# design 1

Fig. 1: design 1, metal layers overlaid
The bar under the picture is 20 µm long. Only two layers are drawn.
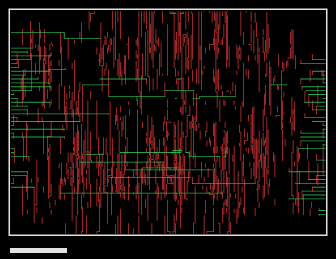

$ cat src/rtl/instruction_fetch_unit.sv
// Instruction fetch unit: holds the PC, reads combinational instruction memory and
// hands fetched instructions to decode over valid/ready, with redirect/flush from execute.
module instruction_fetch_unit #(
    parameter int unsigned         ADDR_W   = 16,
    parameter int unsigned         DATA_W   = 32,
    parameter logic [ADDR_W+1:0]   RESET_PC = '0
) (
    input  logic                clk,
    input  logic                rst,
    input  logic                fetch_enable,
    output logic [ADDR_W-1:0]   instruction_address,
    input  logic [DATA_W-1:0]   instruction_data,
    input  logic                redirect_valid,
    input  logic [ADDR_W+1:0]   redirect_pc,
    output logic                fetch_valid,
    input  logic                fetch_ready,
    output logic [DATA_W-1:0]   fetch_instruction,
    output logic [ADDR_W+1:0]   fetch_pc,
    output logic                misalign_error
);

    localparam logic [ADDR_W+1:0] PC_STEP = (ADDR_W+2)'(4);

    typedef enum logic {
        IDLE,
        RUN
    } state_t;

    state_t              r_state;
    state_t              w_state_next;
    logic                w_load;
    logic                w_fetch;

    logic [ADDR_W+1:0]   r_pc;
    logic                r_fetch_valid;
    logic [DATA_W-1:0]   r_fetch_instruction;
    logic [ADDR_W+1:0]   r_fetch_pc;
    logic                r_misalign;

    always_ff @(posedge clk) begin
        if (rst) begin
            r_state <= IDLE;
        end else begin
            r_state <= w_state_next;
        end
    end

    // RUN only drops to IDLE once the output register is empty or being accepted.
    always_comb begin
        w_state_next = r_state;
        case (r_state)
            IDLE:    if (fetch_enable) w_state_next = RUN;
            RUN:     if (!fetch_enable && w_load) w_state_next = IDLE;
            default: w_state_next = IDLE;
        endcase
    end

    always_comb begin
        w_load  = !r_fetch_valid || fetch_ready;
        w_fetch = (r_state == RUN) && fetch_enable && w_load && !redirect_valid;
    end

    always_ff @(posedge clk) begin
        if (rst) begin
            r_pc                <= RESET_PC;
            r_fetch_valid       <= 1'b0;
            r_fetch_instruction <= '0;
            r_fetch_pc          <= '0;
            r_misalign          <= 1'b0;
        end else if (redirect_valid) begin
            // Redirect flushes the pending word even while decode is stalling.
            r_pc          <= {redirect_pc[ADDR_W+1:2], 2'b00};
            r_fetch_valid <= 1'b0;
            if (redirect_pc[1:0] != 2'b00) begin
                r_misalign <= 1'b1;
            end
        end else if (w_fetch) begin
            r_fetch_instruction <= instruction_data;
            r_fetch_pc          <= r_pc;
            r_fetch_valid       <= 1'b1;
            r_pc                <= r_pc + PC_STEP;
        end else if (w_load) begin
            r_fetch_valid <= 1'b0;
        end
    end

    assign instruction_address = r_pc[ADDR_W+1:2];
    assign fetch_valid         = r_fetch_valid;
    assign fetch_instruction   = r_fetch_instruction;
    assign fetch_pc            = r_fetch_pc;
    assign misalign_error      = r_misalign;

endmodule
$ cat config.mk
export PLATFORM = sky130hd
export DESIGN_NAME = instruction_fetch_unit
export DESIGN_NICKNAME = d
export VERILOG_FILES = /design/src/rtl/instruction_fetch_unit.sv
export SDC_FILE = /design/constraint.sdc
export NUM_CORES = 1
export LEC_CHECK = 0
export ABC_AREA = 1
export CAP_MARGIN = 10
export CORE_ASPECT_RATIO = 0.7
export CORE_MARGIN = 2
export CORE_UTILIZATION = 35
export DETAILED_ROUTE_END_ITERATION = 10
export PLACE_DENSITY_LB_ADDON = 0.12
export SYNTH_ARGS = -nofsm -noshare
export SYNTH_HDL_FRONTEND = slang
export SYNTH_SLANG_ARGS = --single-unit
$ cat constraint.sdc
create_clock -name clk -period 1.65 [get_ports clk]
set_input_delay 0.495 -clock clk [delete_from_list [all_inputs] [get_ports clk]]
set_output_delay 0.495 -clock clk [all_outputs]
set_load 0.1 [all_outputs]
# design 2

`config.mk`:
```
export PLATFORM = sky130hd
export DESIGN_NAME = ecs3_serial_rx_flat
export DESIGN_NICKNAME = d
export VERILOG_FILES = /design/src/rtl/ecs3_pkg.sv /design/src/rtl/ecs3_serial_rx_if.sv /design/src/rtl/ecs3_sync2.sv /design/src/rtl/ecs3_serial_rx.sv /design/src/flat_wrapper.sv
export SDC_FILE = /design/constraint.sdc
export NUM_CORES = 1
export LEC_CHECK = 0
export CAP_MARGIN = 20
export CORE_MARGIN = 1.5
export CORE_UTILIZATION = 40
export CTS_CLUSTER_DIAMETER = 150
export DETAILED_ROUTE_END_ITERATION = 8
export GPL_TIMING_DRIVEN = 0
export MAX_ROUTING_LAYER = met4
export PLACE_DENSITY_LB_ADDON = 0.15
export SLEW_MARGIN = 20
export SYNTH_ARGS = -nofsm -noshare
export SYNTH_HDL_FRONTEND = slang
export SYNTH_HIERARCHICAL = 1
export SYNTH_SLANG_ARGS = --single-unit
```
`constraint.sdc`:
```
create_clock -name clk -period 3.78 [get_ports clk]
set_clock_uncertainty 0.15 [all_clocks]
set_input_delay 0.567 -clock clk [delete_from_list [all_inputs] [get_ports clk]]
set_output_delay 0.567 -clock clk [all_outputs]
set_load 0.005 [all_outputs]
```
`src/rtl/ecs3_pkg.sv`:
```
// Shared ECS3 link definitions: receiver state encoding and link defaults.
package ecs3_pkg;
   localparam int   ECS3_OVERSAMPLE = 4;
   localparam int   ECS3_DATA_BITS  = 8;
   localparam logic ECS3_IDLE_LEVEL = 1'b1;

   typedef enum logic [2:0] {
      RX_IDLE,
      RX_START,
      RX_DATA,
      RX_STOP,
      RX_BREAK
   } rxState_t;
endpackage

```
`src/rtl/ecs3_serial_rx_if.sv`:
```
// Receiver-side bundle: serial line in, recovered byte and status out.
interface ecs3_serial_rx_if
   import ecs3_pkg::*;
#(
   parameter int DATA_BITS = ECS3_DATA_BITS
);
   logic                 rxIn;
   logic [DATA_BITS-1:0] rxData;
   logic                 rxValid;
   logic                 rxFrameErr;
   logic                 rxBusy;

   modport master (input rxIn, output rxData, rxValid, rxFrameErr, rxBusy);
   modport slave  (output rxIn, input rxData, rxValid, rxFrameErr, rxBusy);
endinterface

```
`src/rtl/ecs3_sync2.sv`:
```
// Generic two-flop synchroniser; RESET_VAL sets the value both flops take in reset.
module ecs3_sync2 #(
   parameter logic RESET_VAL = 1'b0
) (
   input  logic clk,
   input  logic nRST,
   input  logic d,
   output logic q
);
   logic meta;

   always_ff @(posedge clk or negedge nRST) begin
      if (!nRST) begin
         meta <= RESET_VAL;
         q    <= RESET_VAL;
      end else begin
         meta <= d;
         q    <= meta;
      end
   end
endmodule

```
`src/rtl/ecs3_serial_rx.sv`:
```
// ECS3 serial frame receiver: oversampled start/data/stop recovery, LSB first.
// Emits a one-cycle rxValid per good frame, or rxFrameErr when the stop bit is low.
module ecs3_serial_rx
   import ecs3_pkg::*;
#(
   parameter int OVERSAMPLE = ECS3_OVERSAMPLE,
   parameter int DATA_BITS  = ECS3_DATA_BITS
) (
   input  logic             clk,
   input  logic             nRST,
   ecs3_serial_rx_if.master rx
);
   localparam int CNT_W = $clog2(OVERSAMPLE);
   localparam int IDX_W = $clog2(DATA_BITS);
   localparam logic [CNT_W-1:0] HALF_LAST = CNT_W'(OVERSAMPLE / 2 - 1);
   localparam logic [CNT_W-1:0] BIT_LAST  = CNT_W'(OVERSAMPLE - 1);
   localparam logic [IDX_W-1:0] IDX_LAST  = IDX_W'(DATA_BITS - 1);

   rxState_t             state, stateNext;
   logic [CNT_W-1:0]     cnt, cntNext;
   logic [IDX_W-1:0]     idx, idxNext;
   logic [DATA_BITS-1:0] shReg, shNext;
   logic [DATA_BITS-1:0] dataReg, dataNext;
   logic                 validReg, validNext;
   logic                 ferrReg, ferrNext;
   logic                 rxS;

   ecs3_sync2 #(.RESET_VAL(ECS3_IDLE_LEVEL)) uSync (
      .clk  (clk),
      .nRST (nRST),
      .d    (rx.rxIn),
      .q    (rxS)
   );

   always_ff @(posedge clk or negedge nRST) begin
      if (!nRST) begin
         state    <= RX_IDLE;
         cnt      <= '0;
         idx      <= '0;
         shReg    <= '0;
         dataReg  <= '0;
         validReg <= 1'b0;
         ferrReg  <= 1'b0;
      end else begin
         state    <= stateNext;
         cnt      <= cntNext;
         idx      <= idxNext;
         shReg    <= shNext;
         dataReg  <= dataNext;
         validReg <= validNext;
         ferrReg  <= ferrNext;
      end
   end

   always_comb begin
      stateNext = state;
      cntNext   = cnt;
      idxNext   = idx;
      shNext    = shReg;
      dataNext  = dataReg;
      validNext = 1'b0;
      ferrNext  = 1'b0;
      case (state)
         RX_IDLE: begin
            if (rxS != ECS3_IDLE_LEVEL) begin
               stateNext = RX_START;
               cntNext   = '0;
            end
         end
         RX_START: begin
            // Start bit is re-checked mid-bit; a high line here was only a glitch.
            if (cnt == HALF_LAST) begin
               cntNext = '0;
               if (rxS != ECS3_IDLE_LEVEL) begin
                  stateNext = RX_DATA;
                  idxNext   = '0;
               end else begin
                  stateNext = RX_IDLE;
               end
            end else begin
               cntNext = cnt + 1'b1;
            end
         end
         RX_DATA: begin
            if (cnt == BIT_LAST) begin
               shNext[idx] = rxS;
               cntNext     = '0;
               if (idx == IDX_LAST) stateNext = RX_STOP;
               else                 idxNext   = idx + 1'b1;
            end else begin
               cntNext = cnt + 1'b1;
            end
         end
         RX_STOP: begin
            if (cnt == BIT_LAST) begin
               cntNext = '0;
               if (rxS == ECS3_IDLE_LEVEL) begin
                  dataNext  = shReg;
                  validNext = 1'b1;
                  stateNext = RX_IDLE;
               end else begin
                  ferrNext  = 1'b1;
                  stateNext = RX_BREAK;
               end
            end else begin
               cntNext = cnt + 1'b1;
            end
         end
         RX_BREAK: begin
            // Wait out a held-low line so it reports one error, not one per frame time.
            if (rxS == ECS3_IDLE_LEVEL) stateNext = RX_IDLE;
         end
         default: stateNext = RX_IDLE;
      endcase
   end

   assign rx.rxData     = dataReg;
   assign rx.rxValid    = validReg;
   assign rx.rxFrameErr = ferrReg;
   assign rx.rxBusy     = (state != RX_IDLE);
endmodule

```
`src/flat_wrapper.sv`:
```
// flat-port wrapper written by rule: the top's interface ports become plain ports
module ecs3_serial_rx_flat import ecs3_pkg::*;
#(
   parameter int OVERSAMPLE = ECS3_OVERSAMPLE,
   parameter int DATA_BITS  = ECS3_DATA_BITS
)
  (clk, nRST, rx_rxIn, rx_rxData, rx_rxValid, rx_rxFrameErr, rx_rxBusy);
  ecs3_serial_rx_if #(.DATA_BITS(DATA_BITS)) rx_i ();
  input  logic clk;
  input  logic nRST;
  input wire logic [$bits(rx_i.rxIn)-1:0] rx_rxIn;
  output wire logic [$bits(rx_i.rxData)-1:0] rx_rxData;
  output wire logic [$bits(rx_i.rxValid)-1:0] rx_rxValid;
  output wire logic [$bits(rx_i.rxFrameErr)-1:0] rx_rxFrameErr;
  output wire logic [$bits(rx_i.rxBusy)-1:0] rx_rxBusy;
  assign rx_i.rxIn = rx_rxIn;
  assign rx_rxData = rx_i.rxData;
  assign rx_rxValid = rx_i.rxValid;
  assign rx_rxFrameErr = rx_i.rxFrameErr;
  assign rx_rxBusy = rx_i.rxBusy;
  ecs3_serial_rx #(.OVERSAMPLE(OVERSAMPLE), .DATA_BITS(DATA_BITS)) u_core (.clk(clk), .nRST(nRST), .rx(rx_i));
endmodule
```
# design 3

### src/rtl/mbist_pkg.sv
// Shared types and the March C- element table for the memory BIST controller.
package mbist_pkg;

    typedef enum logic [1:0] {
        IDLE,
        RUN,
        DONE
    } state_e;

    typedef logic [2:0] elem_t;

    typedef enum logic [1:0] {
        W0,
        W1,
        R0,
        R1
    } op_e;

    // desc selects ~q addressing; op1 is only used when two_ops is set
    typedef struct packed {
        logic desc;
        logic two_ops;
        op_e  op0;
        op_e  op1;
    } elem_cfg_t;

    localparam int    NUM_ELEMS = 6;
    localparam elem_t LAST_ELEM = elem_t'(NUM_ELEMS - 1);

    localparam elem_cfg_t MARCH_TBL [NUM_ELEMS] = '{
        '{desc: 1'b0, two_ops: 1'b0, op0: W0, op1: W0},
        '{desc: 1'b0, two_ops: 1'b1, op0: R0, op1: W1},
        '{desc: 1'b0, two_ops: 1'b1, op0: R1, op1: W0},
        '{desc: 1'b1, two_ops: 1'b1, op0: R0, op1: W1},
        '{desc: 1'b1, two_ops: 1'b1, op0: R1, op1: W0},
        '{desc: 1'b0, two_ops: 1'b0, op0: R0, op1: R0}
    };

    function automatic logic op_is_read(input op_e op);
        return (op == R0) || (op == R1);
    endfunction

    function automatic logic op_data_one(input op_e op);
        return (op == W1) || (op == R1);
    endfunction

endpackage

### src/rtl/bist_counter.sv
// Loadable up-counter used as the BIST address generator; cout flags terminal count.
module bist_counter #(
    parameter int W = 4
) (
    input  logic         clk,
    input  logic         ld,
    input  logic         cen,
    input  logic [W-1:0] d_in,
    output logic [W-1:0] q,
    output logic         cout
);

    logic [W-1:0] r_q;

    always_ff @(posedge clk) begin
        if (ld) begin
            r_q <= d_in;
        end else if (cen) begin
            r_q <= r_q + W'(1);
        end
    end

    assign q    = r_q;
    assign cout = &r_q;

endmodule

### src/rtl/mbist_march_ctrl.sv
// March C- memory BIST controller: one memory operation per cycle, read compare
// overlapped with the following operation, stop on first mismatch.
module mbist_march_ctrl
    import mbist_pkg::*;
#(
    parameter int ADDR_W = 12,
    parameter int DATA_W = 8
) (
    input  logic              clk,
    input  logic              reset,
    input  logic              start,
    output logic [ADDR_W-1:0] mem_addr,
    output logic              mem_we,
    output logic              mem_re,
    output logic [DATA_W-1:0] mem_wdata,
    input  logic [DATA_W-1:0] mem_rdata,
    output logic              busy,
    output logic              done,
    output logic              fail,
    output logic [ADDR_W-1:0] fail_addr,
    output logic [2:0]        fail_elem
);

    state_e            r_state;
    state_e            w_state_nxt;
    elem_t             r_elem;
    logic              r_opi;
    logic              r_ops_done;
    logic              r_fail;
    logic              r_done;
    logic [ADDR_W-1:0] r_fail_addr;
    elem_t             r_fail_elem;

    logic              r_vld_p1;
    logic              r_last_p1;
    logic [DATA_W-1:0] r_exp_p1;
    logic [ADDR_W-1:0] r_addr_p1;
    elem_t             r_elem_p1;

    elem_cfg_t         w_cfg;
    op_e               w_op;
    logic              w_issue;
    logic              w_rd_issue;
    logic              w_op_last;
    logic              w_run_last;
    logic              w_mismatch;
    logic [ADDR_W-1:0] w_addr;
    logic              w_cnt_ld;
    logic              w_cnt_cen;
    logic              w_ld;
    logic [ADDR_W-1:0] w_cnt_q;
    logic              w_cnt_cout;

    assign w_ld = w_cnt_ld | reset;

    bist_counter #(
        .W(ADDR_W)
    ) u_cnt (
        .clk (clk),
        .ld  (w_ld),
        .cen (w_cnt_cen),
        .d_in({ADDR_W{1'b0}}),
        .q   (w_cnt_q),
        .cout(w_cnt_cout)
    );

    assign w_cfg      = (r_elem < elem_t'(NUM_ELEMS)) ? MARCH_TBL[r_elem] : MARCH_TBL[0];
    assign w_op       = r_opi ? w_cfg.op1 : w_cfg.op0;
    assign w_issue    = (r_state == RUN) && !r_ops_done;
    assign w_rd_issue = w_issue && op_is_read(w_op);
    assign w_op_last  = (r_opi == w_cfg.two_ops);
    assign w_addr     = w_cfg.desc ? ~w_cnt_q : w_cnt_q;
    assign w_run_last = w_issue && w_op_last && w_cnt_cout && (r_elem == LAST_ELEM);
    assign w_mismatch = r_vld_p1 && (mem_rdata != r_exp_p1);

    always_ff @(posedge clk) begin
        if (reset) begin
            r_state <= IDLE;
        end else begin
            r_state <= w_state_nxt;
        end
    end

    always_comb begin
        w_state_nxt = r_state;
        w_cnt_ld    = 1'b0;
        w_cnt_cen   = 1'b0;
        mem_addr    = '0;
        mem_we      = 1'b0;
        mem_re      = 1'b0;
        mem_wdata   = '0;
        case (r_state)
            IDLE, DONE: begin
                if (start) begin
                    w_state_nxt = RUN;
                    w_cnt_ld    = 1'b1;
                end
            end
            RUN: begin
                if (w_issue) begin
                    mem_addr = w_addr;
                    mem_re   = op_is_read(w_op);
                    mem_we   = !op_is_read(w_op);
                    if (!op_is_read(w_op) && op_data_one(w_op)) begin
                        mem_wdata = '1;
                    end
                    if (w_op_last) begin
                        w_cnt_ld  = w_cnt_cout;
                        w_cnt_cen = !w_cnt_cout;
                    end
                end
                if (w_mismatch || (r_vld_p1 && r_last_p1)) begin
                    w_state_nxt = DONE;
                end
            end
            default: w_state_nxt = IDLE;
        endcase
    end

    always_ff @(posedge clk) begin
        if (reset) begin
            r_elem      <= '0;
            r_opi       <= 1'b0;
            r_ops_done  <= 1'b0;
            r_vld_p1    <= 1'b0;
            r_last_p1   <= 1'b0;
            r_fail      <= 1'b0;
            r_done      <= 1'b0;
            r_fail_addr <= '0;
            r_fail_elem <= '0;
        end else if (r_state != RUN) begin
            if (start) begin
                r_elem      <= '0;
                r_opi       <= 1'b0;
                r_ops_done  <= 1'b0;
                r_vld_p1    <= 1'b0;
                r_last_p1   <= 1'b0;
                r_fail      <= 1'b0;
                r_done      <= 1'b0;
                r_fail_addr <= '0;
                r_fail_elem <= '0;
            end
        end else begin
            if (w_issue) begin
                r_opi <= !w_op_last;
                if (w_op_last && w_cnt_cout) begin
                    if (r_elem == LAST_ELEM) begin
                        r_ops_done <= 1'b1;
                    end else begin
                        r_elem <= r_elem + elem_t'(1);
                    end
                end
            end
            // p1: a read issued this cycle is checked against mem_rdata next cycle
            r_vld_p1  <= w_rd_issue && (w_state_nxt == RUN);
            r_last_p1 <= w_run_last;
            if (w_mismatch) begin
                r_fail      <= 1'b1;
                r_done      <= 1'b1;
                r_fail_addr <= r_addr_p1;
                r_fail_elem <= r_elem_p1;
            end else if (r_vld_p1 && r_last_p1) begin
                r_done <= 1'b1;
            end
        end
    end

    always_ff @(posedge clk) begin
        if (w_rd_issue) begin
            r_exp_p1  <= op_data_one(w_op) ? {DATA_W{1'b1}} : {DATA_W{1'b0}};
            r_addr_p1 <= w_addr;
            r_elem_p1 <= r_elem;
        end
    end

    assign busy      = (r_state == RUN);
    assign done      = r_done;
    assign fail      = r_fail;
    assign fail_addr = r_fail_addr;
    assign fail_elem = r_fail_elem;

endmodule

### config.mk
export PLATFORM = sky130hd
export DESIGN_NAME = mbist_march_ctrl
export DESIGN_NICKNAME = d
export VERILOG_FILES = /design/src/rtl/mbist_pkg.sv /design/src/rtl/bist_counter.sv /design/src/rtl/mbist_march_ctrl.sv
export SDC_FILE = /design/constraint.sdc
export NUM_CORES = 1
export LEC_CHECK = 0
export CORE_AREA = 2 2 85 87
export CTS_CLUSTER_DIAMETER = 50
export DETAILED_ROUTE_END_ITERATION = 7
export DIE_AREA = 0 0 87 89
export GPL_ROUTABILITY_DRIVEN = 0
export PLACE_DENSITY = 0.74
export SLEW_MARGIN = 10
export SYNTH_ARGS = -nofsm -noshare
export SYNTH_HDL_FRONTEND = slang
export SYNTH_SLANG_ARGS = --single-unit
### constraint.sdc
create_clock -name clk -period 2.5 [get_ports clk]
set_clock_uncertainty 0.15 [all_clocks]
set_input_delay 0.5 -clock clk [delete_from_list [all_inputs] [get_ports clk]]
set_output_delay 0.5 -clock clk [all_outputs]
set_load 0.02 [all_outputs]

==> screenshots <==
Cells coloured by class.
The bar under the picture is 20 µm long. Fill, decap, tap and diode cells in grey.
Plate I
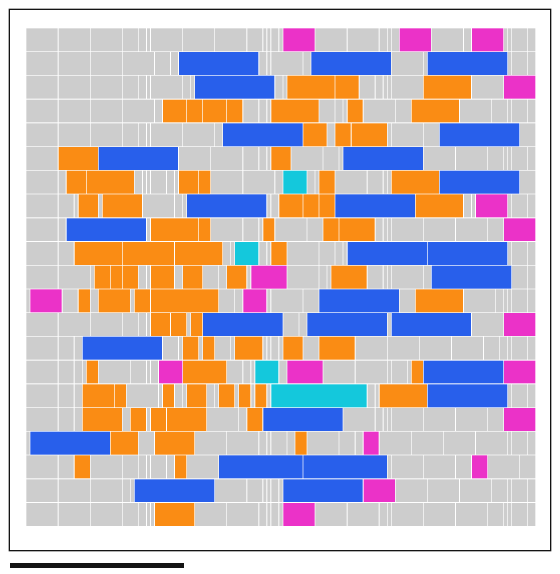
Plate II
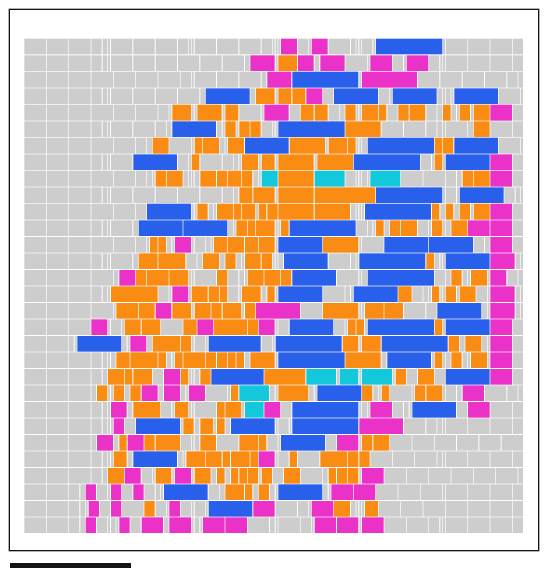
Plate III
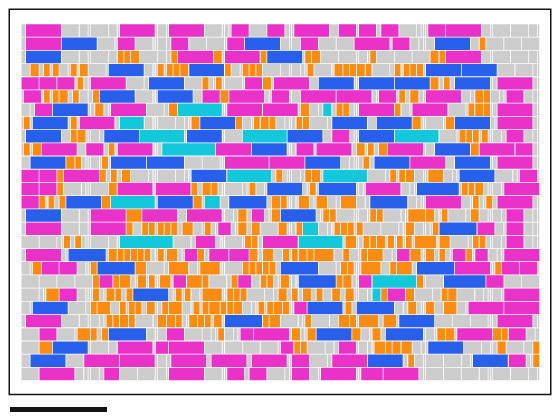
The one with the fewest cells is Plate I.
The one with the fewest sequential cells is Plate I.
Plate II -> design 3
Plate III -> design 1
Plate I -> design 2

Key to Plate II:
cyan -> clock drivers and dummy loads  # cells 8, share of their area 2.7%
magenta -> other buffers and delay cells  # cells 72, share of their area 19%
orange -> combinational and other logic  # cells 202, share of their area 42%
blue -> flops  # cells 54, share of their area 36%

Fig. 2: design 2, cell density map
6 x 6 tiles, from black (low) to pale yellow (high), 0 to 100% covered.
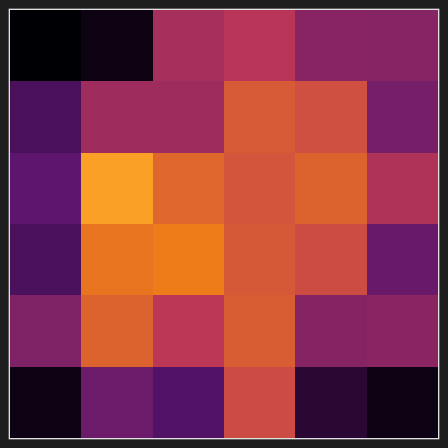
emptiest ninth of the die = north-west
fullest tile = 79%
densest ninth of the die = centre
nearly empty tiles = 2.8%

==> results_dict.tcl, design 2 <==
# collected from the flow reports
set metrics [dict create \
    synth.distinct_cells 37 \
    cts-root-buf "clkbuf_4" \
    final_hold_viol_count 0 \
    pre_cts_ws_ns 1.75 \
    status "finished clean" \
    drc 0 \
    place_congestion 0.801 \
    lay_top_cells "dfrtp_1 (26), clkdlybuf4s50_1 (12), mux2_4 (11)" \
    r2r-start "u_core/idx[1]" \
    p_sw_share_pct 34.0 \
    vias 881 \
    place_hpwl_um 1730 \
    crit_path_max_fanout 10 \
    synth_top_cell_by_area "dfrtp_1" \
    initCoreUtil_pct 41.6 \
    p_sw_mw 0.328 \
    yosys_warnings 6 \
    routed_via_density 5.06 \
    htree_levels 1 \
    fin_crit_ns 2.43 \
    mux_share_pct 15.9 \
    clk-power_mw 0.198 \
    arrival_ns 1.71 \
    clockPowerShare_pct 20.5 \
    area_delta_synth_final_pct 17.0 \
    worstSetupPathType "reg -> out" \
    crit_end "rx_rxBusy" \
]
[design 2: final cells by class]
class                      count  area [µm²]
fill                         312        1710
sequential                    28         703
multi-input combinational     72         619
timing repair buffer          13         125
tap                           46        57.6
buffer                         5        42.5
clock inverter                 1        30.0
clock buffer                   3        22.5
inverter                       6        22.5
[design 2: flip-flops by register name, summed over array words and instances, names as in the netlist]
name / flops
u_core/rx.rxData: 8
u_core/shReg: 8
u_core/idx: 3
u_core/state: 3
u_core/cnt: 2
u_core/rx.rxFrameErr: 1
u_core/rx.rxValid: 1
u_core/uSync/meta: 1
u_core/uSync/q: 1
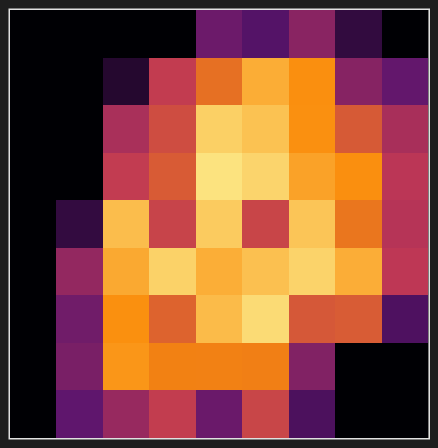
Fig. 3. Cell density map (design 3).
9 x 9 tiles, from black (low) to pale yellow (high), 0 to 100% covered.
nearly empty tiles = 25%
emptiest ninth of the die = north-west
fullest tile = 94%
mean over tiles = 44%

Fig. 4: design 3, sequential cells grouped by signal name
The bar under the picture is 20 µm long. Other sequential cells in the stronger grey, the rest of the logic in the fainter grey.
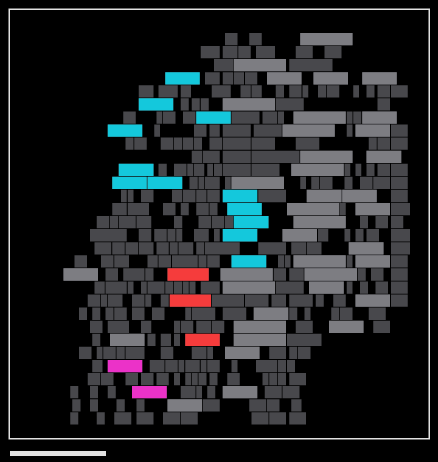
cyan -> u_cnt.q  # flops 12
magenta -> r_state  # flops 2
red -> r_elem  # flops 3

==> results_dict.tcl, design 3 <==
# collected from the flow reports
set metrics [dict create \
    synth-edff-count 16 \
    routed_via_density 5.25 \
    setup-tns-final_ns 0 \
    cts_max_path_buffers 2 \
    fin_crit_ns 2.48 \
    sequentialPower_mw 0.901 \
    nonClkBufAreaFrac_pct 18.7 \
    cp-end-kind "output pin" \
    total_power_mw 1.52 \
    fin_nets 351 \
    worstSetupPathType "reg -> out" \
    ff_type "dfxtp_1" \
    slew_headroom_pct 62.4 \
    placementRows 30 \
    status "finished clean" \
    cts_setup_buffers 0 \
    topCellsByArea "dfxtp_1 (29%), edfxtp_1 (18%), a21oi_1 (5.3%), xnor2_1 (4.3%), nand3b_1 (4.3%)" \
    critical-path-max-stage-delay_ns 0.38 \
    n_tap_cell 80 \
    num_antenna_cells 0 \
    vias 2184 \
    nClkBuffers 5 \
    ys_seq_share_pct 47.1 \
]
[design 3: Yosys cell counts (3+ instances only)]
master and instances:
and3_1 4, xor2_1 3, o31ai_1 6, nor2_1 13, a21oi_1 28, o211ai_1 3, xnor2_1 13, o21ai_0 7
nand3b_1 15, dfxtp_1 38, ha_1 5, clkbuf_1 8, and2_1 14, edfxtp_1 16, nand2_1 26, inv_1 7
nor3_1 6, buf_4 9, nand3_1 10, or4_1 8
[design 3: worst min path at each step]
stage,endpoint,start,cells after the start
floorplan,r_last_p1,r_last_p1,2
global placement,fail,fail,1
detailed placement,done,done,1
CTS,done,done,1
global route,fail,fail,1
finish,done,done,1
Fig. 5: design 1, routing congestion
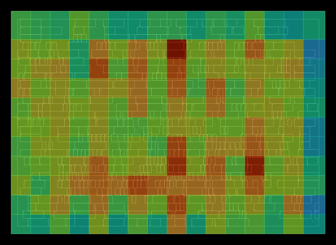
met3 Use GR: 6.95%
WL per Instance: 14.0 µm
GRT Max-Usage Layer: met2
post-layout util: 67.6%
Total GRT Usage: 20.0%

## Picture notes: Fig. 1
red -> metal 2  # wire length 3990 µm
green -> metal 3  # wire length 789 µm

==> results_dict.tcl, design 1 <==
# collected from the flow reports
set metrics [dict create \
    yosys_warnings 0 \
    p_sw_mw 1.48 \
    cts_max_path_buffers 2 \
    adder_share_pct 0.445 \
    status "finished clean" \
    async_reset_ff_share_pct 0 \
    finalCritPeriodShare_pct 96.6 \
    cp-startpoint "fetch_ready" \
    place_area_um2 4910 \
    numCtsBuffers 9 \
    numSynthFlops 67 \
    yosysTopAreaCellShare_pct 47.7 \
    nonClockBufferCount 141 \
    comb_share_pct 24.3 \
    ys_cells 389 \
    sequentialPower_mw 1.78 \
]
==> design 1: worst min-delay path, delay by kind of cell <==
family | cells | cell delay, ns
buf+inv | 2 | 0.20
compound gates | 1 | 0.05
==> design 1: per-layer routing <==
metal	share of wire, %	vias up	wire length (µm)	global-route usage (%)
li1	-	1515	-	-
met3	9.0	6	788	6.95
met4	0.76	0	67	5.19
met5	0	-	0	0
met2	45	112	3990	31.2
met1	45	1399	3950	26.7
==> design 1: state kept, by name, indices dropped and copies added (netlist names) <==
signal and count:
r_pc 16, misalign_error 1, fetch_pc 16, fetch_valid 1
fetch_instruction 32, r_state 1

# design 4

Fig. 6: design 4, metal layers overlaid
The bar under the picture is 50 µm long. Only two layers are drawn.
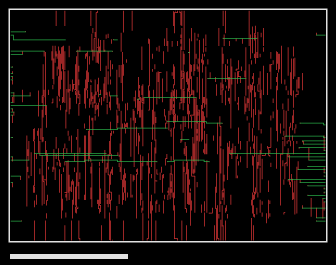

**src/rtl/tdpr_copy_engine.sv**
```systemverilog
// Copy/fill engine that drives both ports of a true dual-port RAM.
// COPY streams words from src (port A reads) to dst (port B writes) at one
// word per cycle. FILL writes a captured constant to dst on port B only.
module tdpr_copy_engine #(
    parameter int ADDR_SIZE = 8,
    parameter int DATA_SIZE = 8
) (
    input  logic                 clk,
    input  logic                 reset,
    input  logic                 start,
    input  logic                 mode,
    input  logic [ADDR_SIZE-1:0] src_addr,
    input  logic [ADDR_SIZE-1:0] dst_addr,
    input  logic [ADDR_SIZE:0]   len,
    input  logic [DATA_SIZE-1:0] fill_val,
    input  logic                 abort,
    output logic                 busy,
    output logic                 done,
    output logic                 en_a,
    output logic                 we_a,
    output logic [ADDR_SIZE-1:0] addr_a,
    output logic [DATA_SIZE-1:0] din_a,
    input  logic [DATA_SIZE-1:0] dout_a,
    output logic                 en_b,
    output logic                 we_b,
    output logic [ADDR_SIZE-1:0] addr_b,
    output logic [DATA_SIZE-1:0] din_b
);

    typedef enum logic [1:0] {
        S_IDLE = 2'd0,
        S_COPY = 2'd1,
        S_FILL = 2'd2
    } state_t;

    state_t                 state_q, state_d;
    logic                   busy_q,  busy_d;
    logic                   done_q,  done_d;
    logic                   en_a_q,  en_a_d;
    logic                   en_b_q,  en_b_d;
    logic                   we_b_q,  we_b_d;
    logic [ADDR_SIZE-1:0]   addr_a_q, addr_a_d;
    logic [ADDR_SIZE-1:0]   addr_b_q, addr_b_d;
    logic [ADDR_SIZE-1:0]   dst_q,   dst_d;
    logic [ADDR_SIZE:0]     len_q,   len_d;
    // Number of words already issued (reads in COPY, writes in FILL).
    logic [ADDR_SIZE:0]     cnt_q,   cnt_d;
    logic [DATA_SIZE-1:0]   fill_q,  fill_d;

    // Next-state and registered-output logic for the transfer FSM.
    always_comb begin
        state_d  = state_q;
        busy_d   = busy_q;
        done_d   = 1'b0;
        en_a_d   = en_a_q;
        en_b_d   = en_b_q;
        we_b_d   = we_b_q;
        addr_a_d = addr_a_q;
        addr_b_d = addr_b_q;
        dst_d    = dst_q;
        len_d    = len_q;
        cnt_d    = cnt_q;
        fill_d   = fill_q;

        case (state_q)
            S_IDLE: begin
                if (start) begin
                    if (len == '0) begin
                        // Empty transfer: acknowledge without touching the RAM.
                        done_d = 1'b1;
                    end else begin
                        dst_d  = dst_addr;
                        len_d  = len;
                        fill_d = fill_val;
                        cnt_d  = {{ADDR_SIZE{1'b0}}, 1'b1};
                        busy_d = 1'b1;
                        if (!mode) begin
                            state_d  = S_COPY;
                            en_a_d   = 1'b1;
                            addr_a_d = src_addr;
                        end else begin
                            state_d  = S_FILL;
                            en_b_d   = 1'b1;
                            we_b_d   = 1'b1;
                            addr_b_d = dst_addr;
                        end
                    end
                end
            end

            S_COPY: begin
                if (abort) begin
                    state_d = S_IDLE;
                    busy_d  = 1'b0;
                    en_a_d  = 1'b0;
                    en_b_d  = 1'b0;
                    we_b_d  = 1'b0;
                end else begin
                    // Read side: keep issuing reads until len words requested.
                    if (cnt_q < len_q) begin
                        en_a_d   = 1'b1;
                        addr_a_d = addr_a_q + 1'b1;
                        cnt_d    = cnt_q + 1'b1;
                    end else begin
                        en_a_d = 1'b0;
                    end
                    // Write side trails the read side by one cycle; the read
                    // issued last cycle returns now on dout_a.
                    if (en_a_q) begin
                        en_b_d   = 1'b1;
                        we_b_d   = 1'b1;
                        addr_b_d = en_b_q ? addr_b_q + 1'b1 : dst_q;
                    end else begin
                        en_b_d  = 1'b0;
                        we_b_d  = 1'b0;
                        busy_d  = 1'b0;
                        done_d  = 1'b1;
                        state_d = S_IDLE;
                    end
                end
            end

            S_FILL: begin
                if (abort) begin
                    state_d = S_IDLE;
                    busy_d  = 1'b0;
                    en_a_d  = 1'b0;
                    en_b_d  = 1'b0;
                    we_b_d  = 1'b0;
                end else if (cnt_q < len_q) begin
                    addr_b_d = addr_b_q + 1'b1;
                    cnt_d    = cnt_q + 1'b1;
                end else begin
                    en_b_d  = 1'b0;
                    we_b_d  = 1'b0;
                    busy_d  = 1'b0;
                    done_d  = 1'b1;
                    state_d = S_IDLE;
                end
            end

            default: begin
                state_d = S_IDLE;
                busy_d  = 1'b0;
                en_a_d  = 1'b0;
                en_b_d  = 1'b0;
                we_b_d  = 1'b0;
            end
        endcase
    end

    // State and output registers with synchronous reset.
    always_ff @(posedge clk) begin
        if (reset) begin
            state_q  <= S_IDLE;
            busy_q   <= 1'b0;
            done_q   <= 1'b0;
            en_a_q   <= 1'b0;
            en_b_q   <= 1'b0;
            we_b_q   <= 1'b0;
            addr_a_q <= '0;
            addr_b_q <= '0;
            dst_q    <= '0;
            len_q    <= '0;
            cnt_q    <= '0;
            fill_q   <= '0;
        end else begin
            state_q  <= state_d;
            busy_q   <= busy_d;
            done_q   <= done_d;
            en_a_q   <= en_a_d;
            en_b_q   <= en_b_d;
            we_b_q   <= we_b_d;
            addr_a_q <= addr_a_d;
            addr_b_q <= addr_b_d;
            dst_q    <= dst_d;
            len_q    <= len_d;
            cnt_q    <= cnt_d;
            fill_q   <= fill_d;
        end
    end

    // Port B data: RAM read data in COPY (no extra pipeline stage), fill constant in FILL.
    always_comb begin
        din_b = '0;
        case (state_q)
            S_COPY:  din_b = dout_a;
            S_FILL:  din_b = fill_q;
            default: din_b = '0;
        endcase
    end

    assign busy   = busy_q;
    assign done   = done_q;
    assign en_a   = en_a_q;
    assign we_a   = 1'b0;
    assign addr_a = addr_a_q;
    assign din_a  = '0;
    assign en_b   = en_b_q;
    assign we_b   = we_b_q;
    assign addr_b = addr_b_q;

endmodule
```
**config.mk**
```make
export PLATFORM = sky130hd
export DESIGN_NAME = tdpr_copy_engine
export DESIGN_NICKNAME = d
export VERILOG_FILES = /design/src/rtl/tdpr_copy_engine.sv
export SDC_FILE = /design/constraint.sdc
export NUM_CORES = 1
export LEC_CHECK = 0
export CAP_MARGIN = 20
export CELL_PAD_IN_SITES_DETAIL_PLACEMENT = 1
export CELL_PAD_IN_SITES_GLOBAL_PLACEMENT = 2
export CORE_AREA = 3 3 131 95
export CTS_CLUSTER_DIAMETER = 80
export DETAILED_ROUTE_END_ITERATION = 10
export DIE_AREA = 0 0 134 98
export GPL_ROUTABILITY_DRIVEN = 0
export PLACE_DENSITY_LB_ADDON = 0.1
export SYNTH_ARGS = -nofsm -noshare
export SYNTH_HDL_FRONTEND = slang
export SYNTH_SLANG_ARGS = --single-unit
```
**constraint.sdc**
```tcl
create_clock -name clk -period 3.9 [get_ports clk]
set_clock_uncertainty 0.05 [all_clocks]
set_input_delay 0.78 -clock clk [delete_from_list [all_inputs] [get_ports clk]]
set_output_delay 0.78 -clock clk [all_outputs]
set_load 0.05 [all_outputs]
```
# design 5

$ cat src/rtl/fsm_core_sequencer_if.sv
// Controller-side handshake bundle for fsm_core_sequencer.
// The test controller drives start/abort/seed; the sequencer returns status and the signature.
interface fsm_core_sequencer_if;
  logic        start;
  logic        abort;
  logic [15:0] seed;
  logic        busy;
  logic        done;
  logic [15:0] signature;
  logic [15:0] vec_cnt;

  modport master (
    output start, abort, seed,
    input  busy, done, signature, vec_cnt
  );

  modport slave (
    input  start, abort, seed,
    output busy, done, signature, vec_cnt
  );
endinterface

$ cat src/rtl/fsm_core_sequencer.sv
// Drives one registered FSM core with LFSR stimulus and folds its outputs into a 16-bit MISR.
// Sequence per run: optional WARM flush, NUM_VEC RUN vectors, DRAIN of the capture pipe, DONE pulse.
module fsm_core_sequencer #(
  parameter int IN_W     = 3,
  parameter int OUT_W    = 5,
  parameter int NUM_VEC  = 64,
  parameter int LAT      = 1,
  parameter int WARM_CYC = 4
) (
  input  logic               clk,
  input  logic               rst_n,
  fsm_core_sequencer_if.slave ctl,
  input  logic [OUT_W-1:0]   core_out,
  output logic [IN_W-1:0]    core_in
);

  typedef enum logic [2:0] {
    IDLE  = 3'd0,
    WARM  = 3'd1,
    RUN   = 3'd2,
    DRAIN = 3'd3,
    DONE  = 3'd4
  } state_t;

  localparam logic [15:0] LAST_VEC  = 16'(NUM_VEC - 1);
  localparam logic [15:0] VEC_MAX   = 16'(NUM_VEC);
  localparam logic [7:0]  WARM_LAST = 8'(WARM_CYC - 1);

  state_t         state;
  state_t         state_nxt;
  logic [15:0]    lfsr;
  logic [15:0]    signature;
  logic [15:0]    vec_cnt;
  logic [7:0]     warm_cnt;
  logic [LAT-1:0] vpipe;
  logic           issue;
  logic           capture;
  logic           pipe_empty;
  logic           last_vec;
  logic           warm_last;
  logic           busy;
  logic           done;

  function automatic logic [15:0] lfsr_step(input logic [15:0] l);
    return {l[14:0], l[15] ^ l[13] ^ l[12] ^ l[10]};
  endfunction

  function automatic logic [15:0] misr_step(input logic [15:0] s, input logic [OUT_W-1:0] d);
    return {s[14:0], s[15] ^ s[13] ^ s[12] ^ s[10]} ^ 16'(d);
  endfunction

  assign issue      = (state == RUN) && !ctl.abort;
  assign capture    = vpipe[LAT-1];
  assign pipe_empty = (vpipe == '0);
  assign last_vec   = (vec_cnt == LAST_VEC);
  assign warm_last  = (warm_cnt == WARM_LAST);

  always_ff @(posedge clk or negedge rst_n) begin
    if (!rst_n) begin
      state <= IDLE;
    end else begin
      state <= state_nxt;
    end
  end

  // Abort overrides every transition, including a start seen in IDLE.
  always_comb begin
    state_nxt = state;
    if (ctl.abort) begin
      state_nxt = IDLE;
    end else begin
      unique case (state)
        IDLE:    if (ctl.start) state_nxt = (WARM_CYC == 0) ? RUN : WARM;
        WARM:    if (warm_last) state_nxt = RUN;
        RUN:     if (last_vec) state_nxt = DRAIN;
        DRAIN:   if (pipe_empty) state_nxt = DONE;
        DONE:    state_nxt = IDLE;
        default: state_nxt = IDLE;
      endcase
    end
  end

  always_comb begin
    busy = 1'b0;
    done = 1'b0;
    unique case (state)
      WARM, RUN, DRAIN: busy = 1'b1;
      DONE:             done = 1'b1;
      default:          ;
    endcase
  end

  // The valid pipe marks, per vector issued, the edge at which its core response is due.
  always_ff @(posedge clk or negedge rst_n) begin
    if (!rst_n) begin
      core_in   <= '0;
      lfsr      <= 16'h0001;
      signature <= 16'h0000;
      vec_cnt   <= 16'h0000;
      warm_cnt  <= 8'h00;
      vpipe     <= '0;
    end else if (ctl.abort) begin
      core_in <= '0;
      vpipe   <= '0;
    end else begin
      vpipe <= (vpipe << 1) | LAT'(issue);
      if (capture) begin
        signature <= misr_step(signature, core_out);
      end
      unique case (state)
        IDLE: begin
          core_in <= '0;
          if (ctl.start) begin
            lfsr      <= (ctl.seed == 16'h0000) ? 16'h0001 : ctl.seed;
            signature <= 16'h0000;
            vec_cnt   <= 16'h0000;
            warm_cnt  <= 8'h00;
          end
        end
        WARM: begin
          core_in  <= '0;
          warm_cnt <= warm_cnt + 8'd1;
        end
        RUN: begin
          core_in <= lfsr[IN_W-1:0];
          lfsr    <= lfsr_step(lfsr);
          if (vec_cnt != VEC_MAX) begin
            vec_cnt <= vec_cnt + 16'd1;
          end
        end
        default: core_in <= '0;
      endcase
    end
  end

  assign ctl.busy      = busy;
  assign ctl.done      = done;
  assign ctl.signature = signature;
  assign ctl.vec_cnt   = vec_cnt;

  a_done_pulse : assert property (@(posedge clk) disable iff (!rst_n) done |=> !done);
  a_busy_excl  : assert property (@(posedge clk) disable iff (!rst_n) !(busy && done));

endmodule

$ cat src/flat_wrapper.sv
// flat-port wrapper written by rule: the top's interface ports become plain ports
module fsm_core_sequencer_flat 
#(
  parameter int IN_W     = 3,
  parameter int OUT_W    = 5,
  parameter int NUM_VEC  = 64,
  parameter int LAT      = 1,
  parameter int WARM_CYC = 4
)
  (clk, rst_n, core_out, core_in, ctl_start, ctl_abort, ctl_seed, ctl_busy, ctl_done, ctl_signature, ctl_vec_cnt);
  fsm_core_sequencer_if ctl_i ();
  input  logic clk;
  input  logic rst_n;
  input  logic [OUT_W-1:0] core_out;
  output logic [IN_W-1:0] core_in;
  input wire logic [$bits(ctl_i.start)-1:0] ctl_start;
  input wire logic [$bits(ctl_i.abort)-1:0] ctl_abort;
  input wire logic [$bits(ctl_i.seed)-1:0] ctl_seed;
  output wire logic [$bits(ctl_i.busy)-1:0] ctl_busy;
  output wire logic [$bits(ctl_i.done)-1:0] ctl_done;
  output wire logic [$bits(ctl_i.signature)-1:0] ctl_signature;
  output wire logic [$bits(ctl_i.vec_cnt)-1:0] ctl_vec_cnt;
  assign ctl_i.start = ctl_start;
  assign ctl_i.abort = ctl_abort;
  assign ctl_i.seed = ctl_seed;
  assign ctl_busy = ctl_i.busy;
  assign ctl_done = ctl_i.done;
  assign ctl_signature = ctl_i.signature;
  assign ctl_vec_cnt = ctl_i.vec_cnt;
  fsm_core_sequencer #(.IN_W(IN_W), .OUT_W(OUT_W), .NUM_VEC(NUM_VEC), .LAT(LAT), .WARM_CYC(WARM_CYC)) u_core (.clk(clk), .rst_n(rst_n), .ctl(ctl_i), .core_out(core_out), .core_in(core_in));
endmodule
$ cat config.mk
export PLATFORM = sky130hd
export DESIGN_NAME = fsm_core_sequencer_flat
export DESIGN_NICKNAME = d
export VERILOG_FILES = /design/src/rtl/fsm_core_sequencer_if.sv /design/src/rtl/fsm_core_sequencer.sv /design/src/flat_wrapper.sv
export SDC_FILE = /design/constraint.sdc
export NUM_CORES = 1
export LEC_CHECK = 0
export ABC_AREA = 1
export CAP_MARGIN = 25
export CORE_ASPECT_RATIO = 0.7
export CORE_UTILIZATION = 34
export DETAILED_ROUTE_END_ITERATION = 8
export PLACE_DENSITY = 0.53
export SLEW_MARGIN = 20
export SYNTH_ARGS = -nofsm -noshare
export SYNTH_HDL_FRONTEND = slang
export SYNTH_SLANG_ARGS = --single-unit
export TNS_END_PERCENT = 20
$ cat constraint.sdc
create_clock -name clk -period 1.95 [get_ports clk]
set_input_delay 0.195 -clock clk [delete_from_list [all_inputs] [get_ports clk]]
set_output_delay 0.195 -clock clk [all_outputs]
set_load 0.01 [all_outputs]
# design 6

<file path="src/rtl/washer_motor_drive.sv">
// washer_motor_drive: H-bridge gate driver for the washer drum motor.
// Turns forward/reverse level commands into four gate signals, inserts
// dead-time on every drive-state change, ramps the PWM duty on start-up and
// latches a fault on an illegal command pair or an emergency stop.
module washer_motor_drive #(
  parameter int DEAD_CYC  = 4,
  parameter int PWM_BITS  = 8,
  parameter int RAMP_STEP = 8
) (
  input  logic       clk,
  input  logic       rst,
  input  logic       fwd_cmd,
  input  logic       rev_cmd,
  input  logic       estop_n,
  input  logic       fault_clr,
  output logic       hs_a,
  output logic       ls_a,
  output logic       hs_b,
  output logic       ls_b,
  output logic       at_speed,
  output logic       fault,
  output logic [2:0] drv_state
);

  localparam int                DW        = (DEAD_CYC > 1) ? $clog2(DEAD_CYC) : 1;
  localparam logic [DW-1:0]     DEAD_LOAD = DW'(DEAD_CYC - 1);
  localparam logic [PWM_BITS:0] DUTY_FULL = {1'b1, {PWM_BITS{1'b0}}};
  localparam logic [PWM_BITS+1:0] STEP_W  = (PWM_BITS + 2)'(RAMP_STEP);

  typedef enum logic [2:0] {
    ST_IDLE  = 3'd0,
    ST_DEAD  = 3'd1,
    ST_FWD   = 3'd2,
    ST_REV   = 3'd3,
    ST_FAULT = 3'd4
  } state_e;

  typedef enum logic [1:0] {
    REQ_IDLE = 2'd0,
    REQ_FWD  = 2'd1,
    REQ_REV  = 2'd2,
    REQ_ILL  = 2'd3
  } req_e;

  state_e                state_q, state_d;
  req_e                  target_q, target_d;
  req_e                  req;
  logic [DW-1:0]         dead_cnt_q, dead_cnt_d;
  logic [PWM_BITS-1:0]   pwm_cnt_q, pwm_cnt_d;
  logic [PWM_BITS:0]     duty_q, duty_d;
  logic [PWM_BITS+1:0]   duty_sum;
  logic                  pwm_on;
  logic                  estop_meta_q, estop_sync_q, estop;
  logic                  hs_a_q, hs_a_d, ls_a_q, ls_a_d;
  logic                  hs_b_q, hs_b_d, ls_b_q, ls_b_d;
  logic                  at_speed_q, at_speed_d, fault_q, fault_d;

  function automatic state_e req_to_state(input req_e r);
    case (r)
      REQ_FWD: return ST_FWD;
      REQ_REV: return ST_REV;
      default: return ST_IDLE;
    endcase
  endfunction

  function automatic logic conducting(input state_e s);
    return (s == ST_FWD) || (s == ST_REV);
  endfunction

  // Two-flop synchronizer for the asynchronous emergency stop; resets to "not stopped"
  always_ff @(posedge clk or negedge rst) begin
    if (!rst) begin
      estop_meta_q <= 1'b1;
      estop_sync_q <= 1'b1;
    end else begin
      // NOTE: non-blocking assignments let both stages sample their inputs
      // from before the edge, so this really is a two-stage pipeline.
      estop_meta_q <= estop_n;
      estop_sync_q <= estop_meta_q;
    end
  end

  assign estop = ~estop_sync_q;

  // Decode the raw command pair into a requested mode
  always_comb begin
    case ({fwd_cmd, rev_cmd})
      2'b10:   req = REQ_FWD;
      2'b01:   req = REQ_REV;
      2'b11:   req = REQ_ILL;
      default: req = REQ_IDLE;
    endcase
  end

  // Next drive state, dead-time target and dead-time counter
  always_comb begin
    // NOTE: every variable gets a default before any branch so no path
    // leaves it unassigned and no latch is inferred.
    state_d    = state_q;
    target_d   = target_q;
    dead_cnt_d = dead_cnt_q;
    if (estop || (req == REQ_ILL)) begin
      state_d = ST_FAULT;
    end else begin
      case (state_q)
        ST_IDLE: begin
          if ((req == REQ_FWD) || (req == REQ_REV)) begin
            state_d    = ST_DEAD;
            target_d   = req;
            dead_cnt_d = DEAD_LOAD;
          end
        end
        ST_DEAD: begin
          if (req != target_q) begin
            target_d   = req;
            dead_cnt_d = DEAD_LOAD;
          end else if (dead_cnt_q == '0) begin
            state_d = req_to_state(target_q);
          end else begin
            dead_cnt_d = dead_cnt_q - DW'(1);
          end
        end
        ST_FWD, ST_REV: begin
          if (req_to_state(req) != state_q || req == REQ_IDLE) begin
            state_d    = ST_DEAD;
            target_d   = req;
            dead_cnt_d = DEAD_LOAD;
          end
        end
        ST_FAULT: begin
          if (fault_clr && (req == REQ_IDLE)) state_d = ST_IDLE;
        end
        default: state_d = ST_IDLE;
      endcase
    end
  end

  // PWM counter and soft-start duty; both restart whenever conduction (re)starts
  always_comb begin
    duty_sum  = {1'b0, duty_q} + STEP_W;
    pwm_cnt_d = '0;
    duty_d    = '0;
    if (conducting(state_d) && (state_d == state_q)) begin
      pwm_cnt_d = pwm_cnt_q + PWM_BITS'(1);
      duty_d    = duty_q;
      if (&pwm_cnt_q) begin
        duty_d = (duty_sum >= {1'b0, DUTY_FULL}) ? DUTY_FULL : duty_sum[PWM_BITS:0];
      end
    end
  end

  // Gate and status decode from the next state so the registered outputs line up with drv_state
  always_comb begin
    pwm_on     = ({1'b0, pwm_cnt_d} < duty_d);
    hs_a_d     = (state_d == ST_FWD) && pwm_on;
    ls_b_d     = (state_d == ST_FWD);
    hs_b_d     = (state_d == ST_REV) && pwm_on;
    ls_a_d     = (state_d == ST_REV);
    at_speed_d = conducting(state_d) && (duty_d == DUTY_FULL);
    fault_d    = (state_d == ST_FAULT);
  end

  // All drive state and registered outputs
  always_ff @(posedge clk or negedge rst) begin
    if (!rst) begin
      state_q    <= ST_IDLE;
      target_q   <= REQ_IDLE;
      dead_cnt_q <= '0;
      pwm_cnt_q  <= '0;
      duty_q     <= '0;
      hs_a_q     <= 1'b0;
      ls_a_q     <= 1'b0;
      hs_b_q     <= 1'b0;
      ls_b_q     <= 1'b0;
      at_speed_q <= 1'b0;
      fault_q    <= 1'b0;
    end else begin
      state_q    <= state_d;
      target_q   <= target_d;
      dead_cnt_q <= dead_cnt_d;
      pwm_cnt_q  <= pwm_cnt_d;
      duty_q     <= duty_d;
      hs_a_q     <= hs_a_d;
      ls_a_q     <= ls_a_d;
      hs_b_q     <= hs_b_d;
      ls_b_q     <= ls_b_d;
      at_speed_q <= at_speed_d;
      fault_q    <= fault_d;
    end
  end

  assign hs_a      = hs_a_q;
  assign ls_a      = ls_a_q;
  assign hs_b      = hs_b_q;
  assign ls_b      = ls_b_q;
  assign at_speed  = at_speed_q;
  assign fault     = fault_q;
  assign drv_state = state_q;

endmodule

</file>
<file path="config.mk">
export PLATFORM = sky130hd
export DESIGN_NAME = washer_motor_drive
export DESIGN_NICKNAME = d
export VERILOG_FILES = /design/src/rtl/washer_motor_drive.sv
export SDC_FILE = /design/constraint.sdc
export NUM_CORES = 1
export LEC_CHECK = 0
export ABC_AREA = 1
export CORE_MARGIN = 2
export CORE_UTILIZATION = 40
export DETAILED_ROUTE_END_ITERATION = 10
export PLACE_DENSITY = 0.68
export SLEW_MARGIN = 20
export SYNTH_ARGS = -nofsm -noshare
export SYNTH_HDL_FRONTEND = slang
export SYNTH_SLANG_ARGS = --single-unit
export TNS_END_PERCENT = 20
</file>
<file path="constraint.sdc">
create_clock -name clk -period 3.1 [get_ports clk]
set_input_delay 0.62 -clock clk [delete_from_list [all_inputs] [get_ports clk]]
set_output_delay 0.62 -clock clk [all_outputs]
set_load 0.005 [all_outputs]
</file>
# design 7

==> config.mk <==
export PLATFORM = sky130hd
export DESIGN_NAME = morse_serializer
export DESIGN_NICKNAME = d
export VERILOG_FILES = /design/src/rtl/morse_serializer.sv
export SDC_FILE = /design/constraint.sdc
export NUM_CORES = 1
export LEC_CHECK = 0
export CORE_MARGIN = 2
export CORE_UTILIZATION = 54
export CTS_BUF_LIST = sky130_fd_sc_hd__clkbuf_4
export DETAILED_ROUTE_END_ITERATION = 6
export GPL_ROUTABILITY_DRIVEN = 0
export PLACE_DENSITY = 0.77
export SLEW_MARGIN = 20
export SYNTH_ARGS = -nofsm -noshare
export SYNTH_HDL_FRONTEND = slang
export SYNTH_SLANG_ARGS = --single-unit
==> constraint.sdc <==
create_clock -name clk -period 3.2 [get_ports clk]
set_input_delay 0.48 -clock clk [delete_from_list [all_inputs] [get_ports clk]]
set_output_delay 0.48 -clock clk [all_outputs]
set_load 0.02 [all_outputs]
==> src/rtl/morse_serializer.sv <==
// Timed Morse keyer for decimal digits fed through a small push FIFO.
// Define MORSE_WORD_GAP_EN to append a 4U word gap when the queue runs dry.
module morse_serializer #(
  parameter int unsigned UNIT_CYCLES = 4,
  parameter int unsigned FIFO_DEPTH  = 4
) (
  input  logic       clk,
  input  logic       reset,
  input  logic [3:0] num,
  input  logic       ready,
  output logic       cheio,
  output logic       ocupado,
  output logic       erro,
  output logic       sinal,
  output logic [4:0] morse
);

  localparam int unsigned PTR_W = (FIFO_DEPTH > 2) ? $clog2(FIFO_DEPTH) : 1;
  localparam int unsigned CNT_W = $clog2(FIFO_DEPTH + 1);
`ifdef MORSE_WORD_GAP_EN
  localparam int unsigned MAX_UNITS = 4;
`else
  localparam int unsigned MAX_UNITS = 3;
`endif
  localparam int unsigned TMR_W = $clog2(MAX_UNITS * UNIT_CYCLES);

  localparam logic [TMR_W-1:0] T_UNIT = TMR_W'(UNIT_CYCLES - 1);
  localparam logic [TMR_W-1:0] T_DASH = TMR_W'(3 * UNIT_CYCLES - 1);
`ifdef MORSE_WORD_GAP_EN
  localparam logic [TMR_W-1:0] T_WGAP = TMR_W'(4 * UNIT_CYCLES - 1);
`endif
  localparam logic [CNT_W-1:0] FULL   = CNT_W'(FIFO_DEPTH);

  typedef enum logic [2:0] {IDLE, MARK, SPACE, CHAR_GAP, WORD_GAP} state_e;

  function automatic logic [4:0] encode(input logic [3:0] d);
    case (d)
      4'd1:    encode = 5'b10000;
      4'd2:    encode = 5'b11000;
      4'd3:    encode = 5'b11100;
      4'd4:    encode = 5'b11110;
      4'd5:    encode = 5'b11111;
      4'd6:    encode = 5'b01111;
      4'd7:    encode = 5'b00111;
      4'd8:    encode = 5'b00011;
      4'd9:    encode = 5'b00001;
      default: encode = 5'b00000;
    endcase
  endfunction

  state_e           state_q, state_d;
  logic [TMR_W-1:0] tmr_q, tmr_d;
  logic [3:0]       shreg_q, shreg_d;
  logic [2:0]       idx_q, idx_d;
  logic [4:0]       morse_q, morse_d;
  logic [PTR_W-1:0] wr_ptr_q, wr_ptr_d, rd_ptr_q, rd_ptr_d;
  logic [CNT_W-1:0] count_q, count_d;
  logic             sinal_q, ocupado_q, cheio_q, erro_q;
  logic             sinal_d, ocupado_d, cheio_d, erro_d;
  logic [3:0]       mem_q [FIFO_DEPTH];
  logic             push_ok, pop;
  logic [4:0]       head_pat;

  // Queue storage; no reset needed since count gates every read.
  always_ff @(posedge clk) begin
    if (push_ok) mem_q[wr_ptr_q] <= num;
  end

  always_comb begin
    state_d  = state_q;
    tmr_d    = tmr_q;
    shreg_d  = shreg_q;
    idx_d    = idx_q;
    morse_d  = morse_q;
    pop      = 1'b0;
    head_pat = encode(mem_q[rd_ptr_q]);
    push_ok  = ready && (num <= 4'd9) && (count_q != FULL);

    case (state_q)
      IDLE: begin
        if (count_q != '0) pop = 1'b1;
      end
      MARK: begin
        if (tmr_q == '0) begin
          tmr_d   = (idx_q < 3'd4) ? T_UNIT : T_DASH;
          state_d = (idx_q < 3'd4) ? SPACE : CHAR_GAP;
        end else begin
          tmr_d = tmr_q - TMR_W'(1);
        end
      end
      SPACE: begin
        if (tmr_q == '0) begin
          state_d = MARK;
          idx_d   = idx_q + 3'd1;
          shreg_d = {shreg_q[2:0], 1'b0};
          tmr_d   = shreg_q[3] ? T_UNIT : T_DASH;
        end else begin
          tmr_d = tmr_q - TMR_W'(1);
        end
      end
      CHAR_GAP: begin
        if (tmr_q == '0) begin
          if (count_q != '0) begin
            pop = 1'b1;
          end else begin
`ifdef MORSE_WORD_GAP_EN
            state_d = WORD_GAP;
            tmr_d   = T_WGAP;
`else
            state_d = IDLE;
`endif
          end
        end else begin
          tmr_d = tmr_q - TMR_W'(1);
        end
      end
`ifdef MORSE_WORD_GAP_EN
      WORD_GAP: begin
        if (tmr_q == '0) state_d = IDLE;
        else             tmr_d   = tmr_q - TMR_W'(1);
      end
`endif
      default: state_d = IDLE;
    endcase

    // A pop always launches the first mark of the head character.
    if (pop) begin
      state_d = MARK;
      morse_d = head_pat;
      shreg_d = head_pat[3:0];
      idx_d   = 3'd0;
      tmr_d   = head_pat[4] ? T_UNIT : T_DASH;
    end

    wr_ptr_d  = push_ok ? wr_ptr_q + PTR_W'(1) : wr_ptr_q;
    rd_ptr_d  = pop ? rd_ptr_q + PTR_W'(1) : rd_ptr_q;
    count_d   = count_q + CNT_W'(push_ok) - CNT_W'(pop);
    sinal_d   = (state_d == MARK);
    ocupado_d = (state_d != IDLE) || (count_d != '0);
    cheio_d   = (count_d == FULL);
    erro_d    = ready && !push_ok;
  end

  always_ff @(posedge clk or posedge reset) begin
    if (reset) begin
      state_q   <= IDLE;
      tmr_q     <= '0;
      shreg_q   <= '0;
      idx_q     <= '0;
      morse_q   <= '0;
      wr_ptr_q  <= '0;
      rd_ptr_q  <= '0;
      count_q   <= '0;
      sinal_q   <= 1'b0;
      ocupado_q <= 1'b0;
      cheio_q   <= 1'b0;
      erro_q    <= 1'b0;
    end else begin
      state_q   <= state_d;
      tmr_q     <= tmr_d;
      shreg_q   <= shreg_d;
      idx_q     <= idx_d;
      morse_q   <= morse_d;
      wr_ptr_q  <= wr_ptr_d;
      rd_ptr_q  <= rd_ptr_d;
      count_q   <= count_d;
      sinal_q   <= sinal_d;
      ocupado_q <= ocupado_d;
      cheio_q   <= cheio_d;
      erro_q    <= erro_d;
    end
  end

  assign sinal   = sinal_q;
  assign ocupado = ocupado_q;
  assign cheio   = cheio_q;
  assign erro    = erro_q;
  assign morse   = morse_q;

endmodule

Fig. 7: design 6, cells coloured by class
The bar under the picture is 20 µm long. Fill, decap, tap and diode cells in grey.
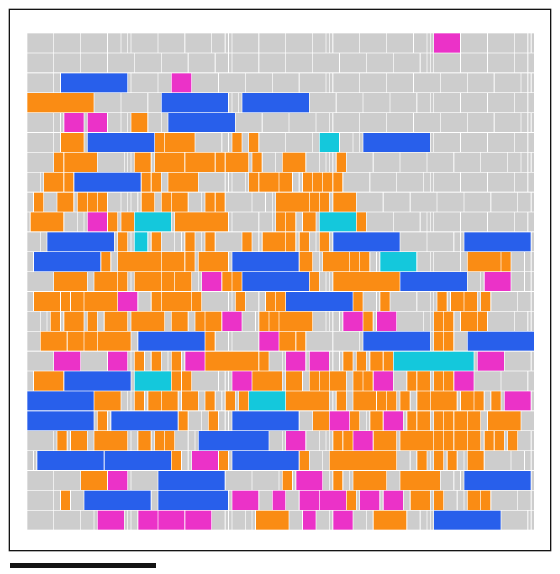
orange -> combinational and other logic  # cells 215, share of their area 51%
magenta -> other buffers and delay cells  # cells 41, share of their area 13%
cyan -> clock drivers and dummy loads  # cells 8, share of their area 4.4%
blue -> flops  # cells 32, share of their area 31%

==> results_dict.tcl, design 6 <==
# collected from the flow reports
set metrics [dict create \
    status "finished clean" \
    adder_share_pct 11.5 \
    regToRegSetupSlack_ns 0.46 \
    wl_per_cell_um 11.6 \
    hold_slack_ns 0.361 \
    placementRows 25 \
    grtUsageMet3_pct 5.49 \
    synthCells 247 \
    top_layer "met4" \
    p_sw_mw 0.247 \
    cts_tree "built" \
    ys_seq_share_pct 41.1 \
    maxPowerGroup "sequential cells" \
    hold_path.class "reg -> reg" \
    yosysTopAreaCellShare_pct 38.4 \
    place_area_um2 2330 \
]
[design 6: worst min path at each step]
| stage | end | slack (ns) | depth (start not counted) |
|---|---|---|---|
| finish | estop_sync_q | 0.36 | 0 |
| global route | estop_sync_q | 0.37 | 0 |
| CTS | estop_sync_q | 0.36 | 0 |
| detailed placement | estop_sync_q | 0.35 | 0 |
| global placement | estop_sync_q | 0.35 | 0 |
| floorplan | at_speed | 0.32 | 0 |
[design 6: sequential cells by signal (all words and copies together), names as in the netlist, 2 cells and up]
signal      count
dead_cnt_q      2
drv_state       3
duty_q          9
pwm_cnt_q       8
target_q        2
Fig. 8: design 5, metal layers overlaid
The bar under the picture is 20 µm long. Only two layers are drawn.
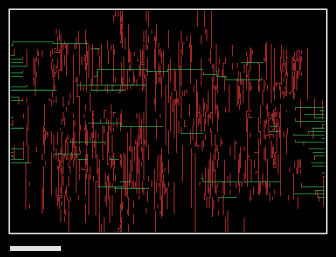
green -> metal 3  # wire length 501 µm
red -> metal 2  # wire length 3690 µm

==> results_dict.tcl, design 5 <==
# collected from the flow reports
set metrics [dict create \
    synthCells 479 \
    yosysTopAreaCellShare_pct 43.5 \
    post-place-cells 663 \
    yosys.cell_count.top_type "nand2_1" \
    layout_top_cell "nand2_1" \
    nonClkBufAreaFrac_pct 15.7 \
    simple_gate_area_share_pct 31.7 \
    inverters 51 \
    ys_seq_share_pct 44.2 \
    cp-start-kind "flop" \
    die_y_um 87.7 \
    status "finished clean" \
    clockPowerShare_pct 28.5 \
    comb_share_pct 36.5 \
    cts_max_path_buffers 2 \
    seq_share_pct 34.0 \
    critical-path-max-stage-delay_ns 0.56 \
    yosys_warnings 0 \
    post_cts_resized 1 \
    largestClassByArea "multi-input combinational cells" \
    seq_area_um2 1580 \
    nClkBuffers 12 \
    sequentialPower_mw 2.06 \
    n_tap_cell 128 \
    final_area_um2 4650 \
    finClkSkew_ns 0.00610 \
    logic_area_um2 1690 \
]
design 5: cell families (layout without fill, tap and decap cells):
| logic type | after synthesis | after routing |
|---|---|---|
| AND-OR/OR-AND | 77 | 77 |
| XOR/XNOR | 9 | 9 |
| adder cells (fa/ha/maj) | 3 | 3 |
| buffers and inverters | 66 | 139 |
| flip-flops | 63 | 63 |
| AND/OR/NAND/NOR | 261 | 261 |
design 5: tightest hold or removal path, delay by kind of cell:
kind | cells | cell delay [ns]
buffers and inverters | 3 | 0.94
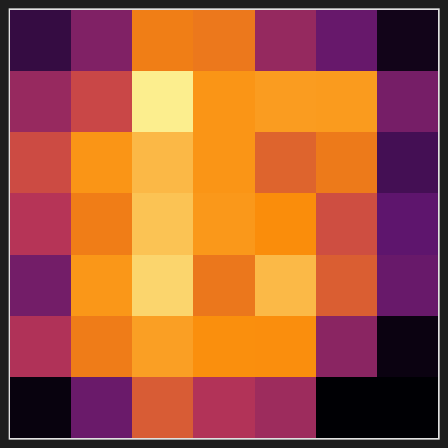
Fig. 9. Cell density map (design 7).
7 x 7 tiles, from black (low) to pale yellow (high), 0 to 100% covered.
nearly empty tiles = 4.1%
tiles over 75% full = 33%
mean over tiles = 53%

==> results_dict.tcl, design 7 <==
# collected from the flow reports
set metrics [dict create \
    status "finished clean" \
    busiest_layer "met2" \
    fmax_mhz 325 \
    ff_count 46 \
    p_seq_share_pct 44.3 \
    top_layer "met4" \
    ioPinCount 16 \
    leakage_nw 1.07 \
    logic_area_um2 906 \
    synth-edff-count 16 \
    place_area_um2 2440 \
    n_tap_cell 50 \
    largestClassByArea "registers" \
    finalSetupViolations 0 \
    track_usage_pct 19.5 \
    mux_share_pct 4.70 \
    nonClockBufferCount 24 \
    maxPowerGroup "sequential cells" \
    topCellsByArea "dfrtp_1 (34%), edfxtp_1 (22%), ha_1 (5.1%), nand2_1 (3.2%), mux4_2 (3.1%)" \
    syn_area_um2 2210 \
    ff_type "dfrtp_1" \
    internal-power_mw 1.29 \
    grt_pass1_vias 1443 \
    ys_seq_share_pct 55.8 \
    critPathBufInv 3 \
]
design 7: worst max path at each step:
stage | to | cells past startpoint | startpoint | slack, ns
2_1_floorplan | ocupado | 13 | tmr_q[0] | 0.06
3_3_place_gp | ocupado | 12 | num[1] | -0.002
3_5_place_dp | ocupado | 12 | num[1] | -0.05
4_1_cts | ocupado | 13 | tmr_q[0] | 0.01
5_1_grt | ocupado | 13 | tmr_q[0] | -0.008
6_report | ocupado | 13 | tmr_q[0] | 0.12
Fig. 10: design 4, cells coloured by class
The bar under the picture is 50 µm long. Fill, decap, tap and diode cells in grey.
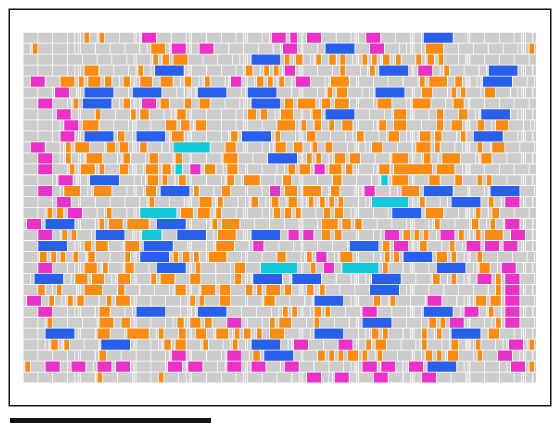
cyan -> clock drivers and dummy loads  # cells 8, share of their area 3.6%
magenta -> other buffers and delay cells  # cells 85, share of their area 20%
orange -> combinational and other logic  # cells 343, share of their area 50%
blue -> flops  # cells 56, share of their area 27%

Fig. 11: design 4, cell density map
13 x 10 tiles, from black (low) to pale yellow (high), 0 to 100% covered.
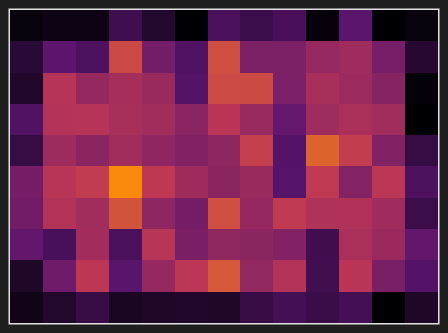
fullest tile = 75%
mean over tiles = 32%
nearly empty tiles = 4.6%

## Picture notes: Fig. 6
green -> metal 3  # wire length 562 µm
red -> metal 2  # wire length 4610 µm

==> results_dict.tcl, design 4 <==
# collected from the flow reports
set metrics [dict create \
    first_pass_iters 4 \
    crit_end "din_b[1]" \
    top_logic_kind "AND-OR/OR-AND gates" \
    die_y_um 98 \
    grt_pass1_vias 3307 \
    syn_area_um2 3340 \
    nonClockBufferCount 85 \
    nClkBuffers 6 \
    cts_tree "built" \
    setup-tns-final_ns 0 \
    slew_headroom_pct 53.3 \
    r2r-end "cnt_q[7]" \
    cts_sinks 56 \
    clk_pin_slew_ns 0.07 \
    status "finished clean" \
    worst_pin_slew_ns 0.694 \
    power_density_nw_per_um2 434 \
]
## design 4: how the worst min path moves through the flow
stage / from / to / slack [ns] / cells past startpoint
finish: len_q[0] / len_q[0] / 0.41 / 2
global route: len_q[0] / len_q[0] / 0.43 / 2
CTS: len_q[0] / len_q[0] / 0.41 / 2
detailed placement: len_q[0] / len_q[0] / 0.40 / 2
global placement: len_q[0] / len_q[0] / 0.39 / 2
floorplan: len_q[0] / len_q[0] / 0.38 / 2
## design 4: per-layer routing
layer	up-vias	track usage (%)
li1	1657	-
met1	1608	25.3
met2	71	24.8
met3	11	4.17
met4	0	4.03
met5	-	0

==> layout pictures side by side <==
Routing congestion.
panel A
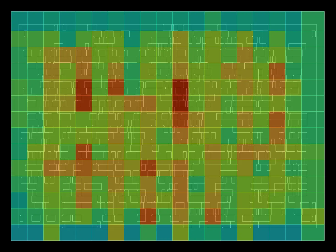
panel B
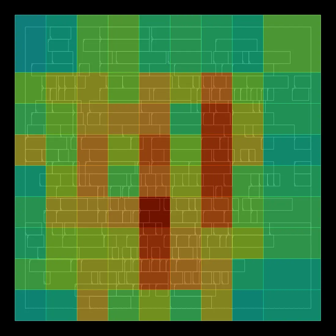
panel C
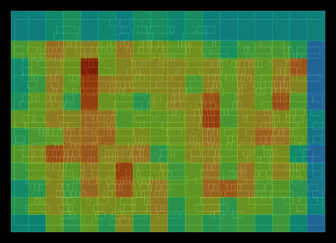
panel D
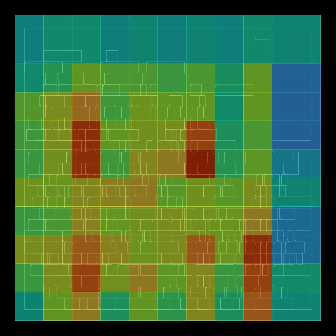
For design 4, see panel A.
For design 7, see panel B.
For design 5, see panel C.
For design 6, see panel D.



==> notes/layouts.md <==
Pictures saved along the way, in no particular order.

Cell density map.
shot_01.png
11 x 8 tiles, from black (low) to pale yellow (high), 0 to 100% covered.
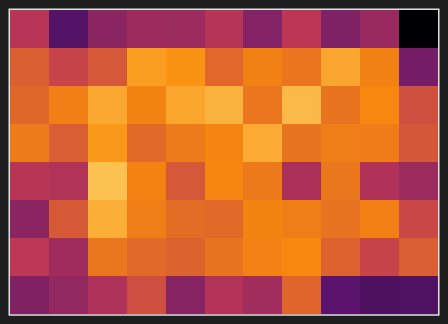
shot_02.png
7 x 7 tiles, from black (low) to pale yellow (high), 0 to 100% covered.
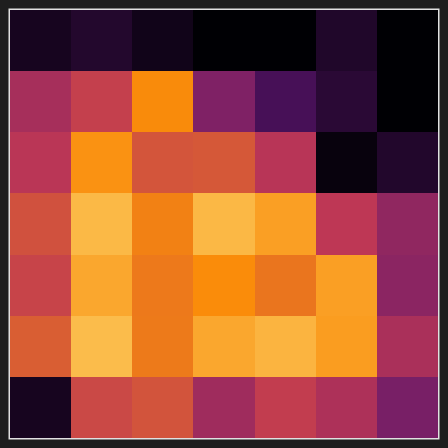
shot_03.png
12 x 9 tiles, from black (low) to pale yellow (high), 0 to 100% covered.
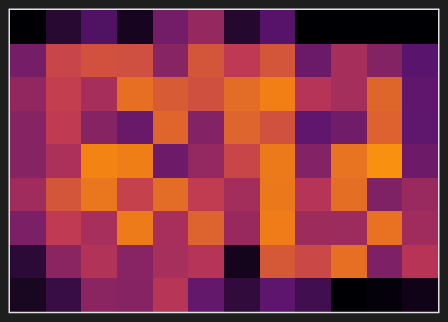
shot_02.png comes from design 6.
shot_01.png comes from design 1.
shot_03.png comes from design 5.
- highest utilization: shot_01.png
- lowest utilization: shot_03.png

Key to shot_03.png:
emptiest ninth of the die = north-east
tiles over 75% full = 0.90%
fullest tile = 76%
nearly empty tiles = 6.5%
mean over tiles = 41%


==> screenshots <==
Sequential cells grouped by signal name.
picture 1
The bar under the picture is 20 µm long. Other sequential cells in the stronger grey, the rest of the logic in the fainter grey.
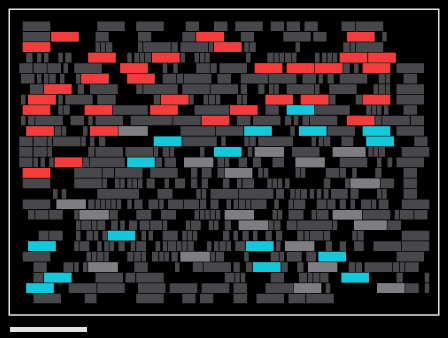
picture 2
The bar under the picture is 20 µm long. Other sequential cells in the stronger grey, the rest of the logic in the fainter grey.
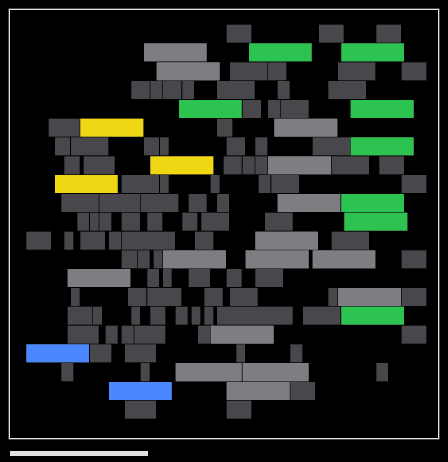
picture 3
The bar under the picture is 50 µm long. Other sequential cells in the stronger grey, the rest of the logic in the fainter grey.
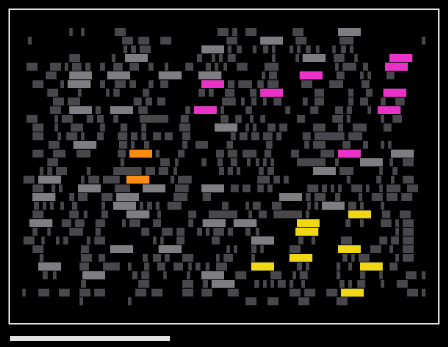
picture 4
The bar under the picture is 20 µm long. Other sequential cells in the stronger grey, the rest of the logic in the fainter grey.
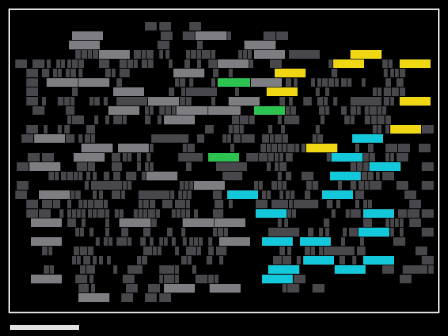
picture 5
The bar under the picture is 20 µm long. Other sequential cells in the stronger grey, the rest of the logic in the fainter grey.
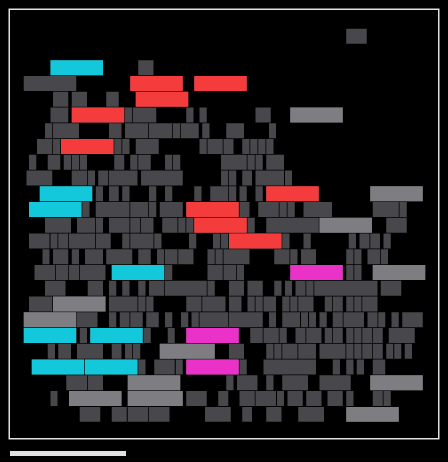
picture 6
The bar under the picture is 20 µm long. Other sequential cells in the stronger grey, the rest of the logic in the fainter grey.
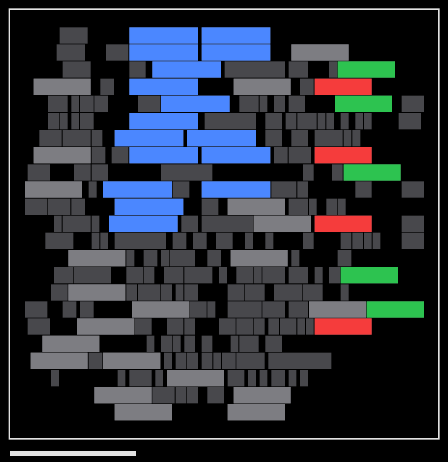
design 6 -> picture 5
design 7 -> picture 6
design 5 -> picture 4
design 2 -> picture 2
design 4 -> picture 3
design 1 -> picture 1
Of these, fewest cells: picture 2
Of these, smallest die: picture 2

Key to picture 2:
green -> u_core/rx.rxData  # flops 8
yellow -> u_core/idx  # flops 3
blue -> u_core/cnt  # flops 2
not coloured = 15

